# serial_subtractor

$ cat src/rtl/serial_subtractor.sv
// Bit-serial subtractor: a - b, one bit per clock LSB first, through one full-subtractor cell with a registered borrow.
// Optional macro SERIAL_SUB_OVF_EN adds the registered signed-overflow output ovf.
module serial_subtractor #(
    parameter int WIDTH = 8
) (
    input  logic             clk,
    input  logic             rst_n,
    input  logic             in_valid,
    output logic             in_ready,
    input  logic [WIDTH-1:0] a,
    input  logic [WIDTH-1:0] b,
    output logic             out_valid,
    input  logic             out_ready,
    output logic [WIDTH-1:0] diff,
    output logic             borrow
`ifdef SERIAL_SUB_OVF_EN
   ,output logic             ovf
`endif
);

    // state | meaning
    // IDLE  | waiting for operands, in_ready=1
    // SHIFT | one bit per edge through the subtractor cell
    // DONE  | result held with out_valid=1 until out_ready
    localparam int CW = $clog2(WIDTH) + 1;
    localparam logic [1:0] S_IDLE  = 2'd0;
    localparam logic [1:0] S_SHIFT = 2'd1;
    localparam logic [1:0] S_DONE  = 2'd2;
    localparam logic [CW-1:0] LAST_BIT = CW'(WIDTH - 1);

    logic [1:0]       state_q,  state_d;
    logic [WIDTH-1:0] a_q,      a_d;
    logic [WIDTH-1:0] b_q,      b_d;
    logic [WIDTH-1:0] res_q,    res_d;
    logic             bin_q,    bin_d;
    logic [CW-1:0]    cnt_q,    cnt_d;
    logic [WIDTH-1:0] diff_q,   diff_d;
    logic             borrow_q, borrow_d;
`ifdef SERIAL_SUB_OVF_EN
    logic             a_msb_q,  a_msb_d;
    logic             b_msb_q,  b_msb_d;
    logic             ovf_q,    ovf_d;
`endif

    logic ai, bi, d_bit, bout;

    assign in_ready  = rst_n && (state_q == S_IDLE);
    assign out_valid = (state_q == S_DONE);
    assign diff      = diff_q;
    assign borrow    = borrow_q;
`ifdef SERIAL_SUB_OVF_EN
    assign ovf       = ovf_q;
`endif

    assign ai    = a_q[0];
    assign bi    = b_q[0];
    assign d_bit = ai ^ bi ^ bin_q;
    assign bout  = (~ai & bi) | (~(ai ^ bi) & bin_q);

    always_comb begin
        state_d  = state_q;
        a_d      = a_q;
        b_d      = b_q;
        res_d    = res_q;
        bin_d    = bin_q;
        cnt_d    = cnt_q;
        diff_d   = diff_q;
        borrow_d = borrow_q;
`ifdef SERIAL_SUB_OVF_EN
        a_msb_d  = a_msb_q;
        b_msb_d  = b_msb_q;
        ovf_d    = ovf_q;
`endif
        case (state_q)
            S_IDLE: begin
                if (in_valid && in_ready) begin
                    a_d     = a;
                    b_d     = b;
                    bin_d   = 1'b0;
                    cnt_d   = '0;
                    state_d = S_SHIFT;
`ifdef SERIAL_SUB_OVF_EN
                    a_msb_d = a[WIDTH-1];
                    b_msb_d = b[WIDTH-1];
`endif
                end
            end
            S_SHIFT: begin
                a_d   = a_q >> 1;
                b_d   = b_q >> 1;
                res_d = {d_bit, res_q[WIDTH-1:1]};
                bin_d = bout;
                cnt_d = cnt_q + CW'(1);
                // The final bit lands directly in the output registers so diff/borrow only change on DONE entry.
                if (cnt_q == LAST_BIT) begin
                    state_d  = S_DONE;
                    diff_d   = {d_bit, res_q[WIDTH-1:1]};
                    borrow_d = bout;
`ifdef SERIAL_SUB_OVF_EN
                    ovf_d    = (a_msb_q != b_msb_q) && (d_bit != a_msb_q);
`endif
                end
            end
            S_DONE: begin
                if (out_ready) begin
                    state_d = S_IDLE;
                end
            end
            default: state_d = S_IDLE;
        endcase
    end

    always_ff @(posedge clk) begin
        if (!rst_n) begin
            state_q  <= S_IDLE;
            a_q      <= '0;
            b_q      <= '0;
            res_q    <= '0;
            bin_q    <= 1'b0;
            cnt_q    <= '0;
            diff_q   <= '0;
            borrow_q <= 1'b0;
`ifdef SERIAL_SUB_OVF_EN
            a_msb_q  <= 1'b0;
            b_msb_q  <= 1'b0;
            ovf_q    <= 1'b0;
`endif
        end else begin
            state_q  <= state_d;
            a_q      <= a_d;
            b_q      <= b_d;
            res_q    <= res_d;
            bin_q    <= bin_d;
            cnt_q    <= cnt_d;
            diff_q   <= diff_d;
            borrow_q <= borrow_d;
`ifdef SERIAL_SUB_OVF_EN
            a_msb_q  <= a_msb_d;
            b_msb_q  <= b_msb_d;
            ovf_q    <= ovf_d;
`endif
        end
    end

endmodule

$ cat config.mk
export PLATFORM = sky130hd
export DESIGN_NAME = serial_subtractor
export DESIGN_NICKNAME = d
export VERILOG_FILES = /design/src/rtl/serial_subtractor.sv
export SDC_FILE = /design/constraint.sdc
export NUM_CORES = 1
export LEC_CHECK = 0
export ABC_AREA = 1
export CAP_MARGIN = 20
export CORE_MARGIN = 1
export CORE_UTILIZATION = 52
export DETAILED_ROUTE_END_ITERATION = 10
export PLACE_DENSITY_LB_ADDON = 0.05
export REMOVE_ABC_BUFFERS = 1
export SLEW_MARGIN = 20
export SYNTH_ARGS = -nofsm -noshare
export SYNTH_HDL_FRONTEND = slang
export SYNTH_SLANG_ARGS = --single-unit
$ cat constraint.sdc
create_clock -name clk -period 1.65 [get_ports clk]
set_input_delay 0.33 -clock clk [delete_from_list [all_inputs] [get_ports clk]]
set_output_delay 0.33 -clock clk [all_outputs]
set_load 0.02 [all_outputs]
# dmem_arbiter

### src/rtl/dmem_arb_pkg.sv
// Shared types and constants for the data-memory arbiter.
package dmem_arb_pkg;

    // Arbiter sequencing state
    typedef enum logic [1:0] {
        IDLE   = 2'd0,
        BUSY_P = 2'd1,
        BUSY_L = 2'd2
    } arb_state_t;

    // Which requester currently drives the memory
    typedef enum logic [1:0] {
        OWN_NONE = 2'd0,
        OWN_P    = 2'd1,
        OWN_L    = 2'd2
    } owner_t;

    // Addressing-control (funct3) encodings understood by data_mem
    localparam logic [2:0] LB  = 3'b000;
    localparam logic [2:0] LH  = 3'b001;
    localparam logic [2:0] LW  = 3'b010;
    localparam logic [2:0] LBU = 3'b100;
    localparam logic [2:0] LHU = 3'b101;
    localparam logic [2:0] SB  = 3'b000;
    localparam logic [2:0] SH  = 3'b001;
    localparam logic [2:0] SW  = 3'b010;

    // Counter load value on leaving IDLE; unused when an access is a single cycle
    function automatic int unsigned cnt_start(input int unsigned access_cycles);
        return (access_cycles > 1) ? access_cycles - 2 : 0;
    endfunction

endpackage

### src/rtl/arb_fairness_ctr.sv
// Counts consecutive P grants while L waits and forces an L grant at the limit.
module arb_fairness_ctr #(
    parameter int unsigned MAX_P_BURST = 4
) (
    input  logic clk,
    input  logic rst,
    input  logic l_req,
    input  logic p_grant,
    input  logic l_grant,
    output logic force_l
);

    localparam int unsigned BW = $clog2(MAX_P_BURST + 1);
    localparam logic [BW-1:0] BURST_MAX = BW'(MAX_P_BURST);

    logic [BW-1:0] burst_cnt;

    // Saturating burst count; only meaningful while L is actually waiting
    always_ff @(posedge clk) begin
        if (rst) begin
            burst_cnt <= '0;
        end else if (l_grant || !l_req) begin
            burst_cnt <= '0;
        end else if (p_grant && (burst_cnt != BURST_MAX)) begin
            burst_cnt <= burst_cnt + BW'(1);
        end
    end

    assign force_l = (burst_cnt == BURST_MAX);

endmodule

### src/rtl/dmem_arbiter.sv
// Shares the single-port data memory between the MEM stage (P) and a loader port (L).
module dmem_arbiter
    import dmem_arb_pkg::*;
#(
    parameter int unsigned DATA_WIDTH    = 32,
    parameter int unsigned ACCESS_CYCLES = 1,
    parameter int unsigned MAX_P_BURST   = 4
) (
    input  logic                  clk,
    input  logic                  rst,
    input  logic                  p_req,
    input  logic [DATA_WIDTH-1:0] p_addr,
    input  logic [DATA_WIDTH-1:0] p_wd,
    input  logic                  p_we,
    input  logic [2:0]            p_ctrl,
    output logic [DATA_WIDTH-1:0] p_rdata,
    output logic                  p_stall,
    input  logic                  l_req,
    input  logic [DATA_WIDTH-1:0] l_addr,
    input  logic [DATA_WIDTH-1:0] l_wd,
    input  logic                  l_we,
    input  logic [2:0]            l_ctrl,
    output logic                  l_ready,
    output logic [DATA_WIDTH-1:0] l_rdata,
    output logic [DATA_WIDTH-1:0] mem_a,
    output logic [DATA_WIDTH-1:0] mem_wd,
    output logic                  mem_we,
    output logic [2:0]            mem_ctrl,
    input  logic [DATA_WIDTH-1:0] mem_rd
);

    localparam int unsigned CNT_W = $clog2(ACCESS_CYCLES + 1);
    localparam logic [CNT_W-1:0] CNT_INIT = CNT_W'(cnt_start(ACCESS_CYCLES));
    localparam bit SINGLE_CYCLE = (ACCESS_CYCLES == 1);

    arb_state_t       state;
    logic [CNT_W-1:0] cnt;
    owner_t           owner;
    logic             final_cyc;
    logic             force_l;
    logic             p_grant;
    logic             l_grant;

    arb_fairness_ctr #(
        .MAX_P_BURST(MAX_P_BURST)
    ) u_fair (
        .clk    (clk),
        .rst    (rst),
        .l_req  (l_req),
        .p_grant(p_grant),
        .l_grant(l_grant),
        .force_l(force_l)
    );

    // Same-cycle arbitration in IDLE; the busy states keep their owner until done
    always_comb begin
        owner   = OWN_NONE;
        p_grant = 1'b0;
        l_grant = 1'b0;
        if (!rst) begin
            unique case (state)
                IDLE: begin
                    if (l_req && (!p_req || force_l)) begin
                        owner   = OWN_L;
                        l_grant = 1'b1;
                    end else if (p_req) begin
                        owner   = OWN_P;
                        p_grant = 1'b1;
                    end
                end
                BUSY_P:  owner = OWN_P;
                BUSY_L:  owner = OWN_L;
                default: owner = OWN_NONE;
            endcase
        end
    end

    // The last cycle of an access: the grant cycle itself for single-cycle accesses
    always_comb begin
        final_cyc = 1'b0;
        if (owner != OWN_NONE) begin
            final_cyc = (state == IDLE) ? SINGLE_CYCLE : (cnt == '0);
        end
    end

    // Access sequencer: counts the remaining cycles of a multi-cycle access
    always_ff @(posedge clk) begin
        if (rst) begin
            state <= IDLE;
            cnt   <= '0;
        end else begin
            unique case (state)
                IDLE: begin
                    if ((p_grant || l_grant) && !SINGLE_CYCLE) begin
                        state <= p_grant ? BUSY_P : BUSY_L;
                        cnt   <= CNT_INIT;
                    end
                end
                BUSY_P, BUSY_L: begin
                    if (cnt == '0) begin
                        state <= IDLE;
                    end else begin
                        cnt <= cnt - CNT_W'(1);
                    end
                end
                default: begin
                    state <= IDLE;
                    cnt   <= '0;
                end
            endcase
        end
    end

    // Memory-side mux and requester handshakes; the write strobe fires once, at the end
    always_comb begin
        mem_a    = '0;
        mem_wd   = '0;
        mem_ctrl = '0;
        mem_we   = 1'b0;
        p_rdata  = '0;
        l_rdata  = '0;
        p_stall  = 1'b0;
        l_ready  = 1'b0;
        unique case (owner)
            OWN_P: begin
                mem_a    = p_addr;
                mem_wd   = p_wd;
                mem_ctrl = p_ctrl;
                mem_we   = p_we && final_cyc;
            end
            OWN_L: begin
                mem_a    = l_addr;
                mem_wd   = l_wd;
                mem_ctrl = l_ctrl;
                mem_we   = l_we && final_cyc;
            end
            default: ;
        endcase
        if (!rst) begin
            p_stall = p_req && !((owner == OWN_P) && final_cyc);
        end
        if ((owner == OWN_P) && final_cyc) begin
            p_rdata = mem_rd;
        end
        if ((owner == OWN_L) && final_cyc) begin
            l_ready = 1'b1;
            l_rdata = mem_rd;
        end
    end

endmodule
### config.mk
export PLATFORM = sky130hd
export DESIGN_NAME = dmem_arbiter
export DESIGN_NICKNAME = d
export VERILOG_FILES = /design/src/rtl/dmem_arb_pkg.sv /design/src/rtl/arb_fairness_ctr.sv /design/src/rtl/dmem_arbiter.sv
export SDC_FILE = /design/constraint.sdc
export NUM_CORES = 1
export LEC_CHECK = 0
export ABC_AREA = 0
export CAP_MARGIN = 0
export CORE_AREA = 2 2 119 121
export DETAILED_ROUTE_END_ITERATION = 6
export DIE_AREA = 0 0 121 123
export HOLD_SLACK_MARGIN = 0.03
export SYNTH_ARGS = -nofsm -noshare
export SYNTH_HDL_FRONTEND = slang
export SYNTH_SLANG_ARGS = --single-unit
### constraint.sdc
create_clock -name clk -period 2.2 [get_ports clk]
set_input_delay 0.33 -clock clk [delete_from_list [all_inputs] [get_ports clk]]
set_output_delay 0.33 -clock clk [all_outputs]
set_load 0.005 [all_outputs]
# mmio_io_bridge

$ cat config.mk
export PLATFORM = sky130hd
export DESIGN_NAME = mmio_io_bridge
export DESIGN_NICKNAME = d
export VERILOG_FILES = /design/src/rtl/io_map_pkg.sv /design/src/rtl/io_sync_fifo.sv /design/src/rtl/mmio_io_bridge.sv
export SDC_FILE = /design/constraint.sdc
export NUM_CORES = 1
export LEC_CHECK = 0
export CAP_MARGIN = 20
export CORE_UTILIZATION = 44
export DETAILED_ROUTE_END_ITERATION = 12
export PLACE_DENSITY = 0.75
export RECOVER_POWER = 50
export SYNTH_ARGS = -nofsm -noshare
export SYNTH_HDL_FRONTEND = slang
export SYNTH_SLANG_ARGS = --single-unit
$ cat constraint.sdc
create_clock -name CLK -period 4.4 [get_ports CLK]
set_clock_uncertainty 0.2 [all_clocks]
set_input_delay 1.1 -clock CLK [delete_from_list [all_inputs] [get_ports CLK]]
set_output_delay 1.1 -clock CLK [all_outputs]
set_load 0.01 [all_outputs]
$ cat src/rtl/io_map_pkg.sv
// ============================================================================
//  Module      : io_map_pkg
//  Description : I/O address map and word width, shared with the memory wrapper.
//  Revision    : 1.0 - initial release
// ============================================================================
`default_nettype none

package io_map_pkg;
    localparam int          IO_WORD_W   = 16;
    localparam logic [15:0] IO_OUT_ADDR = 16'h3FFC;
    localparam logic [15:0] IO_IN_ADDR  = 16'h3FFE;
    localparam logic [15:0] IO_ACK_ADDR = 16'h3FFA;
endpackage

`default_nettype wire

$ cat src/rtl/io_sync_fifo.sv
// ============================================================================
//  Module      : io_sync_fifo
//  Description : Synchronous FIFO with wrap-bit pointers; head word zeroed when empty.
//  Revision    : 1.0 - initial release
// ============================================================================
`default_nettype none

module io_sync_fifo
    import io_map_pkg::*;
#(
    parameter int DEPTH = 4,
    parameter int PTR_W = $clog2(DEPTH) + 1
) (
    input  logic                 clk,
    input  logic                 rst,
    input  logic                 push,
    input  logic                 pop,
    input  logic [IO_WORD_W-1:0] wdata,
    output logic [IO_WORD_W-1:0] rdata,
    output logic                 empty,
    output logic                 full
);

    logic [IO_WORD_W-1:0] r_mem [DEPTH];
    logic [PTR_W-1:0]     r_wr_ptr;
    logic [PTR_W-1:0]     r_rd_ptr;
    logic                 w_do_push;
    logic                 w_do_pop;

    assign empty = (r_wr_ptr == r_rd_ptr);
    assign full  = (r_wr_ptr[PTR_W-2:0] == r_rd_ptr[PTR_W-2:0]) &&
                   (r_wr_ptr[PTR_W-1]   != r_rd_ptr[PTR_W-1]);

    // A push while full is legal only when the head leaves in the same cycle.
    assign w_do_push = push && (!full || pop);
    assign w_do_pop  = pop && !empty;

    assign rdata = empty ? '0 : r_mem[r_rd_ptr[PTR_W-2:0]];

    always_ff @(posedge clk) begin
        if (rst) begin
            r_wr_ptr <= '0;
            r_rd_ptr <= '0;
        end else begin
            if (w_do_push) begin
                r_wr_ptr <= r_wr_ptr + PTR_W'(1);
            end
            if (w_do_pop) begin
                r_rd_ptr <= r_rd_ptr + PTR_W'(1);
            end
        end
    end

    always_ff @(posedge clk) begin
        if (!rst && w_do_push) begin
            r_mem[r_wr_ptr[PTR_W-2:0]] <= wdata;
        end
    end

endmodule

`default_nettype wire

$ cat src/rtl/mmio_io_bridge.sv
// ============================================================================
//  Module      : mmio_io_bridge
//  Description : CPU store-mapped output FIFO and input holding register.
//                Optional IO_STALL_EN: stall the CPU instead of dropping on full.
//  Revision    : 1.0 - initial release
// ============================================================================
`default_nettype none

module mmio_io_bridge
    import io_map_pkg::*;
#(
    parameter int DEPTH = 4,
    parameter int PTR_W = $clog2(DEPTH) + 1
) (
    input  logic                 CLK,
    input  logic                 RST,
    input  logic                 memw,
    input  logic [15:0]          addr_in,
    input  logic [IO_WORD_W-1:0] dataw_in,
    output logic [IO_WORD_W-1:0] dp_input,
    input  logic                 in_valid,
    output logic                 in_ready,
    input  logic [IO_WORD_W-1:0] in_data,
    output logic                 out_valid,
    input  logic                 out_ready,
    output logic [IO_WORD_W-1:0] out_data,
    output logic                 overflow,
    output logic                 stall
);

    logic                 w_push;
    logic                 w_pop;
    logic                 w_ack;
    logic                 w_empty;
    logic                 w_full;
    logic                 r_in_full;
    logic [IO_WORD_W-1:0] r_in_reg;

    assign w_push = memw && (addr_in == IO_OUT_ADDR);
    assign w_ack  = memw && (addr_in == IO_ACK_ADDR);
    assign w_pop  = out_valid && out_ready;

    io_sync_fifo #(
        .DEPTH (DEPTH),
        .PTR_W (PTR_W)
    ) u_fifo (
        .clk   (CLK),
        .rst   (RST),
        .push  (w_push),
        .pop   (w_pop),
        .wdata (dataw_in),
        .rdata (out_data),
        .empty (w_empty),
        .full  (w_full)
    );

    assign out_valid = !w_empty;

`ifdef IO_STALL_EN
    // The CPU holds the store while stalled, so nothing is ever lost.
    assign stall    = w_push && w_full && !w_pop;
    assign overflow = 1'b0;
`else
    logic r_overflow;

    always_ff @(posedge CLK) begin
        if (RST) begin
            r_overflow <= 1'b0;
        end else if (w_push && w_full && !w_pop) begin
            r_overflow <= 1'b1;
        end
    end

    assign stall    = 1'b0;
    assign overflow = r_overflow;
`endif

    // A load only happens when empty, so an ack on a full register never reloads.
    always_ff @(posedge CLK) begin
        if (RST) begin
            r_in_full <= 1'b0;
            r_in_reg  <= '0;
        end else if (in_valid && !r_in_full) begin
            r_in_full <= 1'b1;
            r_in_reg  <= in_data;
        end else if (w_ack) begin
            r_in_full <= 1'b0;
        end
    end

    assign in_ready = !r_in_full;
    assign dp_input = r_in_full ? r_in_reg : '0;

endmodule

`default_nettype wire

# fetch_unit_flat

[config.mk]
export PLATFORM = sky130hd
export DESIGN_NAME = fetch_unit_flat
export DESIGN_NICKNAME = d
export VERILOG_FILES = /design/src/rtl/fetch_pkg.sv /design/src/rtl/fetch_unit_if.sv /design/src/rtl/fetch_fifo.sv /design/src/rtl/fetch_unit.sv /design/src/flat_wrapper.sv
export SDC_FILE = /design/constraint.sdc
export NUM_CORES = 1
export LEC_CHECK = 0
export CORE_MARGIN = 1.5
export CORE_UTILIZATION = 47
export DETAILED_ROUTE_END_ITERATION = 10
export GPL_ROUTABILITY_DRIVEN = 0
export PLACE_DENSITY = 0.77
export REMOVE_ABC_BUFFERS = 1
export SETUP_SLACK_MARGIN = 0.15
export SYNTH_ARGS = -nofsm -noshare
export SYNTH_HDL_FRONTEND = slang
export SYNTH_SLANG_ARGS = --single-unit
[constraint.sdc]
create_clock -name clk -period 3.9 [get_ports clk]
set_clock_uncertainty 0.2 [all_clocks]
set_input_delay 0.585 -clock clk [delete_from_list [all_inputs] [get_ports clk]]
set_output_delay 0.585 -clock clk [all_outputs]
set_load 0.02 [all_outputs]
[src/rtl/fetch_pkg.sv]
`default_nettype none
// ============================================================================
// Module      : fetch_pkg
// Description : Shared types and constants for the instruction-fetch stage.
// Revision    : 1.0 - initial release
// ============================================================================
package fetch_pkg;

    // Canonical RISC-V NOP (addi x0, x0, 0) presented to decode when empty
    localparam logic [31:0] NOP_INSTR        = 32'h0000_0013;
    localparam logic [31:0] DEFAULT_RESET_PC = 32'h0000_0000;

    // Fetch sequencer states
    typedef enum logic [1:0] {
        IDLE = 2'd0,   // no request outstanding
        REQ  = 2'd1,   // request outstanding, data will be kept
        DROP = 2'd2    // request outstanding, data will be discarded
    } fetch_state_t;

    // One prefetch buffer entry
    typedef struct packed {
        logic [31:0] instr;
        logic [31:0] pc;
    } fetch_entry_t;

endpackage
`default_nettype wire

[src/rtl/fetch_unit_if.sv]
`default_nettype none
// ============================================================================
// Module      : fetch_unit_if
// Description : Instruction-memory, redirect and decode-side signals of the
//               fetch stage. fetch_misalign exists only when
//               FETCH_MISALIGN_TRAP_EN is defined.
// Revision    : 1.0 - initial release
// ============================================================================
interface fetch_unit_if;
    import fetch_pkg::*;

    logic        imem_req;
    logic [31:0] imem_addr;
    logic        imem_ack;
    logic [31:0] imem_rdata;
    logic        pc_sel;
    logic [31:0] target_pc;
    logic        stall;
    logic [31:0] instr;
    logic [31:0] instr_pc;
    logic        instr_valid;
`ifdef FETCH_MISALIGN_TRAP_EN
    logic        fetch_misalign;
`endif

    // Fetch-unit side
    modport master (
`ifdef FETCH_MISALIGN_TRAP_EN
        output fetch_misalign,
`endif
        output imem_req, imem_addr, instr, instr_pc, instr_valid,
        input  imem_ack, imem_rdata, pc_sel, target_pc, stall
    );

    // Memory / pipeline environment side
    modport slave (
`ifdef FETCH_MISALIGN_TRAP_EN
        input  fetch_misalign,
`endif
        input  imem_req, imem_addr, instr, instr_pc, instr_valid,
        output imem_ack, imem_rdata, pc_sel, target_pc, stall
    );

endinterface
`default_nettype wire

[src/rtl/fetch_fifo.sv]
`default_nettype none
// ============================================================================
// Module      : fetch_fifo
// Description : Small synchronous prefetch FIFO with clear, occupancy count
//               and full/empty flags. DEPTH must be a power of two.
// Revision    : 1.0 - initial release
// ============================================================================
module fetch_fifo
    import fetch_pkg::*;
#(
    parameter int DEPTH = 2
) (
    input  wire                    clk,
    input  wire                    rst,
    input  wire                    push,
    input  wire                    pop,
    input  wire                    clear,
    input  wire fetch_entry_t      wr_data,
    output fetch_entry_t           rd_data,
    output logic [$clog2(DEPTH):0] count,
    output logic                   full,
    output logic                   empty
);

    localparam int AW = $clog2(DEPTH);
    localparam logic [AW:0] c_depth = (AW + 1)'(DEPTH);

    fetch_entry_t  r_mem [DEPTH];
    logic [AW-1:0] r_wr_ptr;
    logic [AW-1:0] r_rd_ptr;
    logic [AW:0]   r_count;
    logic          w_do_push;
    logic          w_do_pop;

    assign w_do_pop  = pop && !empty;
    assign w_do_push = push && (!full || w_do_pop);

    assign full    = (r_count == c_depth);
    assign empty   = (r_count == '0);
    assign count   = r_count;
    assign rd_data = r_mem[r_rd_ptr];

    // Storage write; contents need no reset since occupancy gates visibility
    always_ff @(posedge clk) begin
        if (w_do_push && !clear) begin
            r_mem[r_wr_ptr] <= wr_data;
        end
    end

    // Pointer and occupancy bookkeeping; clear discards everything
    always_ff @(posedge clk or posedge rst) begin
        if (rst) begin
            r_wr_ptr <= '0;
            r_rd_ptr <= '0;
            r_count  <= '0;
        end else if (clear) begin
            r_wr_ptr <= '0;
            r_rd_ptr <= '0;
            r_count  <= '0;
        end else begin
            if (w_do_push) r_wr_ptr <= r_wr_ptr + 1'b1;
            if (w_do_pop)  r_rd_ptr <= r_rd_ptr + 1'b1;
            r_count <= r_count + {{AW{1'b0}}, w_do_push} - {{AW{1'b0}}, w_do_pop};
        end
    end

endmodule
`default_nettype wire

[src/rtl/fetch_unit.sv]
`default_nettype none
// ============================================================================
// Module      : fetch_unit
// Description : Instruction-fetch stage. Owns the PC, keeps one request in
//               flight to instruction memory, buffers returned words in a
//               prefetch FIFO and flushes on redirect. Defining
//               FETCH_MISALIGN_TRAP_EN adds the fetch_misalign trap output.
// Revision    : 1.0 - initial release
// ============================================================================
module fetch_unit
    import fetch_pkg::*;
#(
    parameter logic [31:0] RESET_PC   = DEFAULT_RESET_PC,
    parameter int          FIFO_DEPTH = 2
) (
    input  wire          clk,
    input  wire          rst,
    fetch_unit_if.master bus
);

    localparam int             CW      = $clog2(FIFO_DEPTH) + 1;
    localparam logic [CW-1:0]  c_depth = CW'(FIFO_DEPTH);

    fetch_state_t  r_state;
    fetch_state_t  w_state_next;
    logic [31:0]   r_fetch_pc;
    logic [31:0]   w_fetch_pc_next;
    logic [31:0]   r_hold_addr;
    logic [31:0]   w_target;
    logic          w_block;
    logic          w_push;
    logic          w_pop;
    logic          w_clear;
    logic          w_full;
    logic          w_empty;
    logic [CW-1:0] w_count;
    logic [CW-1:0] w_count_after;
    fetch_entry_t  w_head;
    fetch_entry_t  w_wr_entry;

`ifdef FETCH_MISALIGN_TRAP_EN
    logic r_misalign;

    assign w_target            = {bus.target_pc[31:2], 2'b00};
    assign w_block             = r_misalign;
    assign bus.fetch_misalign  = r_misalign;

    // Trap flag follows the alignment of the most recent redirect
    always_ff @(posedge clk or posedge rst) begin
        if (rst) begin
            r_misalign <= 1'b0;
        end else if (bus.pc_sel) begin
            r_misalign <= |bus.target_pc[1:0];
        end
    end
`else
    logic w_unused_low_bits;

    assign w_unused_low_bits = |bus.target_pc[1:0];
    assign w_target          = {bus.target_pc[31:2], 2'b00};
    assign w_block           = 1'b0;
`endif

    // In REQ the PC register is the in-flight address; DROP holds the
    // abandoned address while fetch_pc already points at the new target.
    assign bus.imem_req  = (r_state != IDLE);
    assign bus.imem_addr = (r_state == DROP) ? r_hold_addr : r_fetch_pc;

    assign w_pop             = !w_empty && !bus.stall && !bus.pc_sel;
    assign w_count_after     = w_count + CW'(1) - {{(CW-1){1'b0}}, w_pop};
    assign w_wr_entry.instr  = bus.imem_rdata;
    assign w_wr_entry.pc     = bus.imem_addr;

    assign bus.instr_valid = !w_empty;
    assign bus.instr       = w_empty ? NOP_INSTR : w_head.instr;
    assign bus.instr_pc    = w_empty ? 32'h0000_0000 : w_head.pc;

    fetch_fifo #(
        .DEPTH (FIFO_DEPTH)
    ) u_fifo (
        .clk     (clk),
        .rst     (rst),
        .push    (w_push),
        .pop     (w_pop),
        .clear   (w_clear),
        .wr_data (w_wr_entry),
        .rd_data (w_head),
        .count   (w_count),
        .full    (w_full),
        .empty   (w_empty)
    );

    // Sequencer next state, PC update and FIFO control; redirect dominates
    always_comb begin
        w_state_next    = r_state;
        w_fetch_pc_next = r_fetch_pc;
        w_push          = 1'b0;
        w_clear         = 1'b0;
        case (r_state)
            IDLE: begin
                if (!bus.pc_sel && !w_full && !w_block) begin
                    w_state_next = REQ;
                end
            end
            REQ: begin
                if (bus.pc_sel) begin
                    w_state_next = bus.imem_ack ? IDLE : DROP;
                end else if (bus.imem_ack) begin
                    w_push          = 1'b1;
                    w_fetch_pc_next = r_fetch_pc + 32'd4;
                    w_state_next    = (w_count_after < c_depth) ? REQ : IDLE;
                end
            end
            DROP: begin
                if (bus.imem_ack) begin
                    w_state_next = IDLE;
                end
            end
            default: w_state_next = IDLE;
        endcase
        if (bus.pc_sel) begin
            w_clear         = 1'b1;
            w_fetch_pc_next = w_target;
        end
    end

    // State, PC and abandoned-address registers
    always_ff @(posedge clk or posedge rst) begin
        if (rst) begin
            r_state     <= IDLE;
            r_fetch_pc  <= RESET_PC;
            r_hold_addr <= RESET_PC;
        end else begin
            r_state    <= w_state_next;
            r_fetch_pc <= w_fetch_pc_next;
            if (r_state == REQ) begin
                r_hold_addr <= r_fetch_pc;
            end
        end
    end

endmodule
`default_nettype wire

[src/flat_wrapper.sv]
// flat-port wrapper written by rule: the top's interface ports become plain ports
module fetch_unit_flat import fetch_pkg::*;
#(
    parameter logic [31:0] RESET_PC   = DEFAULT_RESET_PC,
    parameter int          FIFO_DEPTH = 2
)
  (clk, rst, bus_imem_req, bus_imem_addr, bus_instr, bus_instr_pc, bus_instr_valid, bus_imem_ack, bus_imem_rdata, bus_pc_sel, bus_target_pc, bus_stall);
  fetch_unit_if bus_i ();
  input  wire clk;
  input  wire rst;
  output wire logic [$bits(bus_i.imem_req)-1:0] bus_imem_req;
  output wire logic [$bits(bus_i.imem_addr)-1:0] bus_imem_addr;
  output wire logic [$bits(bus_i.instr)-1:0] bus_instr;
  output wire logic [$bits(bus_i.instr_pc)-1:0] bus_instr_pc;
  output wire logic [$bits(bus_i.instr_valid)-1:0] bus_instr_valid;
  input wire logic [$bits(bus_i.imem_ack)-1:0] bus_imem_ack;
  input wire logic [$bits(bus_i.imem_rdata)-1:0] bus_imem_rdata;
  input wire logic [$bits(bus_i.pc_sel)-1:0] bus_pc_sel;
  input wire logic [$bits(bus_i.target_pc)-1:0] bus_target_pc;
  input wire logic [$bits(bus_i.stall)-1:0] bus_stall;
  assign bus_imem_req = bus_i.imem_req;
  assign bus_imem_addr = bus_i.imem_addr;
  assign bus_instr = bus_i.instr;
  assign bus_instr_pc = bus_i.instr_pc;
  assign bus_instr_valid = bus_i.instr_valid;
  assign bus_i.imem_ack = bus_imem_ack;
  assign bus_i.imem_rdata = bus_imem_rdata;
  assign bus_i.pc_sel = bus_pc_sel;
  assign bus_i.target_pc = bus_target_pc;
  assign bus_i.stall = bus_stall;
  fetch_unit #(.RESET_PC(RESET_PC), .FIFO_DEPTH(FIFO_DEPTH)) u_core (.clk(clk), .rst(rst), .bus(bus_i));
endmodule
mmio_io_bridge/sizing.png
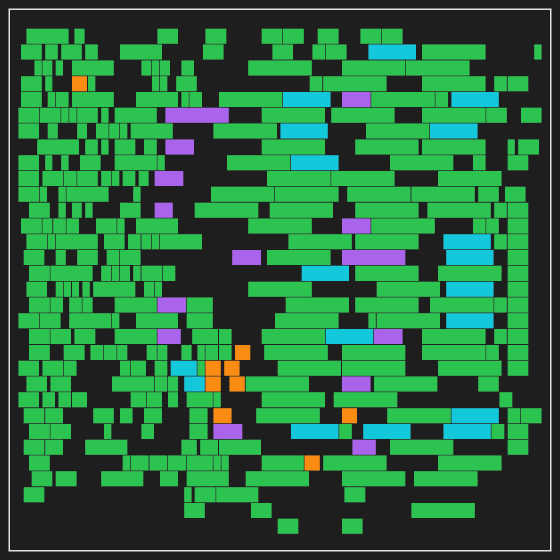
[x3 and x4] orange | cells: 9 | share: 2.5%
[x6 and larger] purple | cells: 14 | share: 4.0%
[x2] cyan | cells: 18 | share: 5.1%
[x1 and smaller] green | cells: 312 | share: 88%

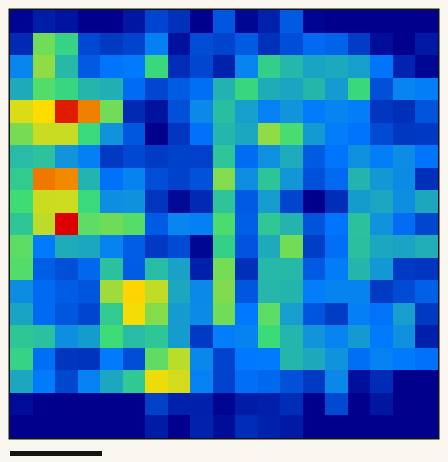
mmio_io_bridge/route_heat.png
Bar = 20 µm. 19 x 19 tiles, from dark blue (low) to red (high), scaled to the fullest tile. Values are wire area over tile area, all layers added.
fullest tile: 0.48
tiles over half the peak: 12%
emptiest ninth of the die: lower right
nearly empty tiles: 11%
densest ninth of the die: middle left

==> report_table.html, mmio_io_bridge <==
<h3>Flow metrics</h3>
<table>
<tr><th>Metric</th><th>Value</th></tr>
<tr><th colspan="2">Logic synthesis</th></tr>
<tr><td>Dominant register cell in the synthesized netlist</td><td>edfxtp_1</td></tr>
<tr><td>Mux share of post-synthesis cell area</td><td>0.102</td></tr>
<tr><td>Most numerous cell in the Yosys netlist</td><td>edfxtp_1</td></tr>
<tr><td>Warnings from Yosys</td><td>0</td></tr>
<tr><td>Fraction of the mapped netlist area in adder cells</td><td>0.0172</td></tr>
<tr><td>Cell count in the Yosys report</td><td>256</td></tr>
<tr><td>Synth Register Bits</td><td>90</td></tr>
<tr><td>Nets in the synthesized netlist</td><td>314</td></tr>
<tr><th colspan="2">Placed design</th></tr>
<tr><td>Post-DP HPWL</td><td>4.63 mm</td></tr>
<tr><td>Number of port buffers</td><td>87</td></tr>
<tr><th colspan="2">Power</th></tr>
<tr><td>Switching Share</td><td>0.207</td></tr>
<tr><th colspan="2">GRT</th></tr>
<tr><td>Met1 layer usage reported by global route</td><td>0.218</td></tr>
<tr><td>Initial antenna violation count</td><td>0</td></tr>
<tr><th colspan="2">Clock tree</th></tr>
<tr><td>Clock-pin transition on the worst setup and hold timing paths</td><td>90 ps</td></tr>
<tr><td>Max Root-Sink Buffers</td><td>2</td></tr>
<tr><th colspan="2">Routing</th></tr>
<tr><td>Final Routed Wirelength</td><td>6.81 mm</td></tr>
<tr><th colspan="2">Outcome</th></tr>
<tr><td>Status</td><td>finished, final reports clean</td></tr>
<tr><th colspan="2">Cells and area</th></tr>
<tr><td>Most numerous logic cell after layout</td><td>clkdlybuf4s50_1</td></tr>
<tr><td>Commonest cells after routing, fill and taps aside</td><td>66 x clkdlybuf4s50_1, 64 x edfxtp_1, 33 x nand2_1</td></tr>
<tr><td>Nets</td><td>406</td></tr>
<tr><td>Layout buffering overhead excluding clock cells</td><td>0.192</td></tr>
<tr><td>Area Overhead vs Synth</td><td>34.1%</td></tr>
<tr><td>Layout filler cell count</td><td>648</td></tr>
<tr><th colspan="2">Worst setup path</th></tr>
<tr><td>Critical path data arrival time</td><td>2220 ps</td></tr>
<tr><td>Largest fanout of any net on the critical path</td><td>16</td></tr>
<tr><td>Crit path to</td><td>out_data[8]</td></tr>
<tr><th colspan="2">Floorplan</th></tr>
<tr><td>Well-tap cell count</td><td>102</td></tr>
<tr><th colspan="2">Job</th></tr>
<tr><td>Tally of max-capacitance violations</td><td>0</td></tr>
<tr><th colspan="2">Final timing</th></tr>
<tr><td>Final Max Tran Viols</td><td>0</td></tr>
</table>
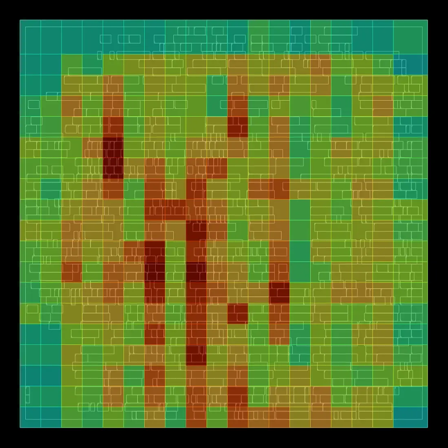
fetch_unit_flat/congestion_map.png
most used routing layer: met2
M3 GR Usage: 0.0400
final routed wire length divided by cell count: 17.6 µm
fin util: 0.624

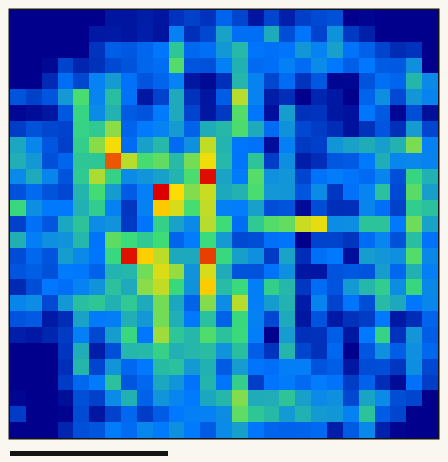
fetch_unit_flat/route_heat.png
Bar = 50 µm. 27 x 27 tiles, from dark blue (low) to red (high), scaled to the fullest tile. Values are wire area over tile area, all layers added.
densest ninth of the die: center
fullest tile: 0.59
tiles over half the peak: 8.2%
mean over tiles: 0.15
nearly empty tiles: 9.1%

==> report_table.html, fetch_unit_flat <==
<h3>Flow metrics</h3>
<table>
<tr><th>Metric</th><th>Value</th></tr>
<tr><th colspan="2">Routing</th></tr>
<tr><td>ANT nets after route</td><td>0</td></tr>
<tr><td>First-pass iteration count of the detailed router</td><td>5</td></tr>
<tr><td>Final Routed Wirelength</td><td>17.7 mm</td></tr>
<tr><td>WL met1</td><td>7.45 mm</td></tr>
<tr><th colspan="2">Cells and area</th></tr>
<tr><td>Commonest cells after routing, fill and taps aside</td><td>160 x clkdlybuf4s50_1, 124 x edfxtp_1, 76 x nor2_1</td></tr>
<tr><td>Number of multi-input combinational cells in the layout</td><td>377</td></tr>
<tr><td>Largest registers</td><td>u_core.u_fifo.r_mem (124), u_core.r_fetch_pc (30), u_core.r_hold_addr (30)</td></tr>
<tr><td>Layout inverter count without the clock tree</td><td>9</td></tr>
<tr><th colspan="2">Placed design</th></tr>
<tr><td>Number of port buffers</td><td>160</td></tr>
<tr><th colspan="2">Outcome</th></tr>
<tr><td>Status</td><td>finished, final reports clean</td></tr>
<tr><th colspan="2">Floorplan</th></tr>
<tr><td>Total die area</td><td>18400 µm²</td></tr>
<tr><td>Number of rows created at floorplan</td><td>48</td></tr>
<tr><th colspan="2">Power</th></tr>
<tr><td>Sequential logic power</td><td>0.00246 W</td></tr>
<tr><td>Sequential power share</td><td>0.468</td></tr>
<tr><th colspan="2">Logic synthesis</th></tr>
<tr><td>Mux share of post-synthesis cell area</td><td>0.158</td></tr>
<tr><td>Gate count of the mapped netlist</td><td>611</td></tr>
<tr><td>Warnings from Yosys</td><td>0</td></tr>
<tr><td>Post-synth cell types</td><td>42</td></tr>
<tr><th colspan="2">Job</th></tr>
<tr><td>Tally of max-capacitance violations</td><td>0</td></tr>
<tr><th colspan="2">Final timing</th></tr>
<tr><td>Slack of the critical path</td><td>368 ps</td></tr>
<tr><td>Worst Max-Slew Pin Slew</td><td>856 ps</td></tr>
<tr><td>Shortest period the worst path allows</td><td>3530 ps</td></tr>
<tr><th colspan="2">GRT</th></tr>
<tr><td>Global-route wire length before repair</td><td>28.1 mm</td></tr>
<tr><th colspan="2">Clock tree</th></tr>
<tr><td>TritonCTS clock tree</td><td>built</td></tr>
<tr><th colspan="2">Worst setup path</th></tr>
<tr><td>Crit-path leading delay family</td><td>buffers and inverters</td></tr>
<tr><th colspan="2">Hold path</th></tr>
<tr><td>Hold path startpoint</td><td>u_core.r_hold_addr[18]$_DFFE_PP0P_</td></tr>
</table>
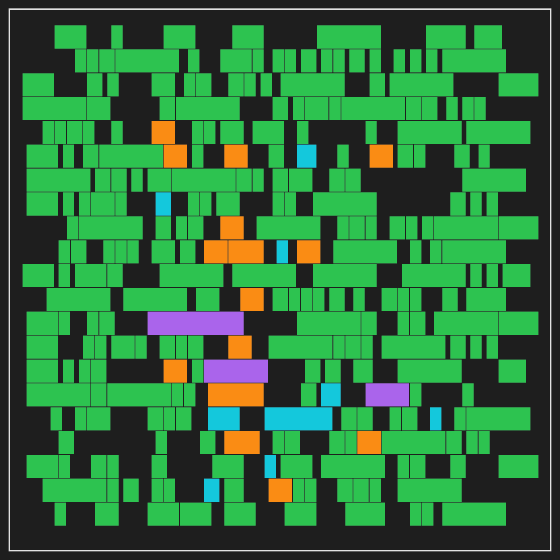
serial_subtractor/sizing.png
[x6 and larger] purple | cells: 3 | share: 1.1%
[x2] cyan | cells: 9 | share: 3.2%
[x1 and smaller] green | cells: 254 | share: 90%
[x3 and x4] orange | cells: 15 | share: 5.3%

==> report_table.html, serial_subtractor <==
<h3>Flow metrics</h3>
<table>
<tr><th>Metric</th><th>Value</th></tr>
<tr><th colspan="2">Floorplan</th></tr>
<tr><td>Total I/O pin count</td><td>31</td></tr>
<tr><td>Total die area</td><td>3790 µm²</td></tr>
<tr><th colspan="2">Worst setup path</th></tr>
<tr><td>Critical path start-end classification</td><td>reg -&gt; out</td></tr>
<tr><td>Logic depth of the worst setup path including buffers</td><td>3</td></tr>
<tr><td>Worst reg2reg path depth</td><td>7</td></tr>
<tr><th colspan="2">Power</th></tr>
<tr><td>Proportion of power drawn by combinational gates</td><td>0.154</td></tr>
<tr><td>Power after layout</td><td>0.00202 W</td></tr>
<tr><th colspan="2">Logic synthesis</th></tr>
<tr><td>Yosys aoi share</td><td>0.109</td></tr>
<tr><td>Cell count in the Yosys report</td><td>253</td></tr>
<tr><th colspan="2">GRT</th></tr>
<tr><td>Fraction of met2 tracks used by global routing</td><td>0.392</td></tr>
<tr><th colspan="2">Clock tree</th></tr>
<tr><td>Max Root-Sink Buffers</td><td>2</td></tr>
<tr><th colspan="2">Final timing</th></tr>
<tr><td>Max-Slew Margin vs Limit</td><td>0.780</td></tr>
<tr><th colspan="2">Cells and area</th></tr>
<tr><td>Layout filler cell count</td><td>348</td></tr>
<tr><th colspan="2">Hold path</th></tr>
<tr><td>Hold path startpoint</td><td>b_q[7]$_SDFFE_PN0P_</td></tr>
<tr><th colspan="2">Outcome</th></tr>
<tr><td>Status</td><td>finished, final reports clean</td></tr>
</table>
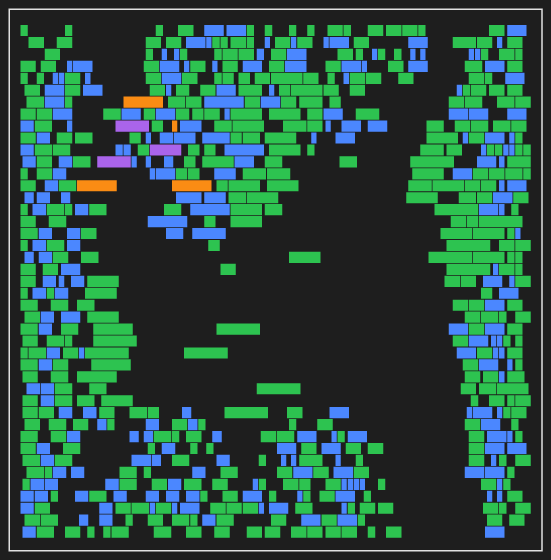
dmem_arbiter/class_map.png
[remaining buffers and delay cells] green | cells: 400
[registers] purple | cells: 3
[remaining logic cells] blue | cells: 223
[clock drivers and dummy loads] orange | cells: 4

==> report_table.html, dmem_arbiter <==
<h3>Flow metrics</h3>
<table>
<tr><th>Metric</th><th>Value</th></tr>
<tr><th colspan="2">Outcome</th></tr>
<tr><td>Status</td><td>finished, violations left</td></tr>
<tr><td>Violations in the final reports</td><td>negative setup slack</td></tr>
<tr><th colspan="2">Final timing</th></tr>
<tr><td>Final setup viols</td><td>122</td></tr>
<tr><td>Slack of the critical path</td><td>-189 ps</td></tr>
<tr><th colspan="2">Floorplan</th></tr>
<tr><td>Horiz. Die Dim</td><td>121 µm</td></tr>
<tr><th colspan="2">Logic synthesis</th></tr>
<tr><td>Mux share of post-synthesis cell area</td><td>0.00642</td></tr>
<tr><td>Post-synth cell types</td><td>19</td></tr>
<tr><td>Most area-consuming cells after synthesis</td><td>a22oi_1 32%, and2_1 26%, nor2_1 16%</td></tr>
<tr><th colspan="2">Cells and area</th></tr>
<tr><td>Nets</td><td>809</td></tr>
<tr><td>Largest registers</td><td>u_fair.burst_cnt (3)</td></tr>
<tr><td>Final Instance Count excl. Fillers</td><td>811</td></tr>
<tr><td>Max FFs per register</td><td>3</td></tr>
<tr><td>Sequential cells</td><td>3</td></tr>
<tr><th colspan="2">Worst setup path</th></tr>
<tr><td>Req. time, crit path</td><td>1870 ps</td></tr>
<tr><th colspan="2">Power</th></tr>
<tr><td>Dominant power group</td><td>combinational logic</td></tr>
</table>

# xoodyak_op_sequencer

xoodyak_op_sequencer/route_heat.png
Bar = 20 µm. 18 x 18 tiles, from dark blue (low) to red (high), scaled to the fullest tile. Values are wire area over tile area, all layers added.
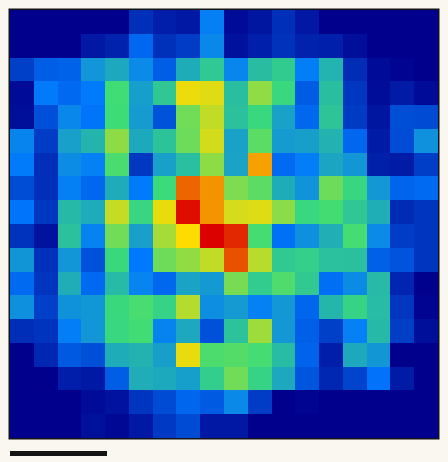

## src/rtl/xoodyak_op_sequencer.sv

```systemverilog
// Xoodyak operation sequencer: walks a latched program of 4-bit opcodes,
// issuing one core start per non-idle op and watching each for completion or timeout.
module xoodyak_op_sequencer #(
    parameter int TIMEOUT = 64,
    parameter int MAX_OPS = 8
) (
    input  logic                   eph1,
    input  logic                   reset,
    input  logic                   cmd_valid,
    output logic                   cmd_ready,
    input  logic [4*MAX_OPS-1:0]   cmd_prog,
    input  logic [3:0]             cmd_len,
    output logic                   core_start,
    output logic [3:0]             core_opmode,
    input  logic                   core_finished,
    output logic                   seq_busy,
    output logic                   seq_done,
    output logic                   seq_error,
    output logic [2:0]             step_idx
);

    localparam int CNT_W = $clog2(TIMEOUT + 1);

    typedef enum logic [2:0] {
        ST_IDLE  = 3'd0,
        ST_ISSUE = 3'd1,
        ST_WAIT  = 3'd2,
        ST_DONE  = 3'd3,
        ST_ERR   = 3'd4
    } state_t;

    state_t               state_r, nxt_state_s;
    logic [2:0]           step_r, nxt_step_s;
    logic [CNT_W-1:0]     cnt_r, nxt_cnt_s;
    logic [4*MAX_OPS-1:0] prog_r, nxt_prog_s;
    logic [3:0]           len_r, nxt_len_s;
    logic                 err_r, nxt_err_s;
    logic                 start_r, busy_r, done_r;
    logic [3:0]           opmode_r;
    logic [3:0]           cur_op_s, nxt_op_s;
    logic                 last_step_s, legal_s;

    function automatic logic [3:0] op_at(input logic [4*MAX_OPS-1:0] prog, input logic [2:0] idx);
        logic [3:0] op;
        op = 4'd0;
        for (int k = 0; k < MAX_OPS; k++) begin
            op = op | (prog[4*k +: 4] & {4{k == int'(idx)}});
        end
        return op;
    endfunction

    assign cur_op_s    = op_at(prog_r, step_r);
    assign nxt_op_s    = op_at(nxt_prog_s, nxt_step_s);
    assign last_step_s = ({1'b0, step_r} == (len_r - 4'd1));
    assign legal_s     = (cmd_len != 4'd0) && (int'(cmd_len) <= MAX_OPS) && (cmd_prog[2:0] == 3'd1);

    // Next-state and next-datapath computation for the program walk.
    always_comb begin
        nxt_state_s = state_r;
        nxt_step_s  = step_r;
        nxt_cnt_s   = cnt_r;
        nxt_prog_s  = prog_r;
        nxt_len_s   = len_r;
        nxt_err_s   = err_r;
        case (state_r)
            ST_IDLE: begin
                if (cmd_valid) begin
                    nxt_prog_s  = cmd_prog;
                    nxt_len_s   = cmd_len;
                    nxt_step_s  = 3'd0;
                    nxt_err_s   = !legal_s;
                    nxt_state_s = legal_s ? ST_ISSUE : ST_ERR;
                end else begin
                    nxt_state_s = ST_IDLE;
                end
            end
            ST_ISSUE: begin
                // An idle opcode is stepped over as if it had completed instantly.
                if (cur_op_s[2:0] == 3'd0) begin
                    if (last_step_s) begin
                        nxt_state_s = ST_DONE;
                    end else begin
                        nxt_step_s  = step_r + 3'd1;
                        nxt_state_s = ST_ISSUE;
                    end
                end else begin
                    nxt_cnt_s   = {CNT_W{1'b0}};
                    nxt_state_s = ST_WAIT;
                end
            end
            ST_WAIT: begin
                if (core_finished) begin
                    if (last_step_s) begin
                        nxt_state_s = ST_DONE;
                    end else begin
                        nxt_step_s  = step_r + 3'd1;
                        nxt_state_s = ST_ISSUE;
                    end
                end else if (cnt_r == CNT_W'(TIMEOUT - 1)) begin
                    nxt_err_s   = 1'b1;
                    nxt_state_s = ST_ERR;
                end else begin
                    nxt_cnt_s   = cnt_r + {{(CNT_W-1){1'b0}}, 1'b1};
                end
            end
            ST_DONE: nxt_state_s = ST_IDLE;
            ST_ERR:  nxt_state_s = ST_IDLE;
            default: nxt_state_s = ST_IDLE;
        endcase
    end

    // State and registered outputs, derived from the next state so they align with it.
    always_ff @(posedge eph1) begin
        if (reset) begin
            state_r  <= ST_IDLE;
            step_r   <= 3'd0;
            cnt_r    <= {CNT_W{1'b0}};
            prog_r   <= {(4*MAX_OPS){1'b0}};
            len_r    <= 4'd0;
            err_r    <= 1'b0;
            start_r  <= 1'b0;
            opmode_r <= 4'd0;
            busy_r   <= 1'b0;
            done_r   <= 1'b0;
        end else begin
            state_r  <= nxt_state_s;
            step_r   <= nxt_step_s;
            cnt_r    <= nxt_cnt_s;
            prog_r   <= nxt_prog_s;
            len_r    <= nxt_len_s;
            err_r    <= nxt_err_s;
            start_r  <= (nxt_state_s == ST_ISSUE) && (nxt_op_s[2:0] != 3'd0);
            opmode_r <= ((nxt_state_s == ST_ISSUE) || (nxt_state_s == ST_WAIT)) ? nxt_op_s : 4'd0;
            busy_r   <= (nxt_state_s == ST_ISSUE) || (nxt_state_s == ST_WAIT);
            done_r   <= (nxt_state_s == ST_DONE);
        end
    end

    // Ready is masked by reset so it stays low while reset is held.
    assign cmd_ready   = (state_r == ST_IDLE) && !reset;
    assign core_start  = start_r;
    assign core_opmode = opmode_r;
    assign seq_busy    = busy_r;
    assign seq_done    = done_r;
    assign seq_error   = err_r;
    assign step_idx    = step_r;

endmodule

```

## config.mk

```make
export PLATFORM = sky130hd
export DESIGN_NAME = xoodyak_op_sequencer
export DESIGN_NICKNAME = d
export VERILOG_FILES = /design/src/rtl/xoodyak_op_sequencer.sv
export SDC_FILE = /design/constraint.sdc
export NUM_CORES = 1
export LEC_CHECK = 0
export CORE_MARGIN = 4
export CORE_UTILIZATION = 47
export CTS_BUF_LIST = sky130_fd_sc_hd__clkbuf_4
export DETAILED_ROUTE_END_ITERATION = 6
export GPL_ROUTABILITY_DRIVEN = 1
export PLACE_DENSITY = 0.7
export SLEW_MARGIN = 10
export SYNTH_ARGS = -nofsm -noshare
export SYNTH_HDL_FRONTEND = slang
export SYNTH_SLANG_ARGS = --single-unit
```

## constraint.sdc

```tcl
create_clock -name eph1 -period 4.15 [get_ports eph1]
set_input_delay 0.83 -clock eph1 [delete_from_list [all_inputs] [get_ports eph1]]
set_output_delay 0.83 -clock eph1 [all_outputs]
set_load 0.1 [all_outputs]
```

# rv_decode_stage_flat

[config.mk]
export PLATFORM = sky130hd
export DESIGN_NAME = rv_decode_stage_flat
export DESIGN_NICKNAME = d
export VERILOG_FILES = /design/src/rtl/rv_decode_stage_if.sv /design/src/rtl/rv_decode_stage.sv /design/src/flat_wrapper.sv
export SDC_FILE = /design/constraint.sdc
export NUM_CORES = 1
export LEC_CHECK = 0
export CAP_MARGIN = 20
export CORE_ASPECT_RATIO = 2
export CORE_UTILIZATION = 45
export CTS_CLUSTER_SIZE = 28
export DETAILED_ROUTE_END_ITERATION = 10
export GPL_ROUTABILITY_DRIVEN = 0
export PLACE_DENSITY = 0.85
export SETUP_SLACK_MARGIN = 0.2
export SLEW_MARGIN = 25
export SYNTH_ARGS = -nofsm -noshare
export SYNTH_HDL_FRONTEND = slang
export SYNTH_SLANG_ARGS = --single-unit
[constraint.sdc]
create_clock -name clk_i -period 5.6 [get_ports clk_i]
set_input_delay 1.12 -clock clk_i [delete_from_list [all_inputs] [get_ports clk_i]]
set_output_delay 1.12 -clock clk_i [all_outputs]
set_load 0.05 [all_outputs]
[src/rtl/rv_decode_stage_if.sv]
// Fetch -> decode -> execute bundle for the uRV decode stage.
// Latency: none (wires only).
// Backpressure: d_stall_i from execute holds decode; f_stall_o back-pressures fetch.
//
// Port summary:
//   fetch side   : f_ir_i, f_pc_i, f_valid_i (in), f_stall_o (out)
//   execute side : d_stall_i, d_kill_i (in), x_* decoded fields (out)
//   regfile side : d_rf_rs1_o, d_rf_rs2_o (out, combinational read addresses)
// The slave modport is the decode stage; master is its surroundings.
interface rv_decode_stage_if;
  logic [31:0] f_ir_i;
  logic [31:0] f_pc_i;
  logic        f_valid_i;
  logic        d_stall_i;
  logic        d_kill_i;
  logic        f_stall_o;
  logic [4:0]  d_rf_rs1_o;
  logic [4:0]  d_rf_rs2_o;
  logic        x_valid_o;
  logic [31:0] x_pc_o;
  logic [31:0] x_ir_o;
  logic [4:0]  x_opcode_o;
  logic [2:0]  x_fun3_o;
  logic [6:0]  x_fun7_o;
  logic [4:0]  x_rs1_o;
  logic [4:0]  x_rs2_o;
  logic [4:0]  x_rd_o;
  logic [31:0] x_imm_o;
  logic        x_is_load_o;
  logic        x_is_store_o;
  logic        x_is_branch_o;
  logic        x_is_jump_o;
  logic        x_illegal_o;

  modport slave (
    input  f_ir_i, f_pc_i, f_valid_i, d_stall_i, d_kill_i,
    output f_stall_o, d_rf_rs1_o, d_rf_rs2_o,
    output x_valid_o, x_pc_o, x_ir_o, x_opcode_o, x_fun3_o, x_fun7_o,
    output x_rs1_o, x_rs2_o, x_rd_o, x_imm_o,
    output x_is_load_o, x_is_store_o, x_is_branch_o, x_is_jump_o, x_illegal_o
  );

  modport master (
    output f_ir_i, f_pc_i, f_valid_i, d_stall_i, d_kill_i,
    input  f_stall_o, d_rf_rs1_o, d_rf_rs2_o,
    input  x_valid_o, x_pc_o, x_ir_o, x_opcode_o, x_fun3_o, x_fun7_o,
    input  x_rs1_o, x_rs2_o, x_rd_o, x_imm_o,
    input  x_is_load_o, x_is_store_o, x_is_branch_o, x_is_jump_o, x_illegal_o
  );
endinterface

[src/rtl/rv_decode_stage.sv]
// uRV decode stage: registers fetch word/PC, splits fields, builds immediate, flags classes.
// Latency: one cycle from fetch word to x_* outputs.
// Backpressure: d_stall_i freezes all x_* state; f_stall_o = d_stall_i | load-use hazard.
//
// Port summary:
//   clk_i, rst_n_i : core clock, asynchronous active-low reset
//   bus (slave)    : fetch inputs, execute stall/kill, decoded x_* outputs,
//                    f_stall_o to fetch, d_rf_rs1_o/d_rf_rs2_o to the register file
module rv_decode_stage #(
  parameter bit g_with_hazard_unit = 1'b1,
  parameter bit g_check_illegal    = 1'b1
) (
  input  logic              clk_i,
  input  logic              rst_n_i,
  rv_decode_stage_if.slave  bus
);

  // Major opcodes, ir[6:2]
  localparam logic [4:0] OPC_LOAD     = 5'b00000;
  localparam logic [4:0] OPC_MISC_MEM = 5'b00011;
  localparam logic [4:0] OPC_OP_IMM   = 5'b00100;
  localparam logic [4:0] OPC_AUIPC    = 5'b00101;
  localparam logic [4:0] OPC_STORE    = 5'b01000;
  localparam logic [4:0] OPC_OP       = 5'b01100;
  localparam logic [4:0] OPC_LUI      = 5'b01101;
  localparam logic [4:0] OPC_BRANCH   = 5'b11000;
  localparam logic [4:0] OPC_JALR     = 5'b11001;
  localparam logic [4:0] OPC_JAL      = 5'b11011;
  localparam logic [4:0] OPC_SYSTEM   = 5'b11100;

  // ------------------------------------------------------------------
  // Combinational decode of the incoming fetch word
  // ------------------------------------------------------------------
  logic [31:0] ir;
  logic [4:0]  dec_opcode;
  logic [4:0]  dec_rs1;
  logic [4:0]  dec_rs2;
  logic [4:0]  dec_rd;
  logic [31:0] dec_imm;
  logic        dec_is_load;
  logic        dec_is_store;
  logic        dec_is_branch;
  logic        dec_is_jump;
  logic        dec_reads_rs1;
  logic        dec_reads_rs2;
  logic        dec_known_opc;
  logic        dec_illegal;

  assign ir         = bus.f_ir_i;
  assign dec_opcode = ir[6:2];
  assign dec_rs1    = ir[19:15];
  assign dec_rs2    = ir[24:20];

  always_comb begin
    dec_imm       = 32'h0;
    dec_is_load   = 1'b0;
    dec_is_store  = 1'b0;
    dec_is_branch = 1'b0;
    dec_is_jump   = 1'b0;
    dec_reads_rs1 = 1'b0;
    dec_reads_rs2 = 1'b0;
    dec_known_opc = 1'b1;
    case (dec_opcode)
      OPC_LOAD: begin
        dec_imm       = {{20{ir[31]}}, ir[31:20]};
        dec_is_load   = 1'b1;
        dec_reads_rs1 = 1'b1;
      end
      OPC_OP_IMM: begin
        dec_imm       = {{20{ir[31]}}, ir[31:20]};
        dec_reads_rs1 = 1'b1;
      end
      OPC_JALR: begin
        dec_imm       = {{20{ir[31]}}, ir[31:20]};
        dec_is_jump   = 1'b1;
        dec_reads_rs1 = 1'b1;
      end
      OPC_SYSTEM: begin
        dec_imm = {{20{ir[31]}}, ir[31:20]};
      end
      OPC_STORE: begin
        dec_imm       = {{20{ir[31]}}, ir[31:25], ir[11:7]};
        dec_is_store  = 1'b1;
        dec_reads_rs1 = 1'b1;
        dec_reads_rs2 = 1'b1;
      end
      OPC_BRANCH: begin
        dec_imm       = {{19{ir[31]}}, ir[31], ir[7], ir[30:25], ir[11:8], 1'b0};
        dec_is_branch = 1'b1;
        dec_reads_rs1 = 1'b1;
        dec_reads_rs2 = 1'b1;
      end
      OPC_LUI, OPC_AUIPC: begin
        dec_imm = {ir[31:12], 12'h000};
      end
      OPC_JAL: begin
        dec_imm     = {{11{ir[31]}}, ir[31], ir[19:12], ir[20], ir[30:21], 1'b0};
        dec_is_jump = 1'b1;
      end
      OPC_OP: begin
        dec_reads_rs1 = 1'b1;
        dec_reads_rs2 = 1'b1;
      end
      OPC_MISC_MEM: begin
        dec_imm = 32'h0;
      end
      default: begin
        dec_known_opc = 1'b0;
      end
    endcase
  end

  // Branches and stores have no destination; zeroing rd here keeps the
  // hazard check and any downstream writeback logic from seeing a phantom rd.
  assign dec_rd = (dec_is_branch || dec_is_store) ? 5'd0 : ir[11:7];

  generate
    if (g_check_illegal) begin : g_illegal_on
      assign dec_illegal = (ir[1:0] != 2'b11) || !dec_known_opc;
    end else begin : g_illegal_off
      assign dec_illegal = 1'b0;
    end
  endgenerate

  // ------------------------------------------------------------------
  // Pipeline registers
  // ------------------------------------------------------------------
  logic        x_valid_q;
  logic [31:0] x_pc_q;
  logic [31:0] x_ir_q;
  logic [4:0]  x_rd_q;
  logic [31:0] x_imm_q;
  logic        x_is_load_q;
  logic        x_is_store_q;
  logic        x_is_branch_q;
  logic        x_is_jump_q;
  logic        x_illegal_q;

  // ------------------------------------------------------------------
  // Load-use hazard: the load in execute has not produced its data yet,
  // so a dependent instruction must wait one cycle. A kill squashes the
  // decoding instruction anyway, so no stall is needed then.
  // ------------------------------------------------------------------
  logic hazard;

  generate
    if (g_with_hazard_unit) begin : g_hazard_on
      logic rs1_dep;
      logic rs2_dep;
      assign rs1_dep = dec_reads_rs1 && (dec_rs1 == x_rd_q);
      assign rs2_dep = dec_reads_rs2 && (dec_rs2 == x_rd_q);
      assign hazard  = !bus.d_kill_i && bus.f_valid_i && x_valid_q &&
                       x_is_load_q && (x_rd_q != 5'd0) && (rs1_dep || rs2_dep);
    end else begin : g_hazard_off
      assign hazard = 1'b0;
    end
  endgenerate

  // Fields always follow the fetch word when not stalled; only the valid
  // bit distinguishes a real issue from a kill or a bubble. During a bubble
  // fetch is held, so the same word is decoded again next cycle.
  always_ff @(posedge clk_i or negedge rst_n_i) begin
    if (!rst_n_i) begin
      x_valid_q     <= 1'b0;
      x_pc_q        <= 32'h0;
      x_ir_q        <= 32'h0;
      x_rd_q        <= 5'd0;
      x_imm_q       <= 32'h0;
      x_is_load_q   <= 1'b0;
      x_is_store_q  <= 1'b0;
      x_is_branch_q <= 1'b0;
      x_is_jump_q   <= 1'b0;
      x_illegal_q   <= 1'b0;
    end else if (!bus.d_stall_i) begin
      x_valid_q     <= bus.f_valid_i && !bus.d_kill_i && !hazard;
      x_pc_q        <= bus.f_pc_i;
      x_ir_q        <= ir;
      x_rd_q        <= dec_rd;
      x_imm_q       <= dec_imm;
      x_is_load_q   <= dec_is_load;
      x_is_store_q  <= dec_is_store;
      x_is_branch_q <= dec_is_branch;
      x_is_jump_q   <= dec_is_jump;
      x_illegal_q   <= dec_illegal;
    end
  end

  // ------------------------------------------------------------------
  // Outputs
  // ------------------------------------------------------------------
  assign bus.f_stall_o     = bus.d_stall_i || hazard;

  assign bus.x_valid_o     = x_valid_q;
  assign bus.x_pc_o        = x_pc_q;
  assign bus.x_ir_o        = x_ir_q;
  // Plain field slices come straight from the registered word.
  assign bus.x_opcode_o    = x_ir_q[6:2];
  assign bus.x_fun3_o      = x_ir_q[14:12];
  assign bus.x_fun7_o      = x_ir_q[31:25];
  assign bus.x_rs1_o       = x_ir_q[19:15];
  assign bus.x_rs2_o       = x_ir_q[24:20];
  assign bus.x_rd_o        = x_rd_q;
  assign bus.x_imm_o       = x_imm_q;
  assign bus.x_is_load_o   = x_is_load_q;
  assign bus.x_is_store_o  = x_is_store_q;
  assign bus.x_is_branch_o = x_is_branch_q;
  assign bus.x_is_jump_o   = x_is_jump_q;
  assign bus.x_illegal_o   = x_illegal_q;

  // A synchronous register file reads on the same edge that loads x_*;
  // while stalled, re-read the held operands so the read data stays
  // paired with the held instruction.
  assign bus.d_rf_rs1_o = bus.d_stall_i ? x_ir_q[19:15] : dec_rs1;
  assign bus.d_rf_rs2_o = bus.d_stall_i ? x_ir_q[24:20] : dec_rs2;

endmodule

[src/flat_wrapper.sv]
// flat-port wrapper written by rule: the top's interface ports become plain ports
module rv_decode_stage_flat 
#(
  parameter bit g_with_hazard_unit = 1'b1,
  parameter bit g_check_illegal    = 1'b1
)
  (clk_i, rst_n_i, bus_f_ir_i, bus_f_pc_i, bus_f_valid_i, bus_d_stall_i, bus_d_kill_i, bus_f_stall_o, bus_d_rf_rs1_o, bus_d_rf_rs2_o, bus_x_valid_o, bus_x_pc_o, bus_x_ir_o, bus_x_opcode_o, bus_x_fun3_o, bus_x_fun7_o, bus_x_rs1_o, bus_x_rs2_o, bus_x_rd_o, bus_x_imm_o, bus_x_is_load_o, bus_x_is_store_o, bus_x_is_branch_o, bus_x_is_jump_o, bus_x_illegal_o);
  rv_decode_stage_if bus_i ();
  input  logic clk_i;
  input  logic rst_n_i;
  input wire logic [$bits(bus_i.f_ir_i)-1:0] bus_f_ir_i;
  input wire logic [$bits(bus_i.f_pc_i)-1:0] bus_f_pc_i;
  input wire logic [$bits(bus_i.f_valid_i)-1:0] bus_f_valid_i;
  input wire logic [$bits(bus_i.d_stall_i)-1:0] bus_d_stall_i;
  input wire logic [$bits(bus_i.d_kill_i)-1:0] bus_d_kill_i;
  output wire logic [$bits(bus_i.f_stall_o)-1:0] bus_f_stall_o;
  output wire logic [$bits(bus_i.d_rf_rs1_o)-1:0] bus_d_rf_rs1_o;
  output wire logic [$bits(bus_i.d_rf_rs2_o)-1:0] bus_d_rf_rs2_o;
  output wire logic [$bits(bus_i.x_valid_o)-1:0] bus_x_valid_o;
  output wire logic [$bits(bus_i.x_pc_o)-1:0] bus_x_pc_o;
  output wire logic [$bits(bus_i.x_ir_o)-1:0] bus_x_ir_o;
  output wire logic [$bits(bus_i.x_opcode_o)-1:0] bus_x_opcode_o;
  output wire logic [$bits(bus_i.x_fun3_o)-1:0] bus_x_fun3_o;
  output wire logic [$bits(bus_i.x_fun7_o)-1:0] bus_x_fun7_o;
  output wire logic [$bits(bus_i.x_rs1_o)-1:0] bus_x_rs1_o;
  output wire logic [$bits(bus_i.x_rs2_o)-1:0] bus_x_rs2_o;
  output wire logic [$bits(bus_i.x_rd_o)-1:0] bus_x_rd_o;
  output wire logic [$bits(bus_i.x_imm_o)-1:0] bus_x_imm_o;
  output wire logic [$bits(bus_i.x_is_load_o)-1:0] bus_x_is_load_o;
  output wire logic [$bits(bus_i.x_is_store_o)-1:0] bus_x_is_store_o;
  output wire logic [$bits(bus_i.x_is_branch_o)-1:0] bus_x_is_branch_o;
  output wire logic [$bits(bus_i.x_is_jump_o)-1:0] bus_x_is_jump_o;
  output wire logic [$bits(bus_i.x_illegal_o)-1:0] bus_x_illegal_o;
  assign bus_i.f_ir_i = bus_f_ir_i;
  assign bus_i.f_pc_i = bus_f_pc_i;
  assign bus_i.f_valid_i = bus_f_valid_i;
  assign bus_i.d_stall_i = bus_d_stall_i;
  assign bus_i.d_kill_i = bus_d_kill_i;
  assign bus_f_stall_o = bus_i.f_stall_o;
  assign bus_d_rf_rs1_o = bus_i.d_rf_rs1_o;
  assign bus_d_rf_rs2_o = bus_i.d_rf_rs2_o;
  assign bus_x_valid_o = bus_i.x_valid_o;
  assign bus_x_pc_o = bus_i.x_pc_o;
  assign bus_x_ir_o = bus_i.x_ir_o;
  assign bus_x_opcode_o = bus_i.x_opcode_o;
  assign bus_x_fun3_o = bus_i.x_fun3_o;
  assign bus_x_fun7_o = bus_i.x_fun7_o;
  assign bus_x_rs1_o = bus_i.x_rs1_o;
  assign bus_x_rs2_o = bus_i.x_rs2_o;
  assign bus_x_rd_o = bus_i.x_rd_o;
  assign bus_x_imm_o = bus_i.x_imm_o;
  assign bus_x_is_load_o = bus_i.x_is_load_o;
  assign bus_x_is_store_o = bus_i.x_is_store_o;
  assign bus_x_is_branch_o = bus_i.x_is_branch_o;
  assign bus_x_is_jump_o = bus_i.x_is_jump_o;
  assign bus_x_illegal_o = bus_i.x_illegal_o;
  rv_decode_stage #(.g_with_hazard_unit(g_with_hazard_unit), .g_check_illegal(g_check_illegal)) u_core (.clk_i(clk_i), .rst_n_i(rst_n_i), .bus(bus_i));
endmodule
# weapons_bank_flat

<file path="src/rtl/weapons_bank_if.sv">
// Bus bundle for weapons_bank: ship mode, per-channel fire/load/capacity
// strobes with their shared operands, and the per-channel status outputs.
// The master side is whoever drives the requests; the slave side is the bank.
interface weapons_bank_if #(
  parameter int N_CH = 4,
  parameter int AW   = 9,
  parameter int CW   = 4
);
  logic [3:0]         mode;
  logic [N_CH-1:0]    fire;
  logic [N_CH-1:0]    load;
  logic [AW-1:0]      load_val;
  logic [N_CH-1:0]    max_load;
  logic [AW-1:0]      max_val;
  logic [AW-1:0]      rate;
  logic [CW-1:0]      cooldown;
  logic [N_CH*AW-1:0] ammo_out;
  logic [N_CH-1:0]    ready;
  logic [N_CH-1:0]    shot;
  logic [N_CH-1:0]    error;

  modport master (
    output mode, fire, load, load_val, max_load, max_val, rate, cooldown,
    input  ammo_out, ready, shot, error
  );

  modport slave (
    input  mode, fire, load, load_val, max_load, max_val, rate, cooldown,
    output ammo_out, ready, shot, error
  );
endinterface

</file>
<file path="src/rtl/weapons_bank.sv">
// weapons_bank: N_CH independent weapon channels, each tracking ammo, a
// capacity limit and a post-shot cooldown. Accepted shots and rejected
// requests are reported as registered one-cycle pulses.
// Optional feature: define WEAPONS_AUTORELOAD_EN to add a RELOAD state that
// refills an empty idle channel by one round per cycle up to its capacity.
module weapons_bank #(
  parameter int          N_CH        = 4,
  parameter int          AW          = 9,
  parameter int          CW          = 4,
  parameter logic [3:0]  ATTACK_MODE = 4'b0010
) (
  input  logic           clk,
  input  logic           rst,
  weapons_bank_if.slave  bus
);

  localparam logic [1:0] ST_IDLE   = 2'd0;
  localparam logic [1:0] ST_COOL   = 2'd1;
`ifdef WEAPONS_AUTORELOAD_EN
  localparam logic [1:0] ST_RELOAD = 2'd2;
`endif

  logic [AW-1:0] ammo_q  [N_CH];
  logic [AW-1:0] ammo_d  [N_CH];
  logic [AW-1:0] max_q   [N_CH];
  logic [AW-1:0] max_d   [N_CH];
  logic [1:0]    state_q [N_CH];
  logic [1:0]    state_d [N_CH];
  logic [CW-1:0] cnt_q   [N_CH];
  logic [CW-1:0] cnt_d   [N_CH];
  logic [N_CH-1:0] shot_q, shot_d;
  logic [N_CH-1:0] error_q, error_d;
  logic [N_CH-1:0] accept;
  logic [N_CH-1:0] reject;
  logic            mode_ok;

  // Saturating subtract: never wraps below zero.
  function automatic logic [AW-1:0] sat_sub(input logic [AW-1:0] a,
                                            input logic [AW-1:0] b);
    return (a > b) ? a - b : '0;
  endfunction

  // Clamp a value to a ceiling.
  function automatic logic [AW-1:0] clamp_to(input logic [AW-1:0] v,
                                             input logic [AW-1:0] lim);
    return (v > lim) ? lim : v;
  endfunction

  assign mode_ok = (bus.mode == ATTACK_MODE);

  // Per-channel next-state: fire arbitration, cooldown, load/capacity updates.
  always_comb begin
    accept  = '0;
    reject  = '0;
    shot_d  = '0;
    error_d = '0;
    for (int i = 0; i < N_CH; i++) begin
      ammo_d[i]  = ammo_q[i];
      max_d[i]   = max_q[i];
      state_d[i] = state_q[i];
      cnt_d[i]   = cnt_q[i];

      accept[i] = bus.fire[i] && mode_ok && !bus.load[i] &&
                  (state_q[i] == ST_IDLE) && (ammo_q[i] != '0);
      // A cooling channel with a valid request is simply ignored; only a bad
      // mode, a colliding load or an empty idle channel is flagged.
      reject[i] = bus.fire[i] && (!mode_ok || bus.load[i] ||
                  ((state_q[i] == ST_IDLE) && (ammo_q[i] == '0))
`ifdef WEAPONS_AUTORELOAD_EN
                  || (state_q[i] == ST_RELOAD)
`endif
                  );
      shot_d[i]  = accept[i];
      error_d[i] = reject[i];

      // Capacity update lands first so loads and refills clamp to the new value.
      if (bus.max_load[i]) max_d[i] = bus.max_val;

      case (state_q[i])
        ST_IDLE: begin
          if (accept[i]) begin
            ammo_d[i] = sat_sub(ammo_q[i], bus.rate);
            if (bus.cooldown != '0) begin
              state_d[i] = ST_COOL;
              cnt_d[i]   = bus.cooldown;
            end
          end
`ifdef WEAPONS_AUTORELOAD_EN
          else if ((ammo_q[i] == '0) && !bus.load[i] && !bus.max_load[i]) begin
            state_d[i] = ST_RELOAD;
          end
`endif
        end
        ST_COOL: begin
          cnt_d[i] = cnt_q[i] - CW'(1);
          if (cnt_q[i] <= CW'(1)) state_d[i] = ST_IDLE;
        end
`ifdef WEAPONS_AUTORELOAD_EN
        ST_RELOAD: begin
          ammo_d[i] = (ammo_q[i] >= max_d[i]) ? max_d[i] : ammo_q[i] + AW'(1);
          if (ammo_d[i] == max_d[i]) state_d[i] = ST_IDLE;
        end
`endif
        default: state_d[i] = ST_IDLE;
      endcase

      if (bus.load[i]) begin
        ammo_d[i] = clamp_to(bus.load_val, max_d[i]);
`ifdef WEAPONS_AUTORELOAD_EN
        if (state_q[i] == ST_RELOAD) state_d[i] = ST_IDLE;
`endif
      end else if (bus.max_load[i]) begin
        ammo_d[i] = clamp_to(ammo_d[i], bus.max_val);
      end
    end
  end

  // State registers; reset empties every channel and restores full capacity.
  always_ff @(posedge clk) begin
    if (rst) begin
      for (int i = 0; i < N_CH; i++) begin
        ammo_q[i]  <= '0;
        max_q[i]   <= '1;
        state_q[i] <= ST_IDLE;
        cnt_q[i]   <= '0;
      end
      shot_q  <= '0;
      error_q <= '0;
    end else begin
      for (int i = 0; i < N_CH; i++) begin
        ammo_q[i]  <= ammo_d[i];
        max_q[i]   <= max_d[i];
        state_q[i] <= state_d[i];
        cnt_q[i]   <= cnt_d[i];
      end
      shot_q  <= shot_d;
      error_q <= error_d;
    end
  end

  // Output packing and readiness status.
  always_comb begin
    bus.ammo_out = '0;
    bus.ready    = '0;
    for (int i = 0; i < N_CH; i++) begin
      bus.ammo_out[i*AW +: AW] = ammo_q[i];
      bus.ready[i] = (state_q[i] == ST_IDLE) && (ammo_q[i] != '0);
    end
    bus.shot  = shot_q;
    bus.error = error_q;
  end

endmodule
</file>
<file path="src/flat_wrapper.sv">
// flat-port wrapper written by rule: the top's interface ports become plain ports
module weapons_bank_flat 
#(
  parameter int          N_CH        = 4,
  parameter int          AW          = 9,
  parameter int          CW          = 4,
  parameter logic [3:0]  ATTACK_MODE = 4'b0010
)
  (clk, rst, bus_mode, bus_fire, bus_load, bus_load_val, bus_max_load, bus_max_val, bus_rate, bus_cooldown, bus_ammo_out, bus_ready, bus_shot, bus_error);
  weapons_bank_if #(.N_CH(N_CH), .AW(AW), .CW(CW)) bus_i ();
  input  logic clk;
  input  logic rst;
  input wire logic [$bits(bus_i.mode)-1:0] bus_mode;
  input wire logic [$bits(bus_i.fire)-1:0] bus_fire;
  input wire logic [$bits(bus_i.load)-1:0] bus_load;
  input wire logic [$bits(bus_i.load_val)-1:0] bus_load_val;
  input wire logic [$bits(bus_i.max_load)-1:0] bus_max_load;
  input wire logic [$bits(bus_i.max_val)-1:0] bus_max_val;
  input wire logic [$bits(bus_i.rate)-1:0] bus_rate;
  input wire logic [$bits(bus_i.cooldown)-1:0] bus_cooldown;
  output wire logic [$bits(bus_i.ammo_out)-1:0] bus_ammo_out;
  output wire logic [$bits(bus_i.ready)-1:0] bus_ready;
  output wire logic [$bits(bus_i.shot)-1:0] bus_shot;
  output wire logic [$bits(bus_i.error)-1:0] bus_error;
  assign bus_i.mode = bus_mode;
  assign bus_i.fire = bus_fire;
  assign bus_i.load = bus_load;
  assign bus_i.load_val = bus_load_val;
  assign bus_i.max_load = bus_max_load;
  assign bus_i.max_val = bus_max_val;
  assign bus_i.rate = bus_rate;
  assign bus_i.cooldown = bus_cooldown;
  assign bus_ammo_out = bus_i.ammo_out;
  assign bus_ready = bus_i.ready;
  assign bus_shot = bus_i.shot;
  assign bus_error = bus_i.error;
  weapons_bank #(.N_CH(N_CH), .AW(AW), .CW(CW), .ATTACK_MODE(ATTACK_MODE)) u_core (.clk(clk), .rst(rst), .bus(bus_i));
endmodule
</file>
<file path="config.mk">
export PLATFORM = sky130hd
export DESIGN_NAME = weapons_bank_flat
export DESIGN_NICKNAME = d
export VERILOG_FILES = /design/src/rtl/weapons_bank_if.sv /design/src/rtl/weapons_bank.sv /design/src/flat_wrapper.sv
export SDC_FILE = /design/constraint.sdc
export NUM_CORES = 1
export LEC_CHECK = 0
export CAP_MARGIN = 10
export CORE_ASPECT_RATIO = 0.5
export CORE_MARGIN = 2
export CORE_UTILIZATION = 53
export CTS_CLUSTER_DIAMETER = 120
export DETAILED_ROUTE_END_ITERATION = 16
export GPL_TIMING_DRIVEN = 0
export PLACE_DENSITY = 0.8
export SYNTH_ARGS = -nofsm -noshare
export SYNTH_HDL_FRONTEND = slang
export SYNTH_SLANG_ARGS = --single-unit
</file>
<file path="constraint.sdc">
create_clock -name clk -period 4.6 [get_ports clk]
set_input_delay 0.92 -clock clk [delete_from_list [all_inputs] [get_ports clk]]
set_output_delay 0.92 -clock clk [all_outputs]
set_load 0.005 [all_outputs]
</file>
weapons_bank_flat/route_heat.png
Bar = 50 µm. 37 x 19 tiles, from dark blue (low) to red (high), scaled to the fullest tile. Values are wire area over tile area, all layers added.
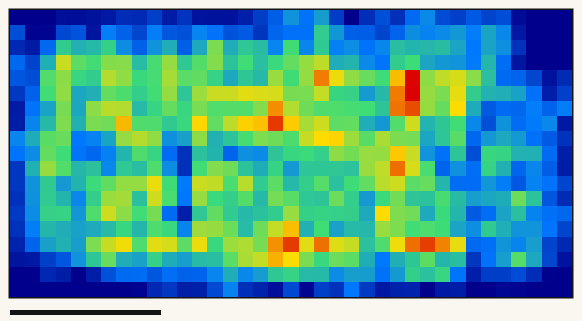
tiles over half the peak: 32%
densest ninth of the die: center
nearly empty tiles: 5.8%
fullest tile: 0.81
mean over tiles: 0.31

==> report_table.html, weapons_bank_flat <==
<h3>Flow metrics</h3>
<table>
<tr><th>Metric</th><th>Value</th></tr>
<tr><th colspan="2">Floorplan</th></tr>
<tr><td>Total die area</td><td>17600 µm²</td></tr>
<tr><td>CORE AREA</td><td>16300 µm²</td></tr>
<tr><th colspan="2">Outcome</th></tr>
<tr><td>Violations in the final reports</td><td>negative setup slack</td></tr>
<tr><td>Status</td><td>finished, violations left</td></tr>
<tr><th colspan="2">Worst setup path</th></tr>
<tr><td>Critical path start-end classification</td><td>in -&gt; reg</td></tr>
<tr><td>Origin of the critical flop-to-flop path</td><td>u_core.ammo_q[0][0]$_SDFF_PP0_</td></tr>
<tr><td>CP cell instances</td><td>clkdlybuf4s50_1 &gt; clkinvlp_4 &gt; buf_12 &gt; ha_4 &gt; and3_1 &gt; o21a_1 &gt; o21ai_0 &gt; a21o_2 &gt; o31ai_2 &gt; ha_1 &gt; a21o_1 &gt; a21o_1 &gt; a2111oi_4 &gt; or2_4 &gt; clkbuf_4 &gt; o211ai_1 &gt; a32o_1</td></tr>
<tr><td>Crit path to</td><td>u_core.ammo_q[0][5]$_SDFF_PP0_</td></tr>
<tr><th colspan="2">Final timing</th></tr>
<tr><td>Final setup viols</td><td>1</td></tr>
<tr><td>Final Hold Violating Endpoints</td><td>0</td></tr>
<tr><td>Slack of the critical path</td><td>-10.2 ps</td></tr>
<tr><th colspan="2">Cells and area</th></tr>
<tr><td>Non-Filler Cell Area, Final</td><td>10800 µm²</td></tr>
<tr><td>Fraction of area in multi-input gates</td><td>0.617</td></tr>
<tr><th colspan="2">Routing</th></tr>
<tr><td>First-pass iteration count of the detailed router</td><td>5</td></tr>
<tr><td>Final Routed Wirelength</td><td>32.1 mm</td></tr>
<tr><th colspan="2">Power</th></tr>
<tr><td>Proportion of power drawn by combinational gates</td><td>0.415</td></tr>
<tr><td>Pwr dens</td><td>289 nW/µm²</td></tr>
<tr><td>Power consumed by combinational cells</td><td>0.00129 W</td></tr>
<tr><th colspan="2">GRT</th></tr>
<tr><td>Met1 layer usage reported by global route</td><td>0.485</td></tr>
<tr><th colspan="2">Hold path</th></tr>
<tr><td>Worst min path class</td><td>reg -&gt; reg</td></tr>
<tr><th colspan="2">Clock tree</th></tr>
<tr><td>Cts-stage hold buffer count</td><td>0</td></tr>
<tr><th colspan="2">Logic synthesis</th></tr>
<tr><td>Cell count in the Yosys report</td><td>1080</td></tr>
<tr><td>Most numerous cell in the Yosys netlist</td><td>ha_1</td></tr>
</table>
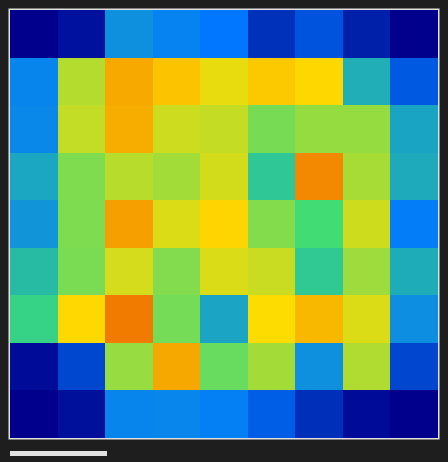
xoodyak_op_sequencer/util_map.png
Bar = 20 µm. 9 x 9 tiles, from dark blue (low) to red (high), 0 to 100% covered.
tiles over 75% full: 15%
densest ninth of the die: center
nearly empty tiles: 4.9%
fullest tile: 86%

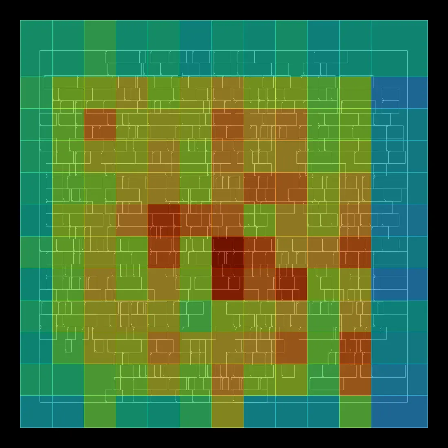
xoodyak_op_sequencer/congestion_map.png
most used routing layer: met2
met1 layer usage reported by global route: 0.253
M3 GR Usage: 0.0423

About xoodyak_op_sequencer/route_heat.png:
fullest tile: 0.55
tiles over half the peak: 15%
densest ninth of the die: center
mean over tiles: 0.15
nearly empty tiles: 15%

==> report_table.html, xoodyak_op_sequencer <==
<h3>Flow metrics</h3>
<table>
<tr><th>Metric</th><th>Value</th></tr>
<tr><th colspan="2">Power</th></tr>
<tr><td>Sequential logic power</td><td>0.000593 W</td></tr>
<tr><td>Worst VDD drop</td><td>0.213 mV</td></tr>
<tr><th colspan="2">Logic synthesis</th></tr>
<tr><td>Cell count in the Yosys report</td><td>371</td></tr>
<tr><td>Most area-consuming cells after synthesis</td><td>dfxtp_1 38%, mux2i_1 8.3%, nand2_1 8.2%</td></tr>
<tr><th colspan="2">Final timing</th></tr>
<tr><td>Unrepaired setup endpoints after global routing</td><td>false</td></tr>
<tr><td>Final setup viols</td><td>0</td></tr>
<tr><td>Worst Max-Slew Pin Slew</td><td>976 ps</td></tr>
<tr><th colspan="2">Routing</th></tr>
<tr><td>First-pass iteration count of the detailed router</td><td>4</td></tr>
<tr><th colspan="2">Job</th></tr>
<tr><td>Tally of max-capacitance violations</td><td>0</td></tr>
<tr><th colspan="2">Worst setup path</th></tr>
<tr><td>Slowest cell on the critical path</td><td>a221o_1</td></tr>
<tr><th colspan="2">Hold path</th></tr>
<tr><td>Worst min path class</td><td>reg -&gt; reg</td></tr>
<tr><th colspan="2">Cells and area</th></tr>
<tr><td>Non-Filler Cell Area, Final</td><td>3740 µm²</td></tr>
<tr><td>Final Instance Count excl. Fillers</td><td>496</td></tr>
<tr><td>Layout inverter count without the clock tree</td><td>11</td></tr>
<tr><th colspan="2">Outcome</th></tr>
<tr><td>Status</td><td>finished, final reports clean</td></tr>
</table>
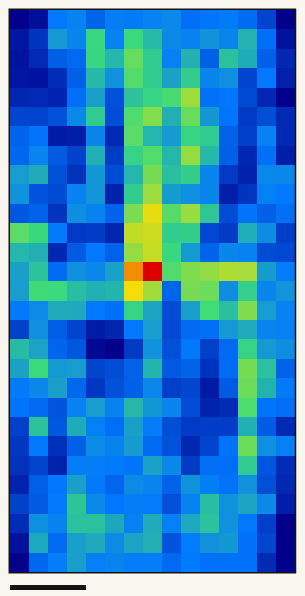
rv_decode_stage_flat/route_heat.png
Bar = 20 µm. 15 x 29 tiles, from dark blue (low) to red (high), scaled to the fullest tile. Values are wire area over tile area, all layers added.
tiles over half the peak: 9.0%
mean over tiles: 0.20
nearly empty tiles: 2.1%

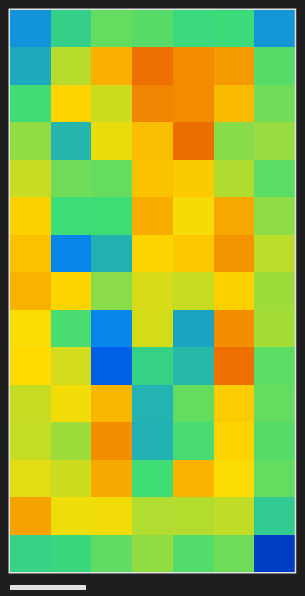
rv_decode_stage_flat/util_map.png
Bar = 20 µm. 7 x 15 tiles, from dark blue (low) to red (high), 0 to 100% covered.
tiles over 75% full: 31%
mean over tiles: 63%
fullest tile: 88%

==> report_table.html, rv_decode_stage_flat <==
<h3>Flow metrics</h3>
<table>
<tr><th>Metric</th><th>Value</th></tr>
<tr><th colspan="2">Outcome</th></tr>
<tr><td>Status</td><td>finished, final reports clean</td></tr>
<tr><th colspan="2">Logic synthesis</th></tr>
<tr><td>Most numerous cell in the Yosys netlist</td><td>dfrtp_1</td></tr>
<tr><td>Most area-consuming cells after synthesis</td><td>dfrtp_1 56%, mux2_2 13%, buf_4 4.3%</td></tr>
<tr><td>Fraction of the mapped netlist area in adder cells</td><td>0</td></tr>
<tr><td>Ranking of synthesized cells by instance count</td><td>107 x dfrtp_1, 56 x mux2_2, 43 x nand2_1, 27 x buf_4, 23 x inv_1</td></tr>
<tr><td>Proportion of synthesized flip-flops having asynchronous set or reset</td><td>1.00</td></tr>
<tr><th colspan="2">Routing</th></tr>
<tr><td>Via count normalized by instance count</td><td>5.25</td></tr>
<tr><td>ANT nets after route</td><td>0</td></tr>
<tr><th colspan="2">Cells and area</th></tr>
<tr><td>Non-Filler Cell Area, Final</td><td>7080 µm²</td></tr>
<tr><th colspan="2">Final timing</th></tr>
<tr><td>Worst Max-Slew Pin Slew</td><td>729 ps</td></tr>
<tr><td>Peak clock frequency supported by timing</td><td>209 MHz</td></tr>
<tr><th colspan="2">GRT</th></tr>
<tr><td>Remaining Overflow, GRT</td><td>0</td></tr>
<tr><td>Initial antenna violation count</td><td>0</td></tr>
<tr><th colspan="2">Clock tree</th></tr>
<tr><td>Max Root-Sink Buffers</td><td>2</td></tr>
<tr><th colspan="2">Power</th></tr>
<tr><td>Cell internal power dissipation</td><td>0.00147 W</td></tr>
<tr><td>Power of the clock network</td><td>0.000637 W</td></tr>
</table>

==> gallery <==
Placement by cell class.
shot_01.png
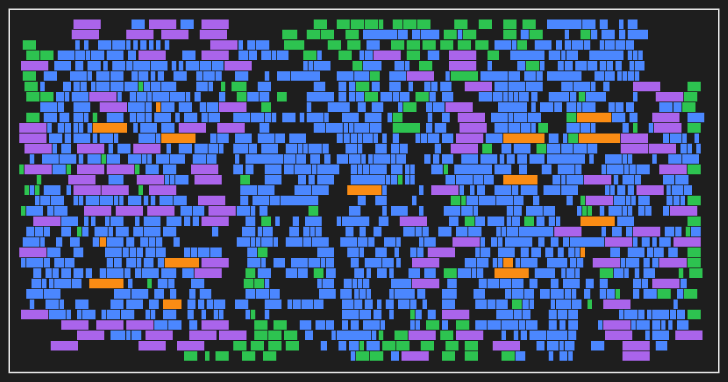
shot_02.png
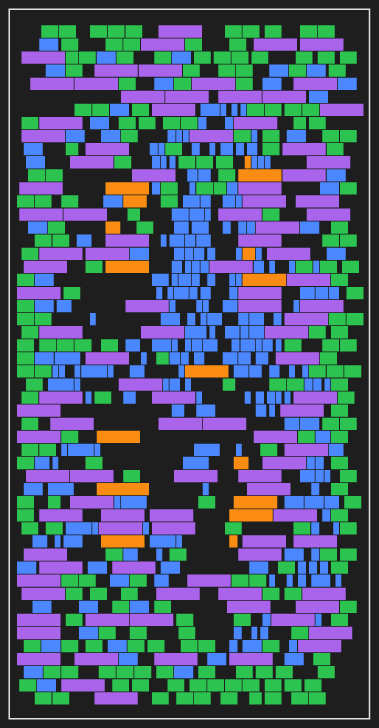
shot_03.png
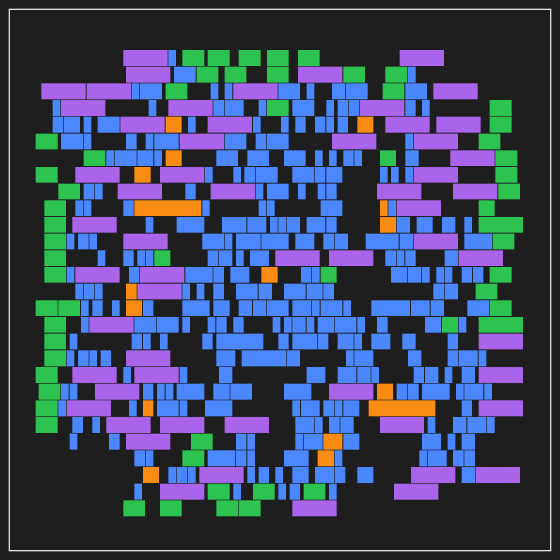
- most cells: shot_01.png
- rv_decode_stage_flat = shot_02.png
- xoodyak_op_sequencer = shot_03.png
- weapons_bank_flat = shot_01.png

Key to shot_01.png:
[registers] purple | cells: 100
[remaining logic cells] blue | cells: 927
[clock drivers and dummy loads] orange | cells: 16
[remaining buffers and delay cells] green | cells: 148


# mux8_rr_scheduler

mux8_rr_scheduler/congestion_map.png
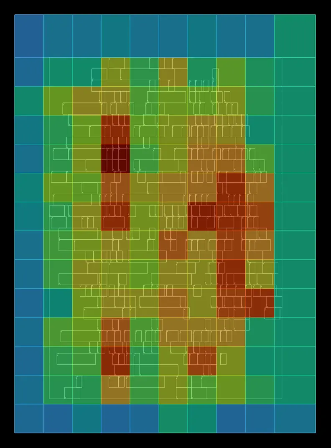

[config.mk]
export PLATFORM = sky130hd
export DESIGN_NAME = mux8_rr_scheduler
export DESIGN_NICKNAME = d
export VERILOG_FILES = /design/src/rtl/mux8_rr_scheduler.sv
export SDC_FILE = /design/constraint.sdc
export NUM_CORES = 1
export LEC_CHECK = 0
export ABC_AREA = 1
export CAP_MARGIN = 30
export CORE_ASPECT_RATIO = 1.5
export CORE_MARGIN = 8
export CORE_UTILIZATION = 40
export DETAILED_ROUTE_END_ITERATION = 8
export PLACE_DENSITY = 0.61
export RECOVER_POWER = 100
export SLEW_MARGIN = 20
export SYNTH_ARGS = -nofsm -noshare
export SYNTH_HDL_FRONTEND = slang
export SYNTH_SLANG_ARGS = --single-unit
export TNS_END_PERCENT = 30
[constraint.sdc]
create_clock -name clk -period 4.4 [get_ports clk]
set_input_delay 0.44 -clock clk [delete_from_list [all_inputs] [get_ports clk]]
set_output_delay 0.44 -clock clk [all_outputs]
set_load 0.005 [all_outputs]
[src/rtl/mux8_rr_scheduler.sv]
// Round-robin owner of a shared 8:1 single-bit mux: grants one requester at a
// time for at most HOLD cycles, with one idle/arbitration cycle between grants.
module mux8_rr_scheduler #(
  parameter int unsigned HOLD  = 4,
  parameter int unsigned CNT_W = 8
) (
  input  logic       clk,
  input  logic       rst_n,
  input  logic [7:0] req,
  output logic [2:0] select,
  output logic       enable,
  output logic [7:0] grant,
  output logic       busy,
  output logic       done
);

  localparam int unsigned NREQ = 8;

  typedef enum logic {IDLE, GRANT} state_t;

  state_t           state;
  logic [CNT_W-1:0] cnt;
  logic [2:0]       last;
  logic [2:0]       pick_c;

  // First requester at or after last+1, wrapping; descending scan lets the nearest win.
  always_comb begin
    pick_c = '0;
    for (int k = NREQ; k >= 1; k--) begin
      if (req[3'(int'(last) + k)]) pick_c = 3'(int'(last) + k);
    end
  end

  always_ff @(posedge clk or negedge rst_n) begin
    if (!rst_n) begin
      state  <= IDLE;
      cnt    <= '0;
      last   <= 3'd7;
      select <= '0;
      enable <= 1'b0;
      grant  <= '0;
      busy   <= 1'b0;
      done   <= 1'b0;
    end else begin
      done <= 1'b0;
      unique case (state)
        IDLE: begin
          if (req != '0) begin
            state  <= GRANT;
            select <= pick_c;
            grant  <= 8'(1) << pick_c;
            enable <= 1'b1;
            busy   <= 1'b1;
            cnt    <= CNT_W'(HOLD - 1);
          end
        end
        GRANT: begin
          // Burst exhaustion and early release collapse into one end event.
          if (cnt == '0 || !req[select]) begin
            state  <= IDLE;
            enable <= 1'b0;
            grant  <= '0;
            busy   <= 1'b0;
            done   <= 1'b1;
            last   <= select;
          end else begin
            cnt <= cnt - CNT_W'(1);
          end
        end
        default: state <= IDLE;
      endcase
    end
  end

endmodule

# i2s_clkgen

### src/rtl/i2s_clkgen_pkg.sv
// i2s_clkgen_pkg: clock generator state encodings, slot length codes and code-to-length mapping
package i2s_clkgen_pkg;

    localparam logic [1:0] I2S_DAT_8  = 2'd0;
    localparam logic [1:0] I2S_DAT_16 = 2'd1;
    localparam logic [1:0] I2S_DAT_24 = 2'd2;
    localparam logic [1:0] I2S_DAT_32 = 2'd3;

    typedef enum logic [1:0] {
        I2S_CLKGEN_IDLE = 2'd0,
        I2S_CLKGEN_RUN  = 2'd1,
        I2S_CLKGEN_STOP = 2'd2
    } clkgen_state_t;

    function automatic logic [5:0] slot_len(input logic [1:0] chl);
        logic [2:0] n;
        n = {1'b0, chl} + 3'd1;
        return {n, 3'b000};
    endfunction

endpackage

### src/rtl/i2s_clkdiv.sv
// i2s_clkdiv: half-period divider producing sck with registered edge strobes
module i2s_clkdiv #(
    parameter int DIV_WIDTH = 16
) (
    input  logic                 clk_i,
    input  logic                 rst_i,
    input  logic                 en_i,
    input  logic [DIV_WIDTH-1:0] div_i,
    output logic                 sck_o,
    output logic                 re_o,
    output logic                 fe_o,
    output logic                 fall_o
);

    logic [DIV_WIDTH-1:0] cnt_q, cnt_d;
    logic                 sck_q, sck_d, re_q, re_d, fe_q, fe_d, tick;

    // fall_o announces the falling edge one cycle early so ws can change with it
    always_comb begin
        tick   = en_i && (cnt_q == div_i);
        cnt_d  = !en_i ? '0 : tick ? '0 : cnt_q + DIV_WIDTH'(1);
        sck_d  = en_i && (sck_q ^ tick);
        re_d   = tick && !sck_q;
        fe_d   = tick && sck_q;
        fall_o = fe_d;
    end

    always_ff @(posedge clk_i or posedge rst_i) begin
        if (rst_i) begin
            cnt_q <= '0;
            sck_q <= 1'b0;
            re_q  <= 1'b0;
            fe_q  <= 1'b0;
        end else begin
            cnt_q <= cnt_d;
            sck_q <= sck_d;
            re_q  <= re_d;
            fe_q  <= fe_d;
        end
    end

    assign sck_o = sck_q;
    assign re_o  = re_q;
    assign fe_o  = fe_q;

endmodule

### src/rtl/i2s_clkgen.sv
// i2s_clkgen: master-mode I2S bit/word clock generator with frame-aligned start/stop
module i2s_clkgen
    import i2s_clkgen_pkg::*;
#(
    parameter int DIV_WIDTH = 16
) (
    input  logic                 clk_i,
    input  logic                 rst_i,
    input  logic                 en_i,
    input  logic [DIV_WIDTH-1:0] div_i,
    input  logic [1:0]           chl_i,
    output logic                 busy_o,
    output logic                 i2s_sck_o,
    output logic                 i2s_ws_o,
    output logic                 sck_re_o,
    output logic                 sck_fe_o,
    output logic                 frame_o
);

    clkgen_state_t        state_q, state_d;
    logic [DIV_WIDTH-1:0] div_q;
    logic [5:0]           len_q;
    logic [4:0]           bit_q, bit_d;
    logic                 ws_q, ws_d, frame_q, frame_d, busy_q, busy_d;
    logic                 fall, start, wrap, fend, run;

    assign run = state_q != I2S_CLKGEN_IDLE;

    i2s_clkdiv #(.DIV_WIDTH(DIV_WIDTH)) u_div (
        .clk_i  (clk_i),
        .rst_i  (rst_i),
        .en_i   (run),
        .div_i  (div_q),
        .sck_o  (i2s_sck_o),
        .re_o   (sck_re_o),
        .fe_o   (sck_fe_o),
        .fall_o (fall)
    );

    // frame end is the ws 1->0 toggle; busy lingers one cycle past it when stopping
    always_comb begin
        start   = (state_q == I2S_CLKGEN_IDLE) && en_i;
        wrap    = fall && ({1'b0, bit_q} == len_q - 6'd1);
        fend    = wrap && ws_q;
        state_d = state_q == I2S_CLKGEN_IDLE ? (en_i ? I2S_CLKGEN_RUN : I2S_CLKGEN_IDLE) :
                  state_q == I2S_CLKGEN_RUN  ? (en_i ? I2S_CLKGEN_RUN : I2S_CLKGEN_STOP) :
                  en_i ? I2S_CLKGEN_RUN : fend ? I2S_CLKGEN_IDLE : I2S_CLKGEN_STOP;
        bit_d   = start ? 5'd0 : !fall ? bit_q : wrap ? 5'd0 : bit_q + 5'd1;
        ws_d    = !start && (ws_q ^ wrap);
        frame_d = start || (fend && state_d != I2S_CLKGEN_IDLE);
        busy_d  = run || state_d != I2S_CLKGEN_IDLE;
    end

    always_ff @(posedge clk_i or posedge rst_i) begin
        if (rst_i) begin
            state_q <= I2S_CLKGEN_IDLE;
            div_q   <= '0;
            len_q   <= '0;
            bit_q   <= '0;
            ws_q    <= 1'b0;
            frame_q <= 1'b0;
            busy_q  <= 1'b0;
        end else begin
            state_q <= state_d;
            bit_q   <= bit_d;
            ws_q    <= ws_d;
            frame_q <= frame_d;
            busy_q  <= busy_d;
            if (start || fend) begin
                div_q <= div_i;
                len_q <= slot_len(chl_i);
            end
        end
    end

    assign i2s_ws_o = ws_q;
    assign frame_o  = frame_q;
    assign busy_o   = busy_q;

endmodule

### config.mk
export PLATFORM = sky130hd
export DESIGN_NAME = i2s_clkgen
export DESIGN_NICKNAME = d
export VERILOG_FILES = /design/src/rtl/i2s_clkgen_pkg.sv /design/src/rtl/i2s_clkdiv.sv /design/src/rtl/i2s_clkgen.sv
export SDC_FILE = /design/constraint.sdc
export NUM_CORES = 1
export LEC_CHECK = 0
export CAP_MARGIN = 0
export CORE_MARGIN = 2
export CORE_UTILIZATION = 55
export CTS_CLUSTER_DIAMETER = 80
export DETAILED_ROUTE_END_ITERATION = 8
export GPL_ROUTABILITY_DRIVEN = 0
export GPL_TIMING_DRIVEN = 0
export PLACE_DENSITY_LB_ADDON = 0.1
export SYNTH_ARGS = -nofsm -noshare
export SYNTH_HDL_FRONTEND = slang
export SYNTH_SLANG_ARGS = --single-unit
### constraint.sdc
create_clock -name clk_i -period 3.21 [get_ports clk_i]
set_input_delay 0.642 -clock clk_i [delete_from_list [all_inputs] [get_ports clk_i]]
set_output_delay 0.642 -clock clk_i [all_outputs]
set_load 0.005 [all_outputs]
# oled_page_writer

### config.mk
export PLATFORM = sky130hd
export DESIGN_NAME = oled_page_writer
export DESIGN_NICKNAME = d
export VERILOG_FILES = /design/src/rtl/oled_page_writer.sv
export SDC_FILE = /design/constraint.sdc
export NUM_CORES = 1
export LEC_CHECK = 0
export ABC_CLOCK_PERIOD_IN_PS = 2800
export CORE_ASPECT_RATIO = 0.6
export CORE_MARGIN = 10
export CORE_UTILIZATION = 40
export CTS_CLUSTER_DIAMETER = 200
export DETAILED_ROUTE_END_ITERATION = 8
export PLACE_DENSITY = 0.73
export RECOVER_POWER = 100
export SYNTH_ARGS = -nofsm -noshare
export SYNTH_HDL_FRONTEND = slang
export SYNTH_SLANG_ARGS = --single-unit
### constraint.sdc
create_clock -name CLK -period 2.8 [get_ports CLK]
set_input_delay 0.28 -clock CLK [delete_from_list [all_inputs] [get_ports CLK]]
set_output_delay 0.28 -clock CLK [all_outputs]
set_load 0.03 [all_outputs]
### src/rtl/oled_page_writer.sv
// oled_page_writer
// Streams a 4-page x 128-column OLED frame buffer out through a byte-wide SPI
// serializer. Each page is preceded by a 4-byte addressing command sequence
// (0x22, page, 0x00, 0x10) sent with DC=0, followed by 128 display bytes with DC=1.
// Optional build macro: OLED_PW_INVERT_EN -- when defined, display bytes are
// inverted as they are latched from the frame buffer (command bytes untouched).
module oled_page_writer (
    input  logic       CLK,
    input  logic       RST_N,
    input  logic       EN,
    output logic [8:0] MEM_ADDR,
    input  logic [7:0] MEM_DATA,
    output logic       SPI_EN,
    output logic [7:0] SPI_DATA,
    input  logic       SPI_FIN,
    output logic       DC,
    output logic       BUSY,
    output logic       FIN
);

    typedef enum logic [2:0] {
        IDLE,
        CMD,
        FETCH,
        LOAD,
        XFER,
        CLEAR,
        NEXT,
        DONE
    } state_t;

    state_t     state_q;
    logic [1:0] page_q;
    logic [6:0] col_q;
    logic [1:0] cmdIdx_q;
    logic       spiEn_q;
    logic [7:0] spiData_q;
    logic       dc_q;
    logic       busy_q;
    logic       fin_q;

    logic [7:0] cmdByte_d;
    logic [7:0] loadByte_d;

    // Page addressing command byte selected by the position in the command sequence
    always_comb begin
        cmdByte_d = 8'h00;
        case (cmdIdx_q)
            2'd0:    cmdByte_d = 8'h22;
            2'd1:    cmdByte_d = {6'b000000, page_q};
            2'd2:    cmdByte_d = 8'h00;
            default: cmdByte_d = 8'h10;
        endcase
    end

    // Display byte as it will be handed to the serializer
    always_comb begin
`ifdef OLED_PW_INVERT_EN
        loadByte_d = ~MEM_DATA;
`else
        loadByte_d = MEM_DATA;
`endif
    end

    // Main sequencer: walks commands and display bytes, handshaking each byte with the serializer
    always_ff @(posedge CLK or negedge RST_N) begin
        if (!RST_N) begin
            state_q   <= IDLE;
            page_q    <= 2'd0;
            col_q     <= 7'd0;
            cmdIdx_q  <= 2'd0;
            spiEn_q   <= 1'b0;
            spiData_q <= 8'h00;
            dc_q      <= 1'b0;
            busy_q    <= 1'b0;
            fin_q     <= 1'b0;
        end else begin
            case (state_q)
                IDLE: begin
                    spiEn_q <= 1'b0;
                    dc_q    <= 1'b0;
                    fin_q   <= 1'b0;
                    if (EN) begin
                        page_q   <= 2'd0;
                        col_q    <= 7'd0;
                        cmdIdx_q <= 2'd0;
                        busy_q   <= 1'b1;
                        state_q  <= CMD;
                    end else begin
                        busy_q <= 1'b0;
                    end
                end
                CMD: begin
                    spiData_q <= cmdByte_d;
                    spiEn_q   <= 1'b1;
                    state_q   <= XFER;
                end
                FETCH: begin
                    state_q <= LOAD;
                end
                LOAD: begin
                    spiData_q <= loadByte_d;
                    spiEn_q   <= 1'b1;
                    state_q   <= XFER;
                end
                XFER: begin
                    if (SPI_FIN) begin
                        spiEn_q <= 1'b0;
                        state_q <= CLEAR;
                    end
                end
                CLEAR: begin
                    if (!SPI_FIN) begin
                        state_q <= NEXT;
                    end
                end
                NEXT: begin
                    if (!EN) begin
                        dc_q    <= 1'b0;
                        busy_q  <= 1'b0;
                        fin_q   <= 1'b0;
                        state_q <= IDLE;
                    end else if (!dc_q) begin
                        if (cmdIdx_q != 2'd3) begin
                            cmdIdx_q <= cmdIdx_q + 2'd1;
                            state_q  <= CMD;
                        end else begin
                            dc_q    <= 1'b1;
                            state_q <= FETCH;
                        end
                    end else if (col_q != 7'd127) begin
                        col_q   <= col_q + 7'd1;
                        state_q <= FETCH;
                    end else if (page_q != 2'd3) begin
                        col_q    <= 7'd0;
                        page_q   <= page_q + 2'd1;
                        cmdIdx_q <= 2'd0;
                        dc_q     <= 1'b0;
                        state_q  <= CMD;
                    end else begin
                        busy_q  <= 1'b0;
                        fin_q   <= 1'b1;
                        state_q <= DONE;
                    end
                end
                DONE: begin
                    busy_q <= 1'b0;
                    if (EN) begin
                        fin_q <= 1'b1;
                    end else begin
                        fin_q   <= 1'b0;
                        state_q <= IDLE;
                    end
                end
                default: begin
                    state_q <= IDLE;
                end
            endcase
        end
    end

    assign MEM_ADDR = {page_q, col_q};
    assign SPI_EN   = spiEn_q;
    assign SPI_DATA = spiData_q;
    assign DC       = dc_q;
    assign BUSY     = busy_q;
    assign FIN      = fin_q;

endmodule

# sync_fifo_param

==> src/rtl/sync_fifo_param.sv <==
// Parametrised single-clock FIFO with occupancy count, programmable
// almost-full/almost-empty thresholds, sticky overflow/underflow flags,
// synchronous flush and a selectable first-word-fall-through read mode.
module sync_fifo_param #(
  parameter int DATA_W    = 8,
  parameter int DEPTH     = 16,
  parameter int AF_THRESH = DEPTH - 2,
  parameter int AE_THRESH = 2,
  parameter int FWFT      = 0
) (
  input  logic                     clk,
  input  logic                     rst,
  input  logic                     flush,
  input  logic                     wr_en,
  input  logic [DATA_W-1:0]        d_in,
  input  logic                     rd_en,
  output logic [DATA_W-1:0]        d_out,
  output logic                     full,
  output logic                     empty,
  output logic                     almost_full,
  output logic                     almost_empty,
  output logic [$clog2(DEPTH):0]   count,
  output logic                     overflow,
  output logic                     underflow
);

  localparam int AW = $clog2(DEPTH);
  localparam int CW = AW + 1;

  // Thresholds sized to the count register so the flag compares are width-matched.
  localparam logic [CW-1:0] DEPTH_C = CW'(DEPTH);
  localparam logic [CW-1:0] AF_C    = CW'(AF_THRESH);
  localparam logic [CW-1:0] AE_C    = CW'(AE_THRESH);

  logic [DATA_W-1:0] r_mem [DEPTH];
  logic [AW-1:0]     r_wrPtr;
  logic [AW-1:0]     r_rdPtr;
  logic [CW-1:0]     r_count;
  logic              r_overflow;
  logic              r_underflow;

  logic              w_full;
  logic              w_empty;
  logic              w_wrAccept;
  logic              w_rdAccept;

  // Flags are pure decodes of the registered count; no extra flag state exists.
  assign w_full       = (r_count == DEPTH_C);
  assign w_empty      = (r_count == '0);
  assign full         = w_full;
  assign empty        = w_empty;
  assign almost_full  = (r_count >= AF_C);
  assign almost_empty = (r_count <= AE_C);
  assign count        = r_count;
  assign overflow     = r_overflow;
  assign underflow    = r_underflow;

  // Acceptance is judged on the pre-edge state, so at full a simultaneous
  // read is taken while the write is dropped, and the reverse at empty.
  assign w_wrAccept = wr_en && !w_full;
  assign w_rdAccept = rd_en && !w_empty;

  // Storage array; it is never reset or flushed, only the pointers are.
  always_ff @(posedge clk) begin
    if (!flush && w_wrAccept) begin
      r_mem[r_wrPtr] <= d_in;
    end
  end

  // Pointers wrap naturally at DEPTH because DEPTH is a power of two.
  always_ff @(posedge clk or negedge rst) begin
    if (!rst) begin
      r_wrPtr <= '0;
      r_rdPtr <= '0;
    end else if (flush) begin
      r_wrPtr <= '0;
      r_rdPtr <= '0;
    end else begin
      if (w_wrAccept) begin
        r_wrPtr <= r_wrPtr + AW'(1);
      end
      if (w_rdAccept) begin
        r_rdPtr <= r_rdPtr + AW'(1);
      end
    end
  end

  // Occupancy moves only when exactly one side is accepted.
  always_ff @(posedge clk or negedge rst) begin
    if (!rst) begin
      r_count <= '0;
    end else if (flush) begin
      r_count <= '0;
    end else begin
      unique case ({w_wrAccept, w_rdAccept})
        2'b10:   r_count <= r_count + CW'(1);
        2'b01:   r_count <= r_count - CW'(1);
        default: r_count <= r_count;
      endcase
    end
  end

  // Sticky error flags: set on any rejected request, cleared only by reset or flush.
  always_ff @(posedge clk or negedge rst) begin
    if (!rst) begin
      r_overflow  <= 1'b0;
      r_underflow <= 1'b0;
    end else if (flush) begin
      r_overflow  <= 1'b0;
      r_underflow <= 1'b0;
    end else begin
      if (wr_en && w_full) begin
        r_overflow <= 1'b1;
      end
      if (rd_en && w_empty) begin
        r_underflow <= 1'b1;
      end
    end
  end

  generate
    if (FWFT != 0) begin : g_fwft
      // Head word is visible combinationally; zero while nothing is stored.
      always_comb begin
        d_out = w_empty ? '0 : r_mem[r_rdPtr];
      end
    end else begin : g_std
      logic [DATA_W-1:0] r_dOut;

      // Registered read: the head word is captured on the edge that accepts the read.
      always_ff @(posedge clk or negedge rst) begin
        if (!rst) begin
          r_dOut <= '0;
        end else if (!flush && w_rdAccept) begin
          r_dOut <= r_mem[r_rdPtr];
        end
      end

      assign d_out = r_dOut;
    end
  endgenerate

endmodule

==> config.mk <==
export PLATFORM = sky130hd
export DESIGN_NAME = sync_fifo_param
export DESIGN_NICKNAME = d
export VERILOG_FILES = /design/src/rtl/sync_fifo_param.sv
export SDC_FILE = /design/constraint.sdc
export NUM_CORES = 1
export LEC_CHECK = 0
export CAP_MARGIN = 15
export CORE_AREA = 5 5 124 126
export CTS_BUF_LIST = sky130_fd_sc_hd__clkbuf_4 sky130_fd_sc_hd__clkbuf_8 sky130_fd_sc_hd__clkbuf_16
export DETAILED_ROUTE_END_ITERATION = 7
export DIE_AREA = 0 0 129 131
export DONT_BUFFER_PORTS = 1
export PLACE_DENSITY = 0.68
export SYNTH_ARGS = -nofsm -noshare
export SYNTH_HDL_FRONTEND = slang
export SYNTH_SLANG_ARGS = --single-unit
==> constraint.sdc <==
create_clock -name clk -period 2.3 [get_ports clk]
set_input_delay 0.23 -clock clk [delete_from_list [all_inputs] [get_ports clk]]
set_output_delay 0.23 -clock clk [all_outputs]
set_load 0.02 [all_outputs]
oled_page_writer/route_heat.png
Bar = 20 µm. 20 x 13 tiles, from dark blue (low) to red (high), scaled to the fullest tile. Values are wire area over tile area, all layers added.
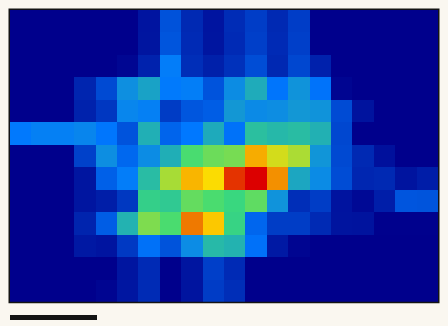
emptiest ninth of the die: lower right
nearly empty tiles: 43%
tiles over half the peak: 7.3%
fullest tile: 0.65
densest ninth of the die: center

==> report_table.html, oled_page_writer <==
<h3>Flow metrics</h3>
<table>
<tr><th>Metric</th><th>Value</th></tr>
<tr><th colspan="2">Cells and area</th></tr>
<tr><td>Layout buffering overhead excluding clock cells</td><td>0.180</td></tr>
<tr><td>Area Overhead vs Synth</td><td>25.4%</td></tr>
<tr><td>Layout inverter count without the clock tree</td><td>6</td></tr>
<tr><th colspan="2">Hold path</th></tr>
<tr><td>Worst Hold Path EP</td><td>SPI_DATA[1]$_DFFE_PN0P_</td></tr>
<tr><th colspan="2">Floorplan</th></tr>
<tr><td>Well-tap cell count</td><td>45</td></tr>
<tr><th colspan="2">Logic synthesis</th></tr>
<tr><td>Register area share after synthesis</td><td>0.443</td></tr>
<tr><th colspan="2">Power</th></tr>
<tr><td>Cell internal power dissipation</td><td>0.000952 W</td></tr>
<tr><td>Power consumed by combinational cells</td><td>0.000890 W</td></tr>
<tr><td>Pwr dens</td><td>970 nW/µm²</td></tr>
<tr><td>Sequential logic power</td><td>0.000655 W</td></tr>
<tr><th colspan="2">Worst setup path</th></tr>
<tr><td>Origin of the critical flop-to-flop path</td><td>state_q[2]$_DFFE_PN0P_</td></tr>
<tr><th colspan="2">Outcome</th></tr>
<tr><td>Status</td><td>finished, final reports clean</td></tr>
<tr><th colspan="2">Clock tree</th></tr>
<tr><td>Cts-stage hold buffer count</td><td>0</td></tr>
<tr><th colspan="2">Placed design</th></tr>
<tr><td>Total cell area at the placement stage</td><td>1810 µm²</td></tr>
<tr><th colspan="2">Routing</th></tr>
<tr><td>WL met1</td><td>1.68 mm</td></tr>
<tr><th colspan="2">Final timing</th></tr>
<tr><td>Worst Max-Slew Pin Slew</td><td>1440 ps</td></tr>
<tr><th colspan="2">GRT</th></tr>
<tr><td>Met1 layer usage reported by global route</td><td>0.146</td></tr>
</table>
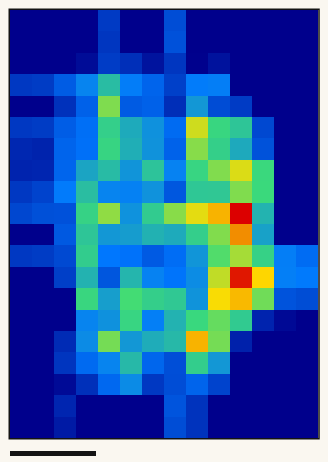
mux8_rr_scheduler/route_heat.png
Bar = 20 µm. 14 x 20 tiles, from dark blue (low) to red (high), scaled to the fullest tile. Values are wire area over tile area, all layers added.
nearly empty tiles: 37%
tiles over half the peak: 9.3%
emptiest ninth of the die: upper right
fullest tile: 0.48
mean over tiles: 0.097

About mux8_rr_scheduler/congestion_map.png:
most used routing layer: met2
fin util: 0.477
met1 layer usage reported by global route: 0.140
fraction of met2 tracks used by global routing: 0.246
Tot GR Track Use: 0.131

==> report_table.html, mux8_rr_scheduler <==
<h3>Flow metrics</h3>
<table>
<tr><th>Metric</th><th>Value</th></tr>
<tr><th colspan="2">Outcome</th></tr>
<tr><td>Status</td><td>finished, final reports clean</td></tr>
<tr><th colspan="2">Routing</th></tr>
<tr><td>ANT nets after route</td><td>0</td></tr>
<tr><td>Via count normalized by instance count</td><td>4.77</td></tr>
<tr><td>Highest routed layer</td><td>met4</td></tr>
<tr><th colspan="2">Cells and area</th></tr>
<tr><td>Largest registers</td><td>cnt (8), grant (8)</td></tr>
<tr><td>Sequential cell area share</td><td>0.290</td></tr>
<tr><th colspan="2">Logic synthesis</th></tr>
<tr><td>Cell count in the Yosys report</td><td>279</td></tr>
<tr><td>Yosys aoi share</td><td>0.0885</td></tr>
<tr><th colspan="2">Placed design</th></tr>
<tr><td>Post-DP HPWL</td><td>3.66 mm</td></tr>
<tr><th colspan="2">Final timing</th></tr>
<tr><td>Max-Slew Margin vs Limit</td><td>0.125</td></tr>
<tr><td>Final sum of negative setup slack</td><td>0 ps</td></tr>
<tr><td>Worst Max-Slew Pin Slew</td><td>1310 ps</td></tr>
<tr><td>Shortest period the worst path allows</td><td>3190 ps</td></tr>
<tr><td>Final Hold Violating Endpoints</td><td>0</td></tr>
<tr><td>Setup Skew</td><td>1.63 ps</td></tr>
<tr><th colspan="2">Job</th></tr>
<tr><td>Tally of max-capacitance violations</td><td>0</td></tr>
<tr><td>Number of warnings in the stage logs</td><td>27</td></tr>
<tr><th colspan="2">Clock tree</th></tr>
<tr><td>CTS H-tree lvls</td><td>1</td></tr>
<tr><td>Number of clock buffers inserted by TritonCTS</td><td>3</td></tr>
<tr><td>Setup fix buffers added after clock tree synthesis</td><td>0</td></tr>
<tr><td>Post-cts resize count</td><td>0</td></tr>
<tr><td>Cts-stage hold buffer count</td><td>0</td></tr>
<tr><th colspan="2">Power</th></tr>
<tr><td>Part of the total power dissipated in the clock network</td><td>0.071</td></tr>
<tr><th colspan="2">Worst setup path</th></tr>
<tr><td>Reg-to-Reg End</td><td>grant[5]$_DFFE_PN0P_</td></tr>
<tr><td>Launch point of the worst path</td><td>last[0]$_DFFE_PN1P_</td></tr>
<tr><th colspan="2">Floorplan</th></tr>
<tr><td>Number of rows created at floorplan</td><td>30</td></tr>
</table>
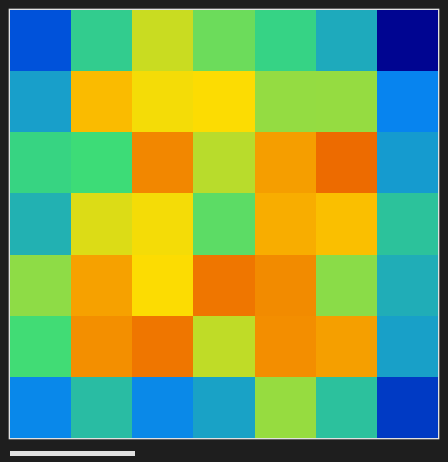
i2s_clkgen/util_map.png
Bar = 20 µm. 7 x 7 tiles, from dark blue (low) to red (high), 0 to 100% covered.
nearly empty tiles: 2.0%
tiles over 75% full: 27%
densest ninth of the die: center

==> report_table.html, i2s_clkgen <==
<h3>Flow metrics</h3>
<table>
<tr><th>Metric</th><th>Value</th></tr>
<tr><th colspan="2">Final timing</th></tr>
<tr><td>Max-Slew Margin vs Limit</td><td>0.620</td></tr>
<tr><td>Final Max Tran Viols</td><td>0</td></tr>
<tr><td>Unrepaired setup endpoints after global routing</td><td>false</td></tr>
<tr><th colspan="2">Worst setup path</th></tr>
<tr><td>Worst reg2reg path depth</td><td>11</td></tr>
<tr><td>Largest fanout of any net on the critical path</td><td>10</td></tr>
<tr><td>WP buf/inv</td><td>2</td></tr>
<tr><td>Req. time, crit path</td><td>3400 ps</td></tr>
<tr><th colspan="2">Cells and area</th></tr>
<tr><td>Most numerous logic cell after layout</td><td>dfrtp_1</td></tr>
<tr><td>Total inserted antenna cells</td><td>0</td></tr>
<tr><td>Non-clock buffer instance count of the final layout</td><td>32</td></tr>
<tr><td>Final Instance Count excl. Fillers</td><td>281</td></tr>
<tr><td>Area taken by flip-flops and latches</td><td>1200 µm²</td></tr>
<tr><th colspan="2">Logic synthesis</th></tr>
<tr><td>Ranking of synthesized cells by instance count</td><td>48 x dfrtp_1, 25 x nor2_1, 19 x mux2_2, 17 x xnor2_1, 17 x xor2_1</td></tr>
<tr><td>Number of synthesized flops with an enable pin</td><td>0</td></tr>
<tr><td>Xor+xnor area frac</td><td>0.131</td></tr>
<tr><td>Nets in the synthesized netlist</td><td>224</td></tr>
<tr><th colspan="2">GRT</th></tr>
<tr><td>M3 GR Usage</td><td>0.0395</td></tr>
<tr><th colspan="2">Outcome</th></tr>
<tr><td>Status</td><td>finished, final reports clean</td></tr>
<tr><th colspan="2">Hold path</th></tr>
<tr><td>Number of instances on the worst hold path</td><td>1</td></tr>
<tr><th colspan="2">Power</th></tr>
<tr><td>Sequential power share</td><td>0.519</td></tr>
<tr><th colspan="2">Clock tree</th></tr>
<tr><td>Setup fix buffers added after clock tree synthesis</td><td>0</td></tr>
<tr><th colspan="2">Routing</th></tr>
<tr><td>Via count normalized by instance count</td><td>5.35</td></tr>
</table>
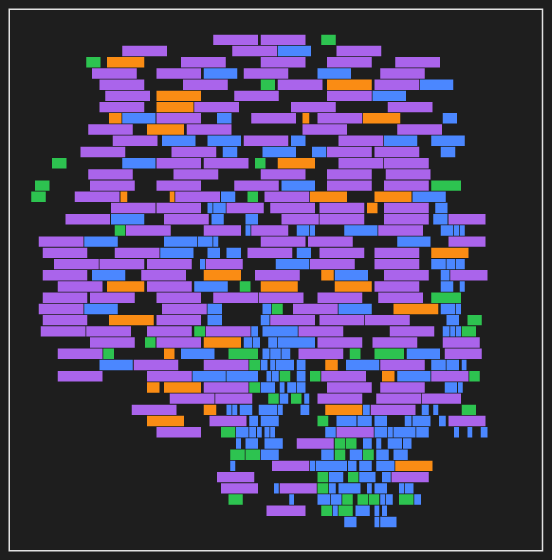
sync_fifo_param/class_map.png
[remaining buffers and delay cells] green | cells: 47
[registers] purple | cells: 151
[remaining logic cells] blue | cells: 172
[clock drivers and dummy loads] orange | cells: 32

==> report_table.html, sync_fifo_param <==
<h3>Flow metrics</h3>
<table>
<tr><th>Metric</th><th>Value</th></tr>
<tr><th colspan="2">GRT</th></tr>
<tr><td>M3 GR Usage</td><td>0.0545</td></tr>
<tr><td>Fraction of met2 tracks used by global routing</td><td>0.270</td></tr>
<tr><th colspan="2">Placed design</th></tr>
<tr><td>Number of port buffers</td><td>0</td></tr>
<tr><th colspan="2">Final timing</th></tr>
<tr><td>Setup Skew</td><td>6.41 ps</td></tr>
<tr><td>Worst hold slack</td><td>-137 ps</td></tr>
<tr><td>Slack of the critical path</td><td>-115 ps</td></tr>
<tr><td>Final Hold Violating Endpoints</td><td>9</td></tr>
<tr><td>Final setup viols</td><td>1</td></tr>
<tr><th colspan="2">Worst setup path</th></tr>
<tr><td>Launch point of the worst path</td><td>count[2]$_DFFE_PN0P_</td></tr>
<tr><th colspan="2">Logic synthesis</th></tr>
<tr><td>Xor+xnor area frac</td><td>0.0141</td></tr>
<tr><td>Synth Area in Simple Gates</td><td>0.0596</td></tr>
<tr><td>Cell count in the Yosys report</td><td>343</td></tr>
<tr><td>Area of the synthesized netlist per yosys stat</td><td>6190 µm²</td></tr>
<tr><th colspan="2">Outcome</th></tr>
<tr><td>Violations in the final reports</td><td>negative hold slack, negative setup slack</td></tr>
<tr><td>Status</td><td>finished, violations left</td></tr>
<tr><th colspan="2">Power</th></tr>
<tr><td>Leakage dissipation</td><td>2.54 nW</td></tr>
<tr><th colspan="2">Job</th></tr>
<tr><td>Number of warnings in the stage logs</td><td>34</td></tr>
<tr><th colspan="2">Cells and area</th></tr>
<tr><td>Sequential cells</td><td>151</td></tr>
</table>


==> notes/layouts.md <==
Pictures saved along the way, in no particular order.

Placement by cell class.
picture 1
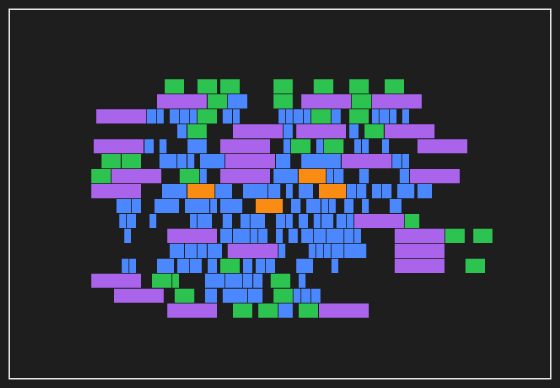
picture 2
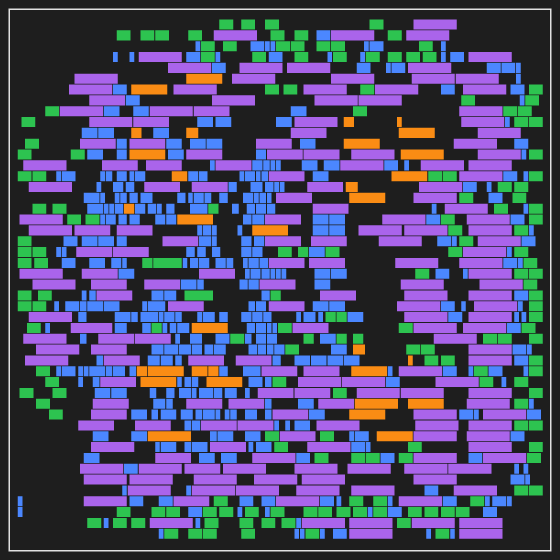
picture 3
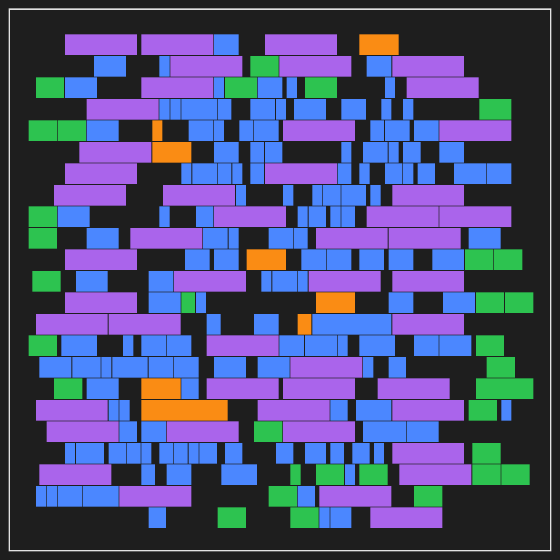
picture 4
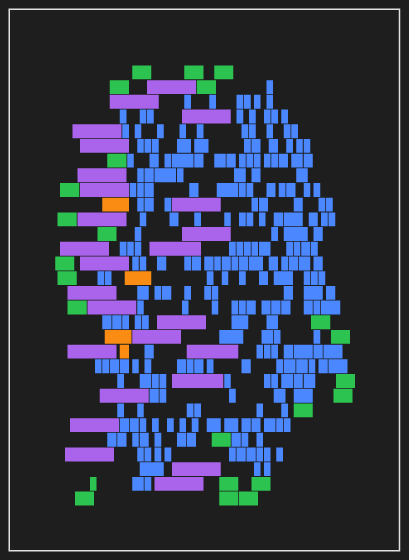
picture 5
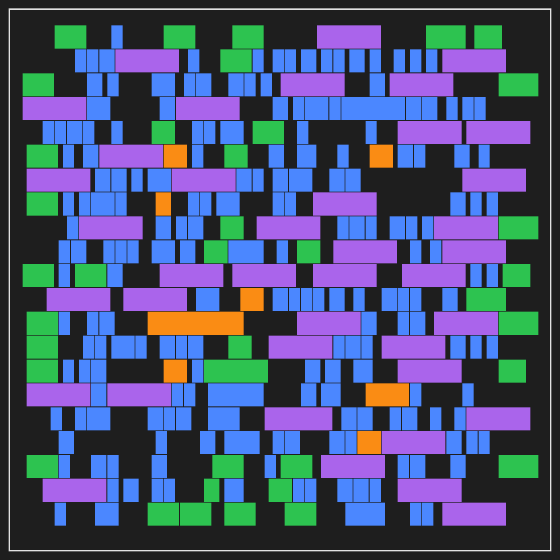
picture 6
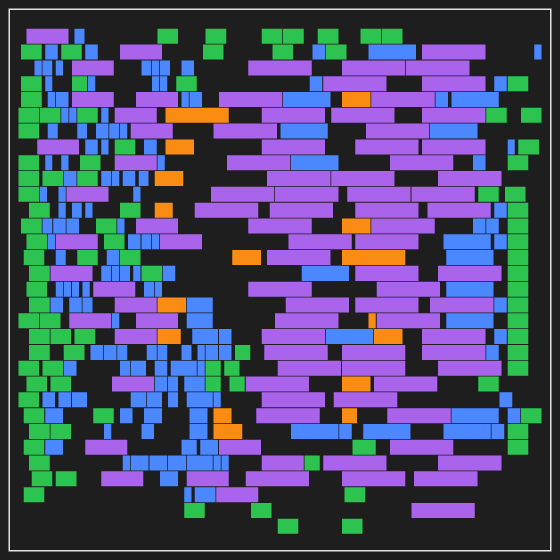
- picture 3 = i2s_clkgen
- picture 4 = mux8_rr_scheduler
- picture 1 = oled_page_writer
- picture 2 = fetch_unit_flat
- picture 6 = mmio_io_bridge
- picture 5 = serial_subtractor


==> notes/layouts.md <==
Pictures saved along the way, in no particular order.

Cell sizes after repair.
image #1
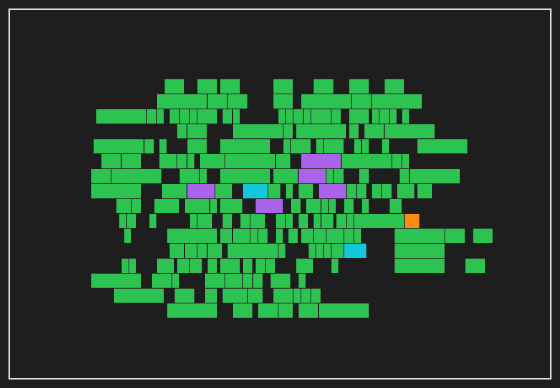
image #2
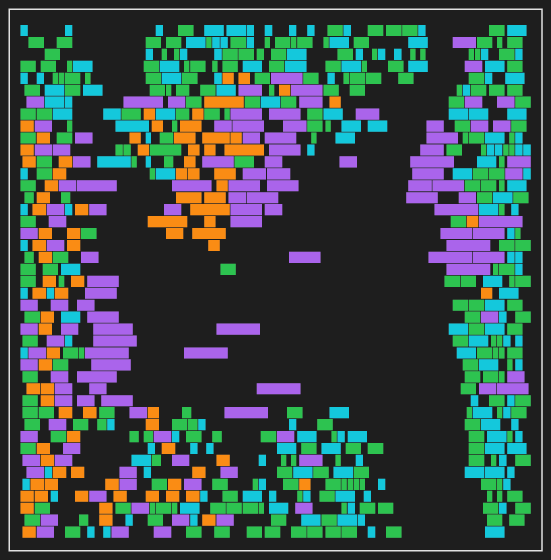
image #3
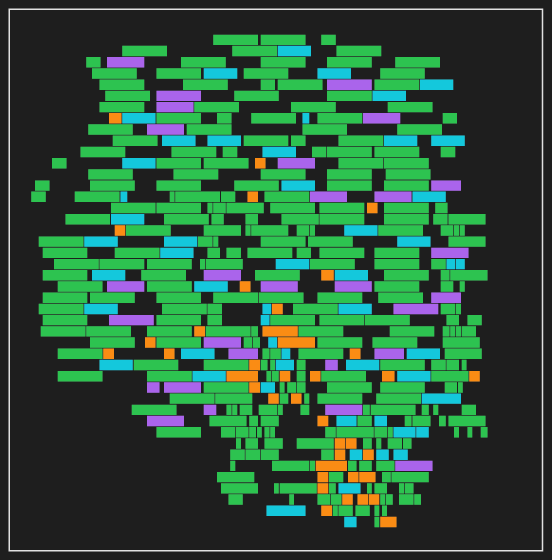
image #4
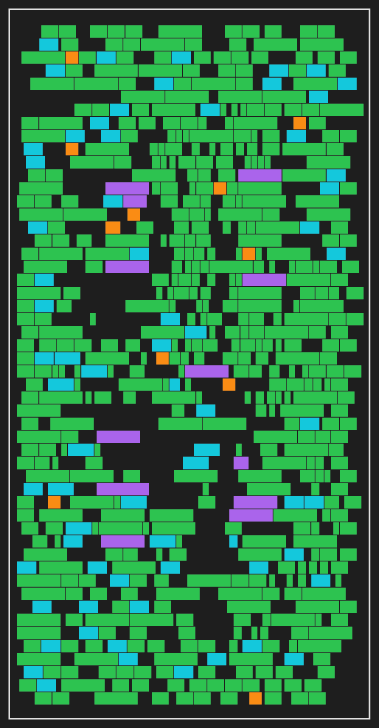
image #5
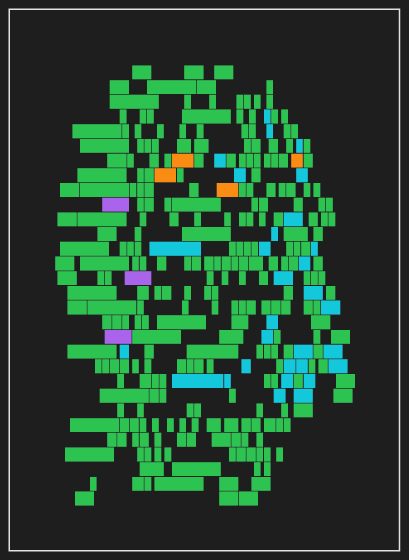
image #6
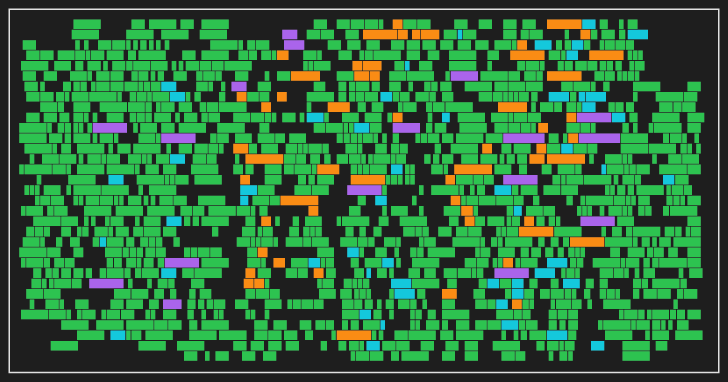
- most cells: image #6
rv_decode_stage_flat -> image #4
oled_page_writer -> image #1
weapons_bank_flat -> image #6
mux8_rr_scheduler -> image #5
sync_fifo_param -> image #3
dmem_arbiter -> image #2

Key to image #3:
[x6 and larger] purple | cells: 28 | share: 7.0%
[x3 and x4] orange | cells: 39 | share: 9.7%
[x1 and smaller] green | cells: 282 | share: 70%
[x2] cyan | cells: 53 | share: 13%

No activity file was given, so power comes from the tool's default toggle rates.
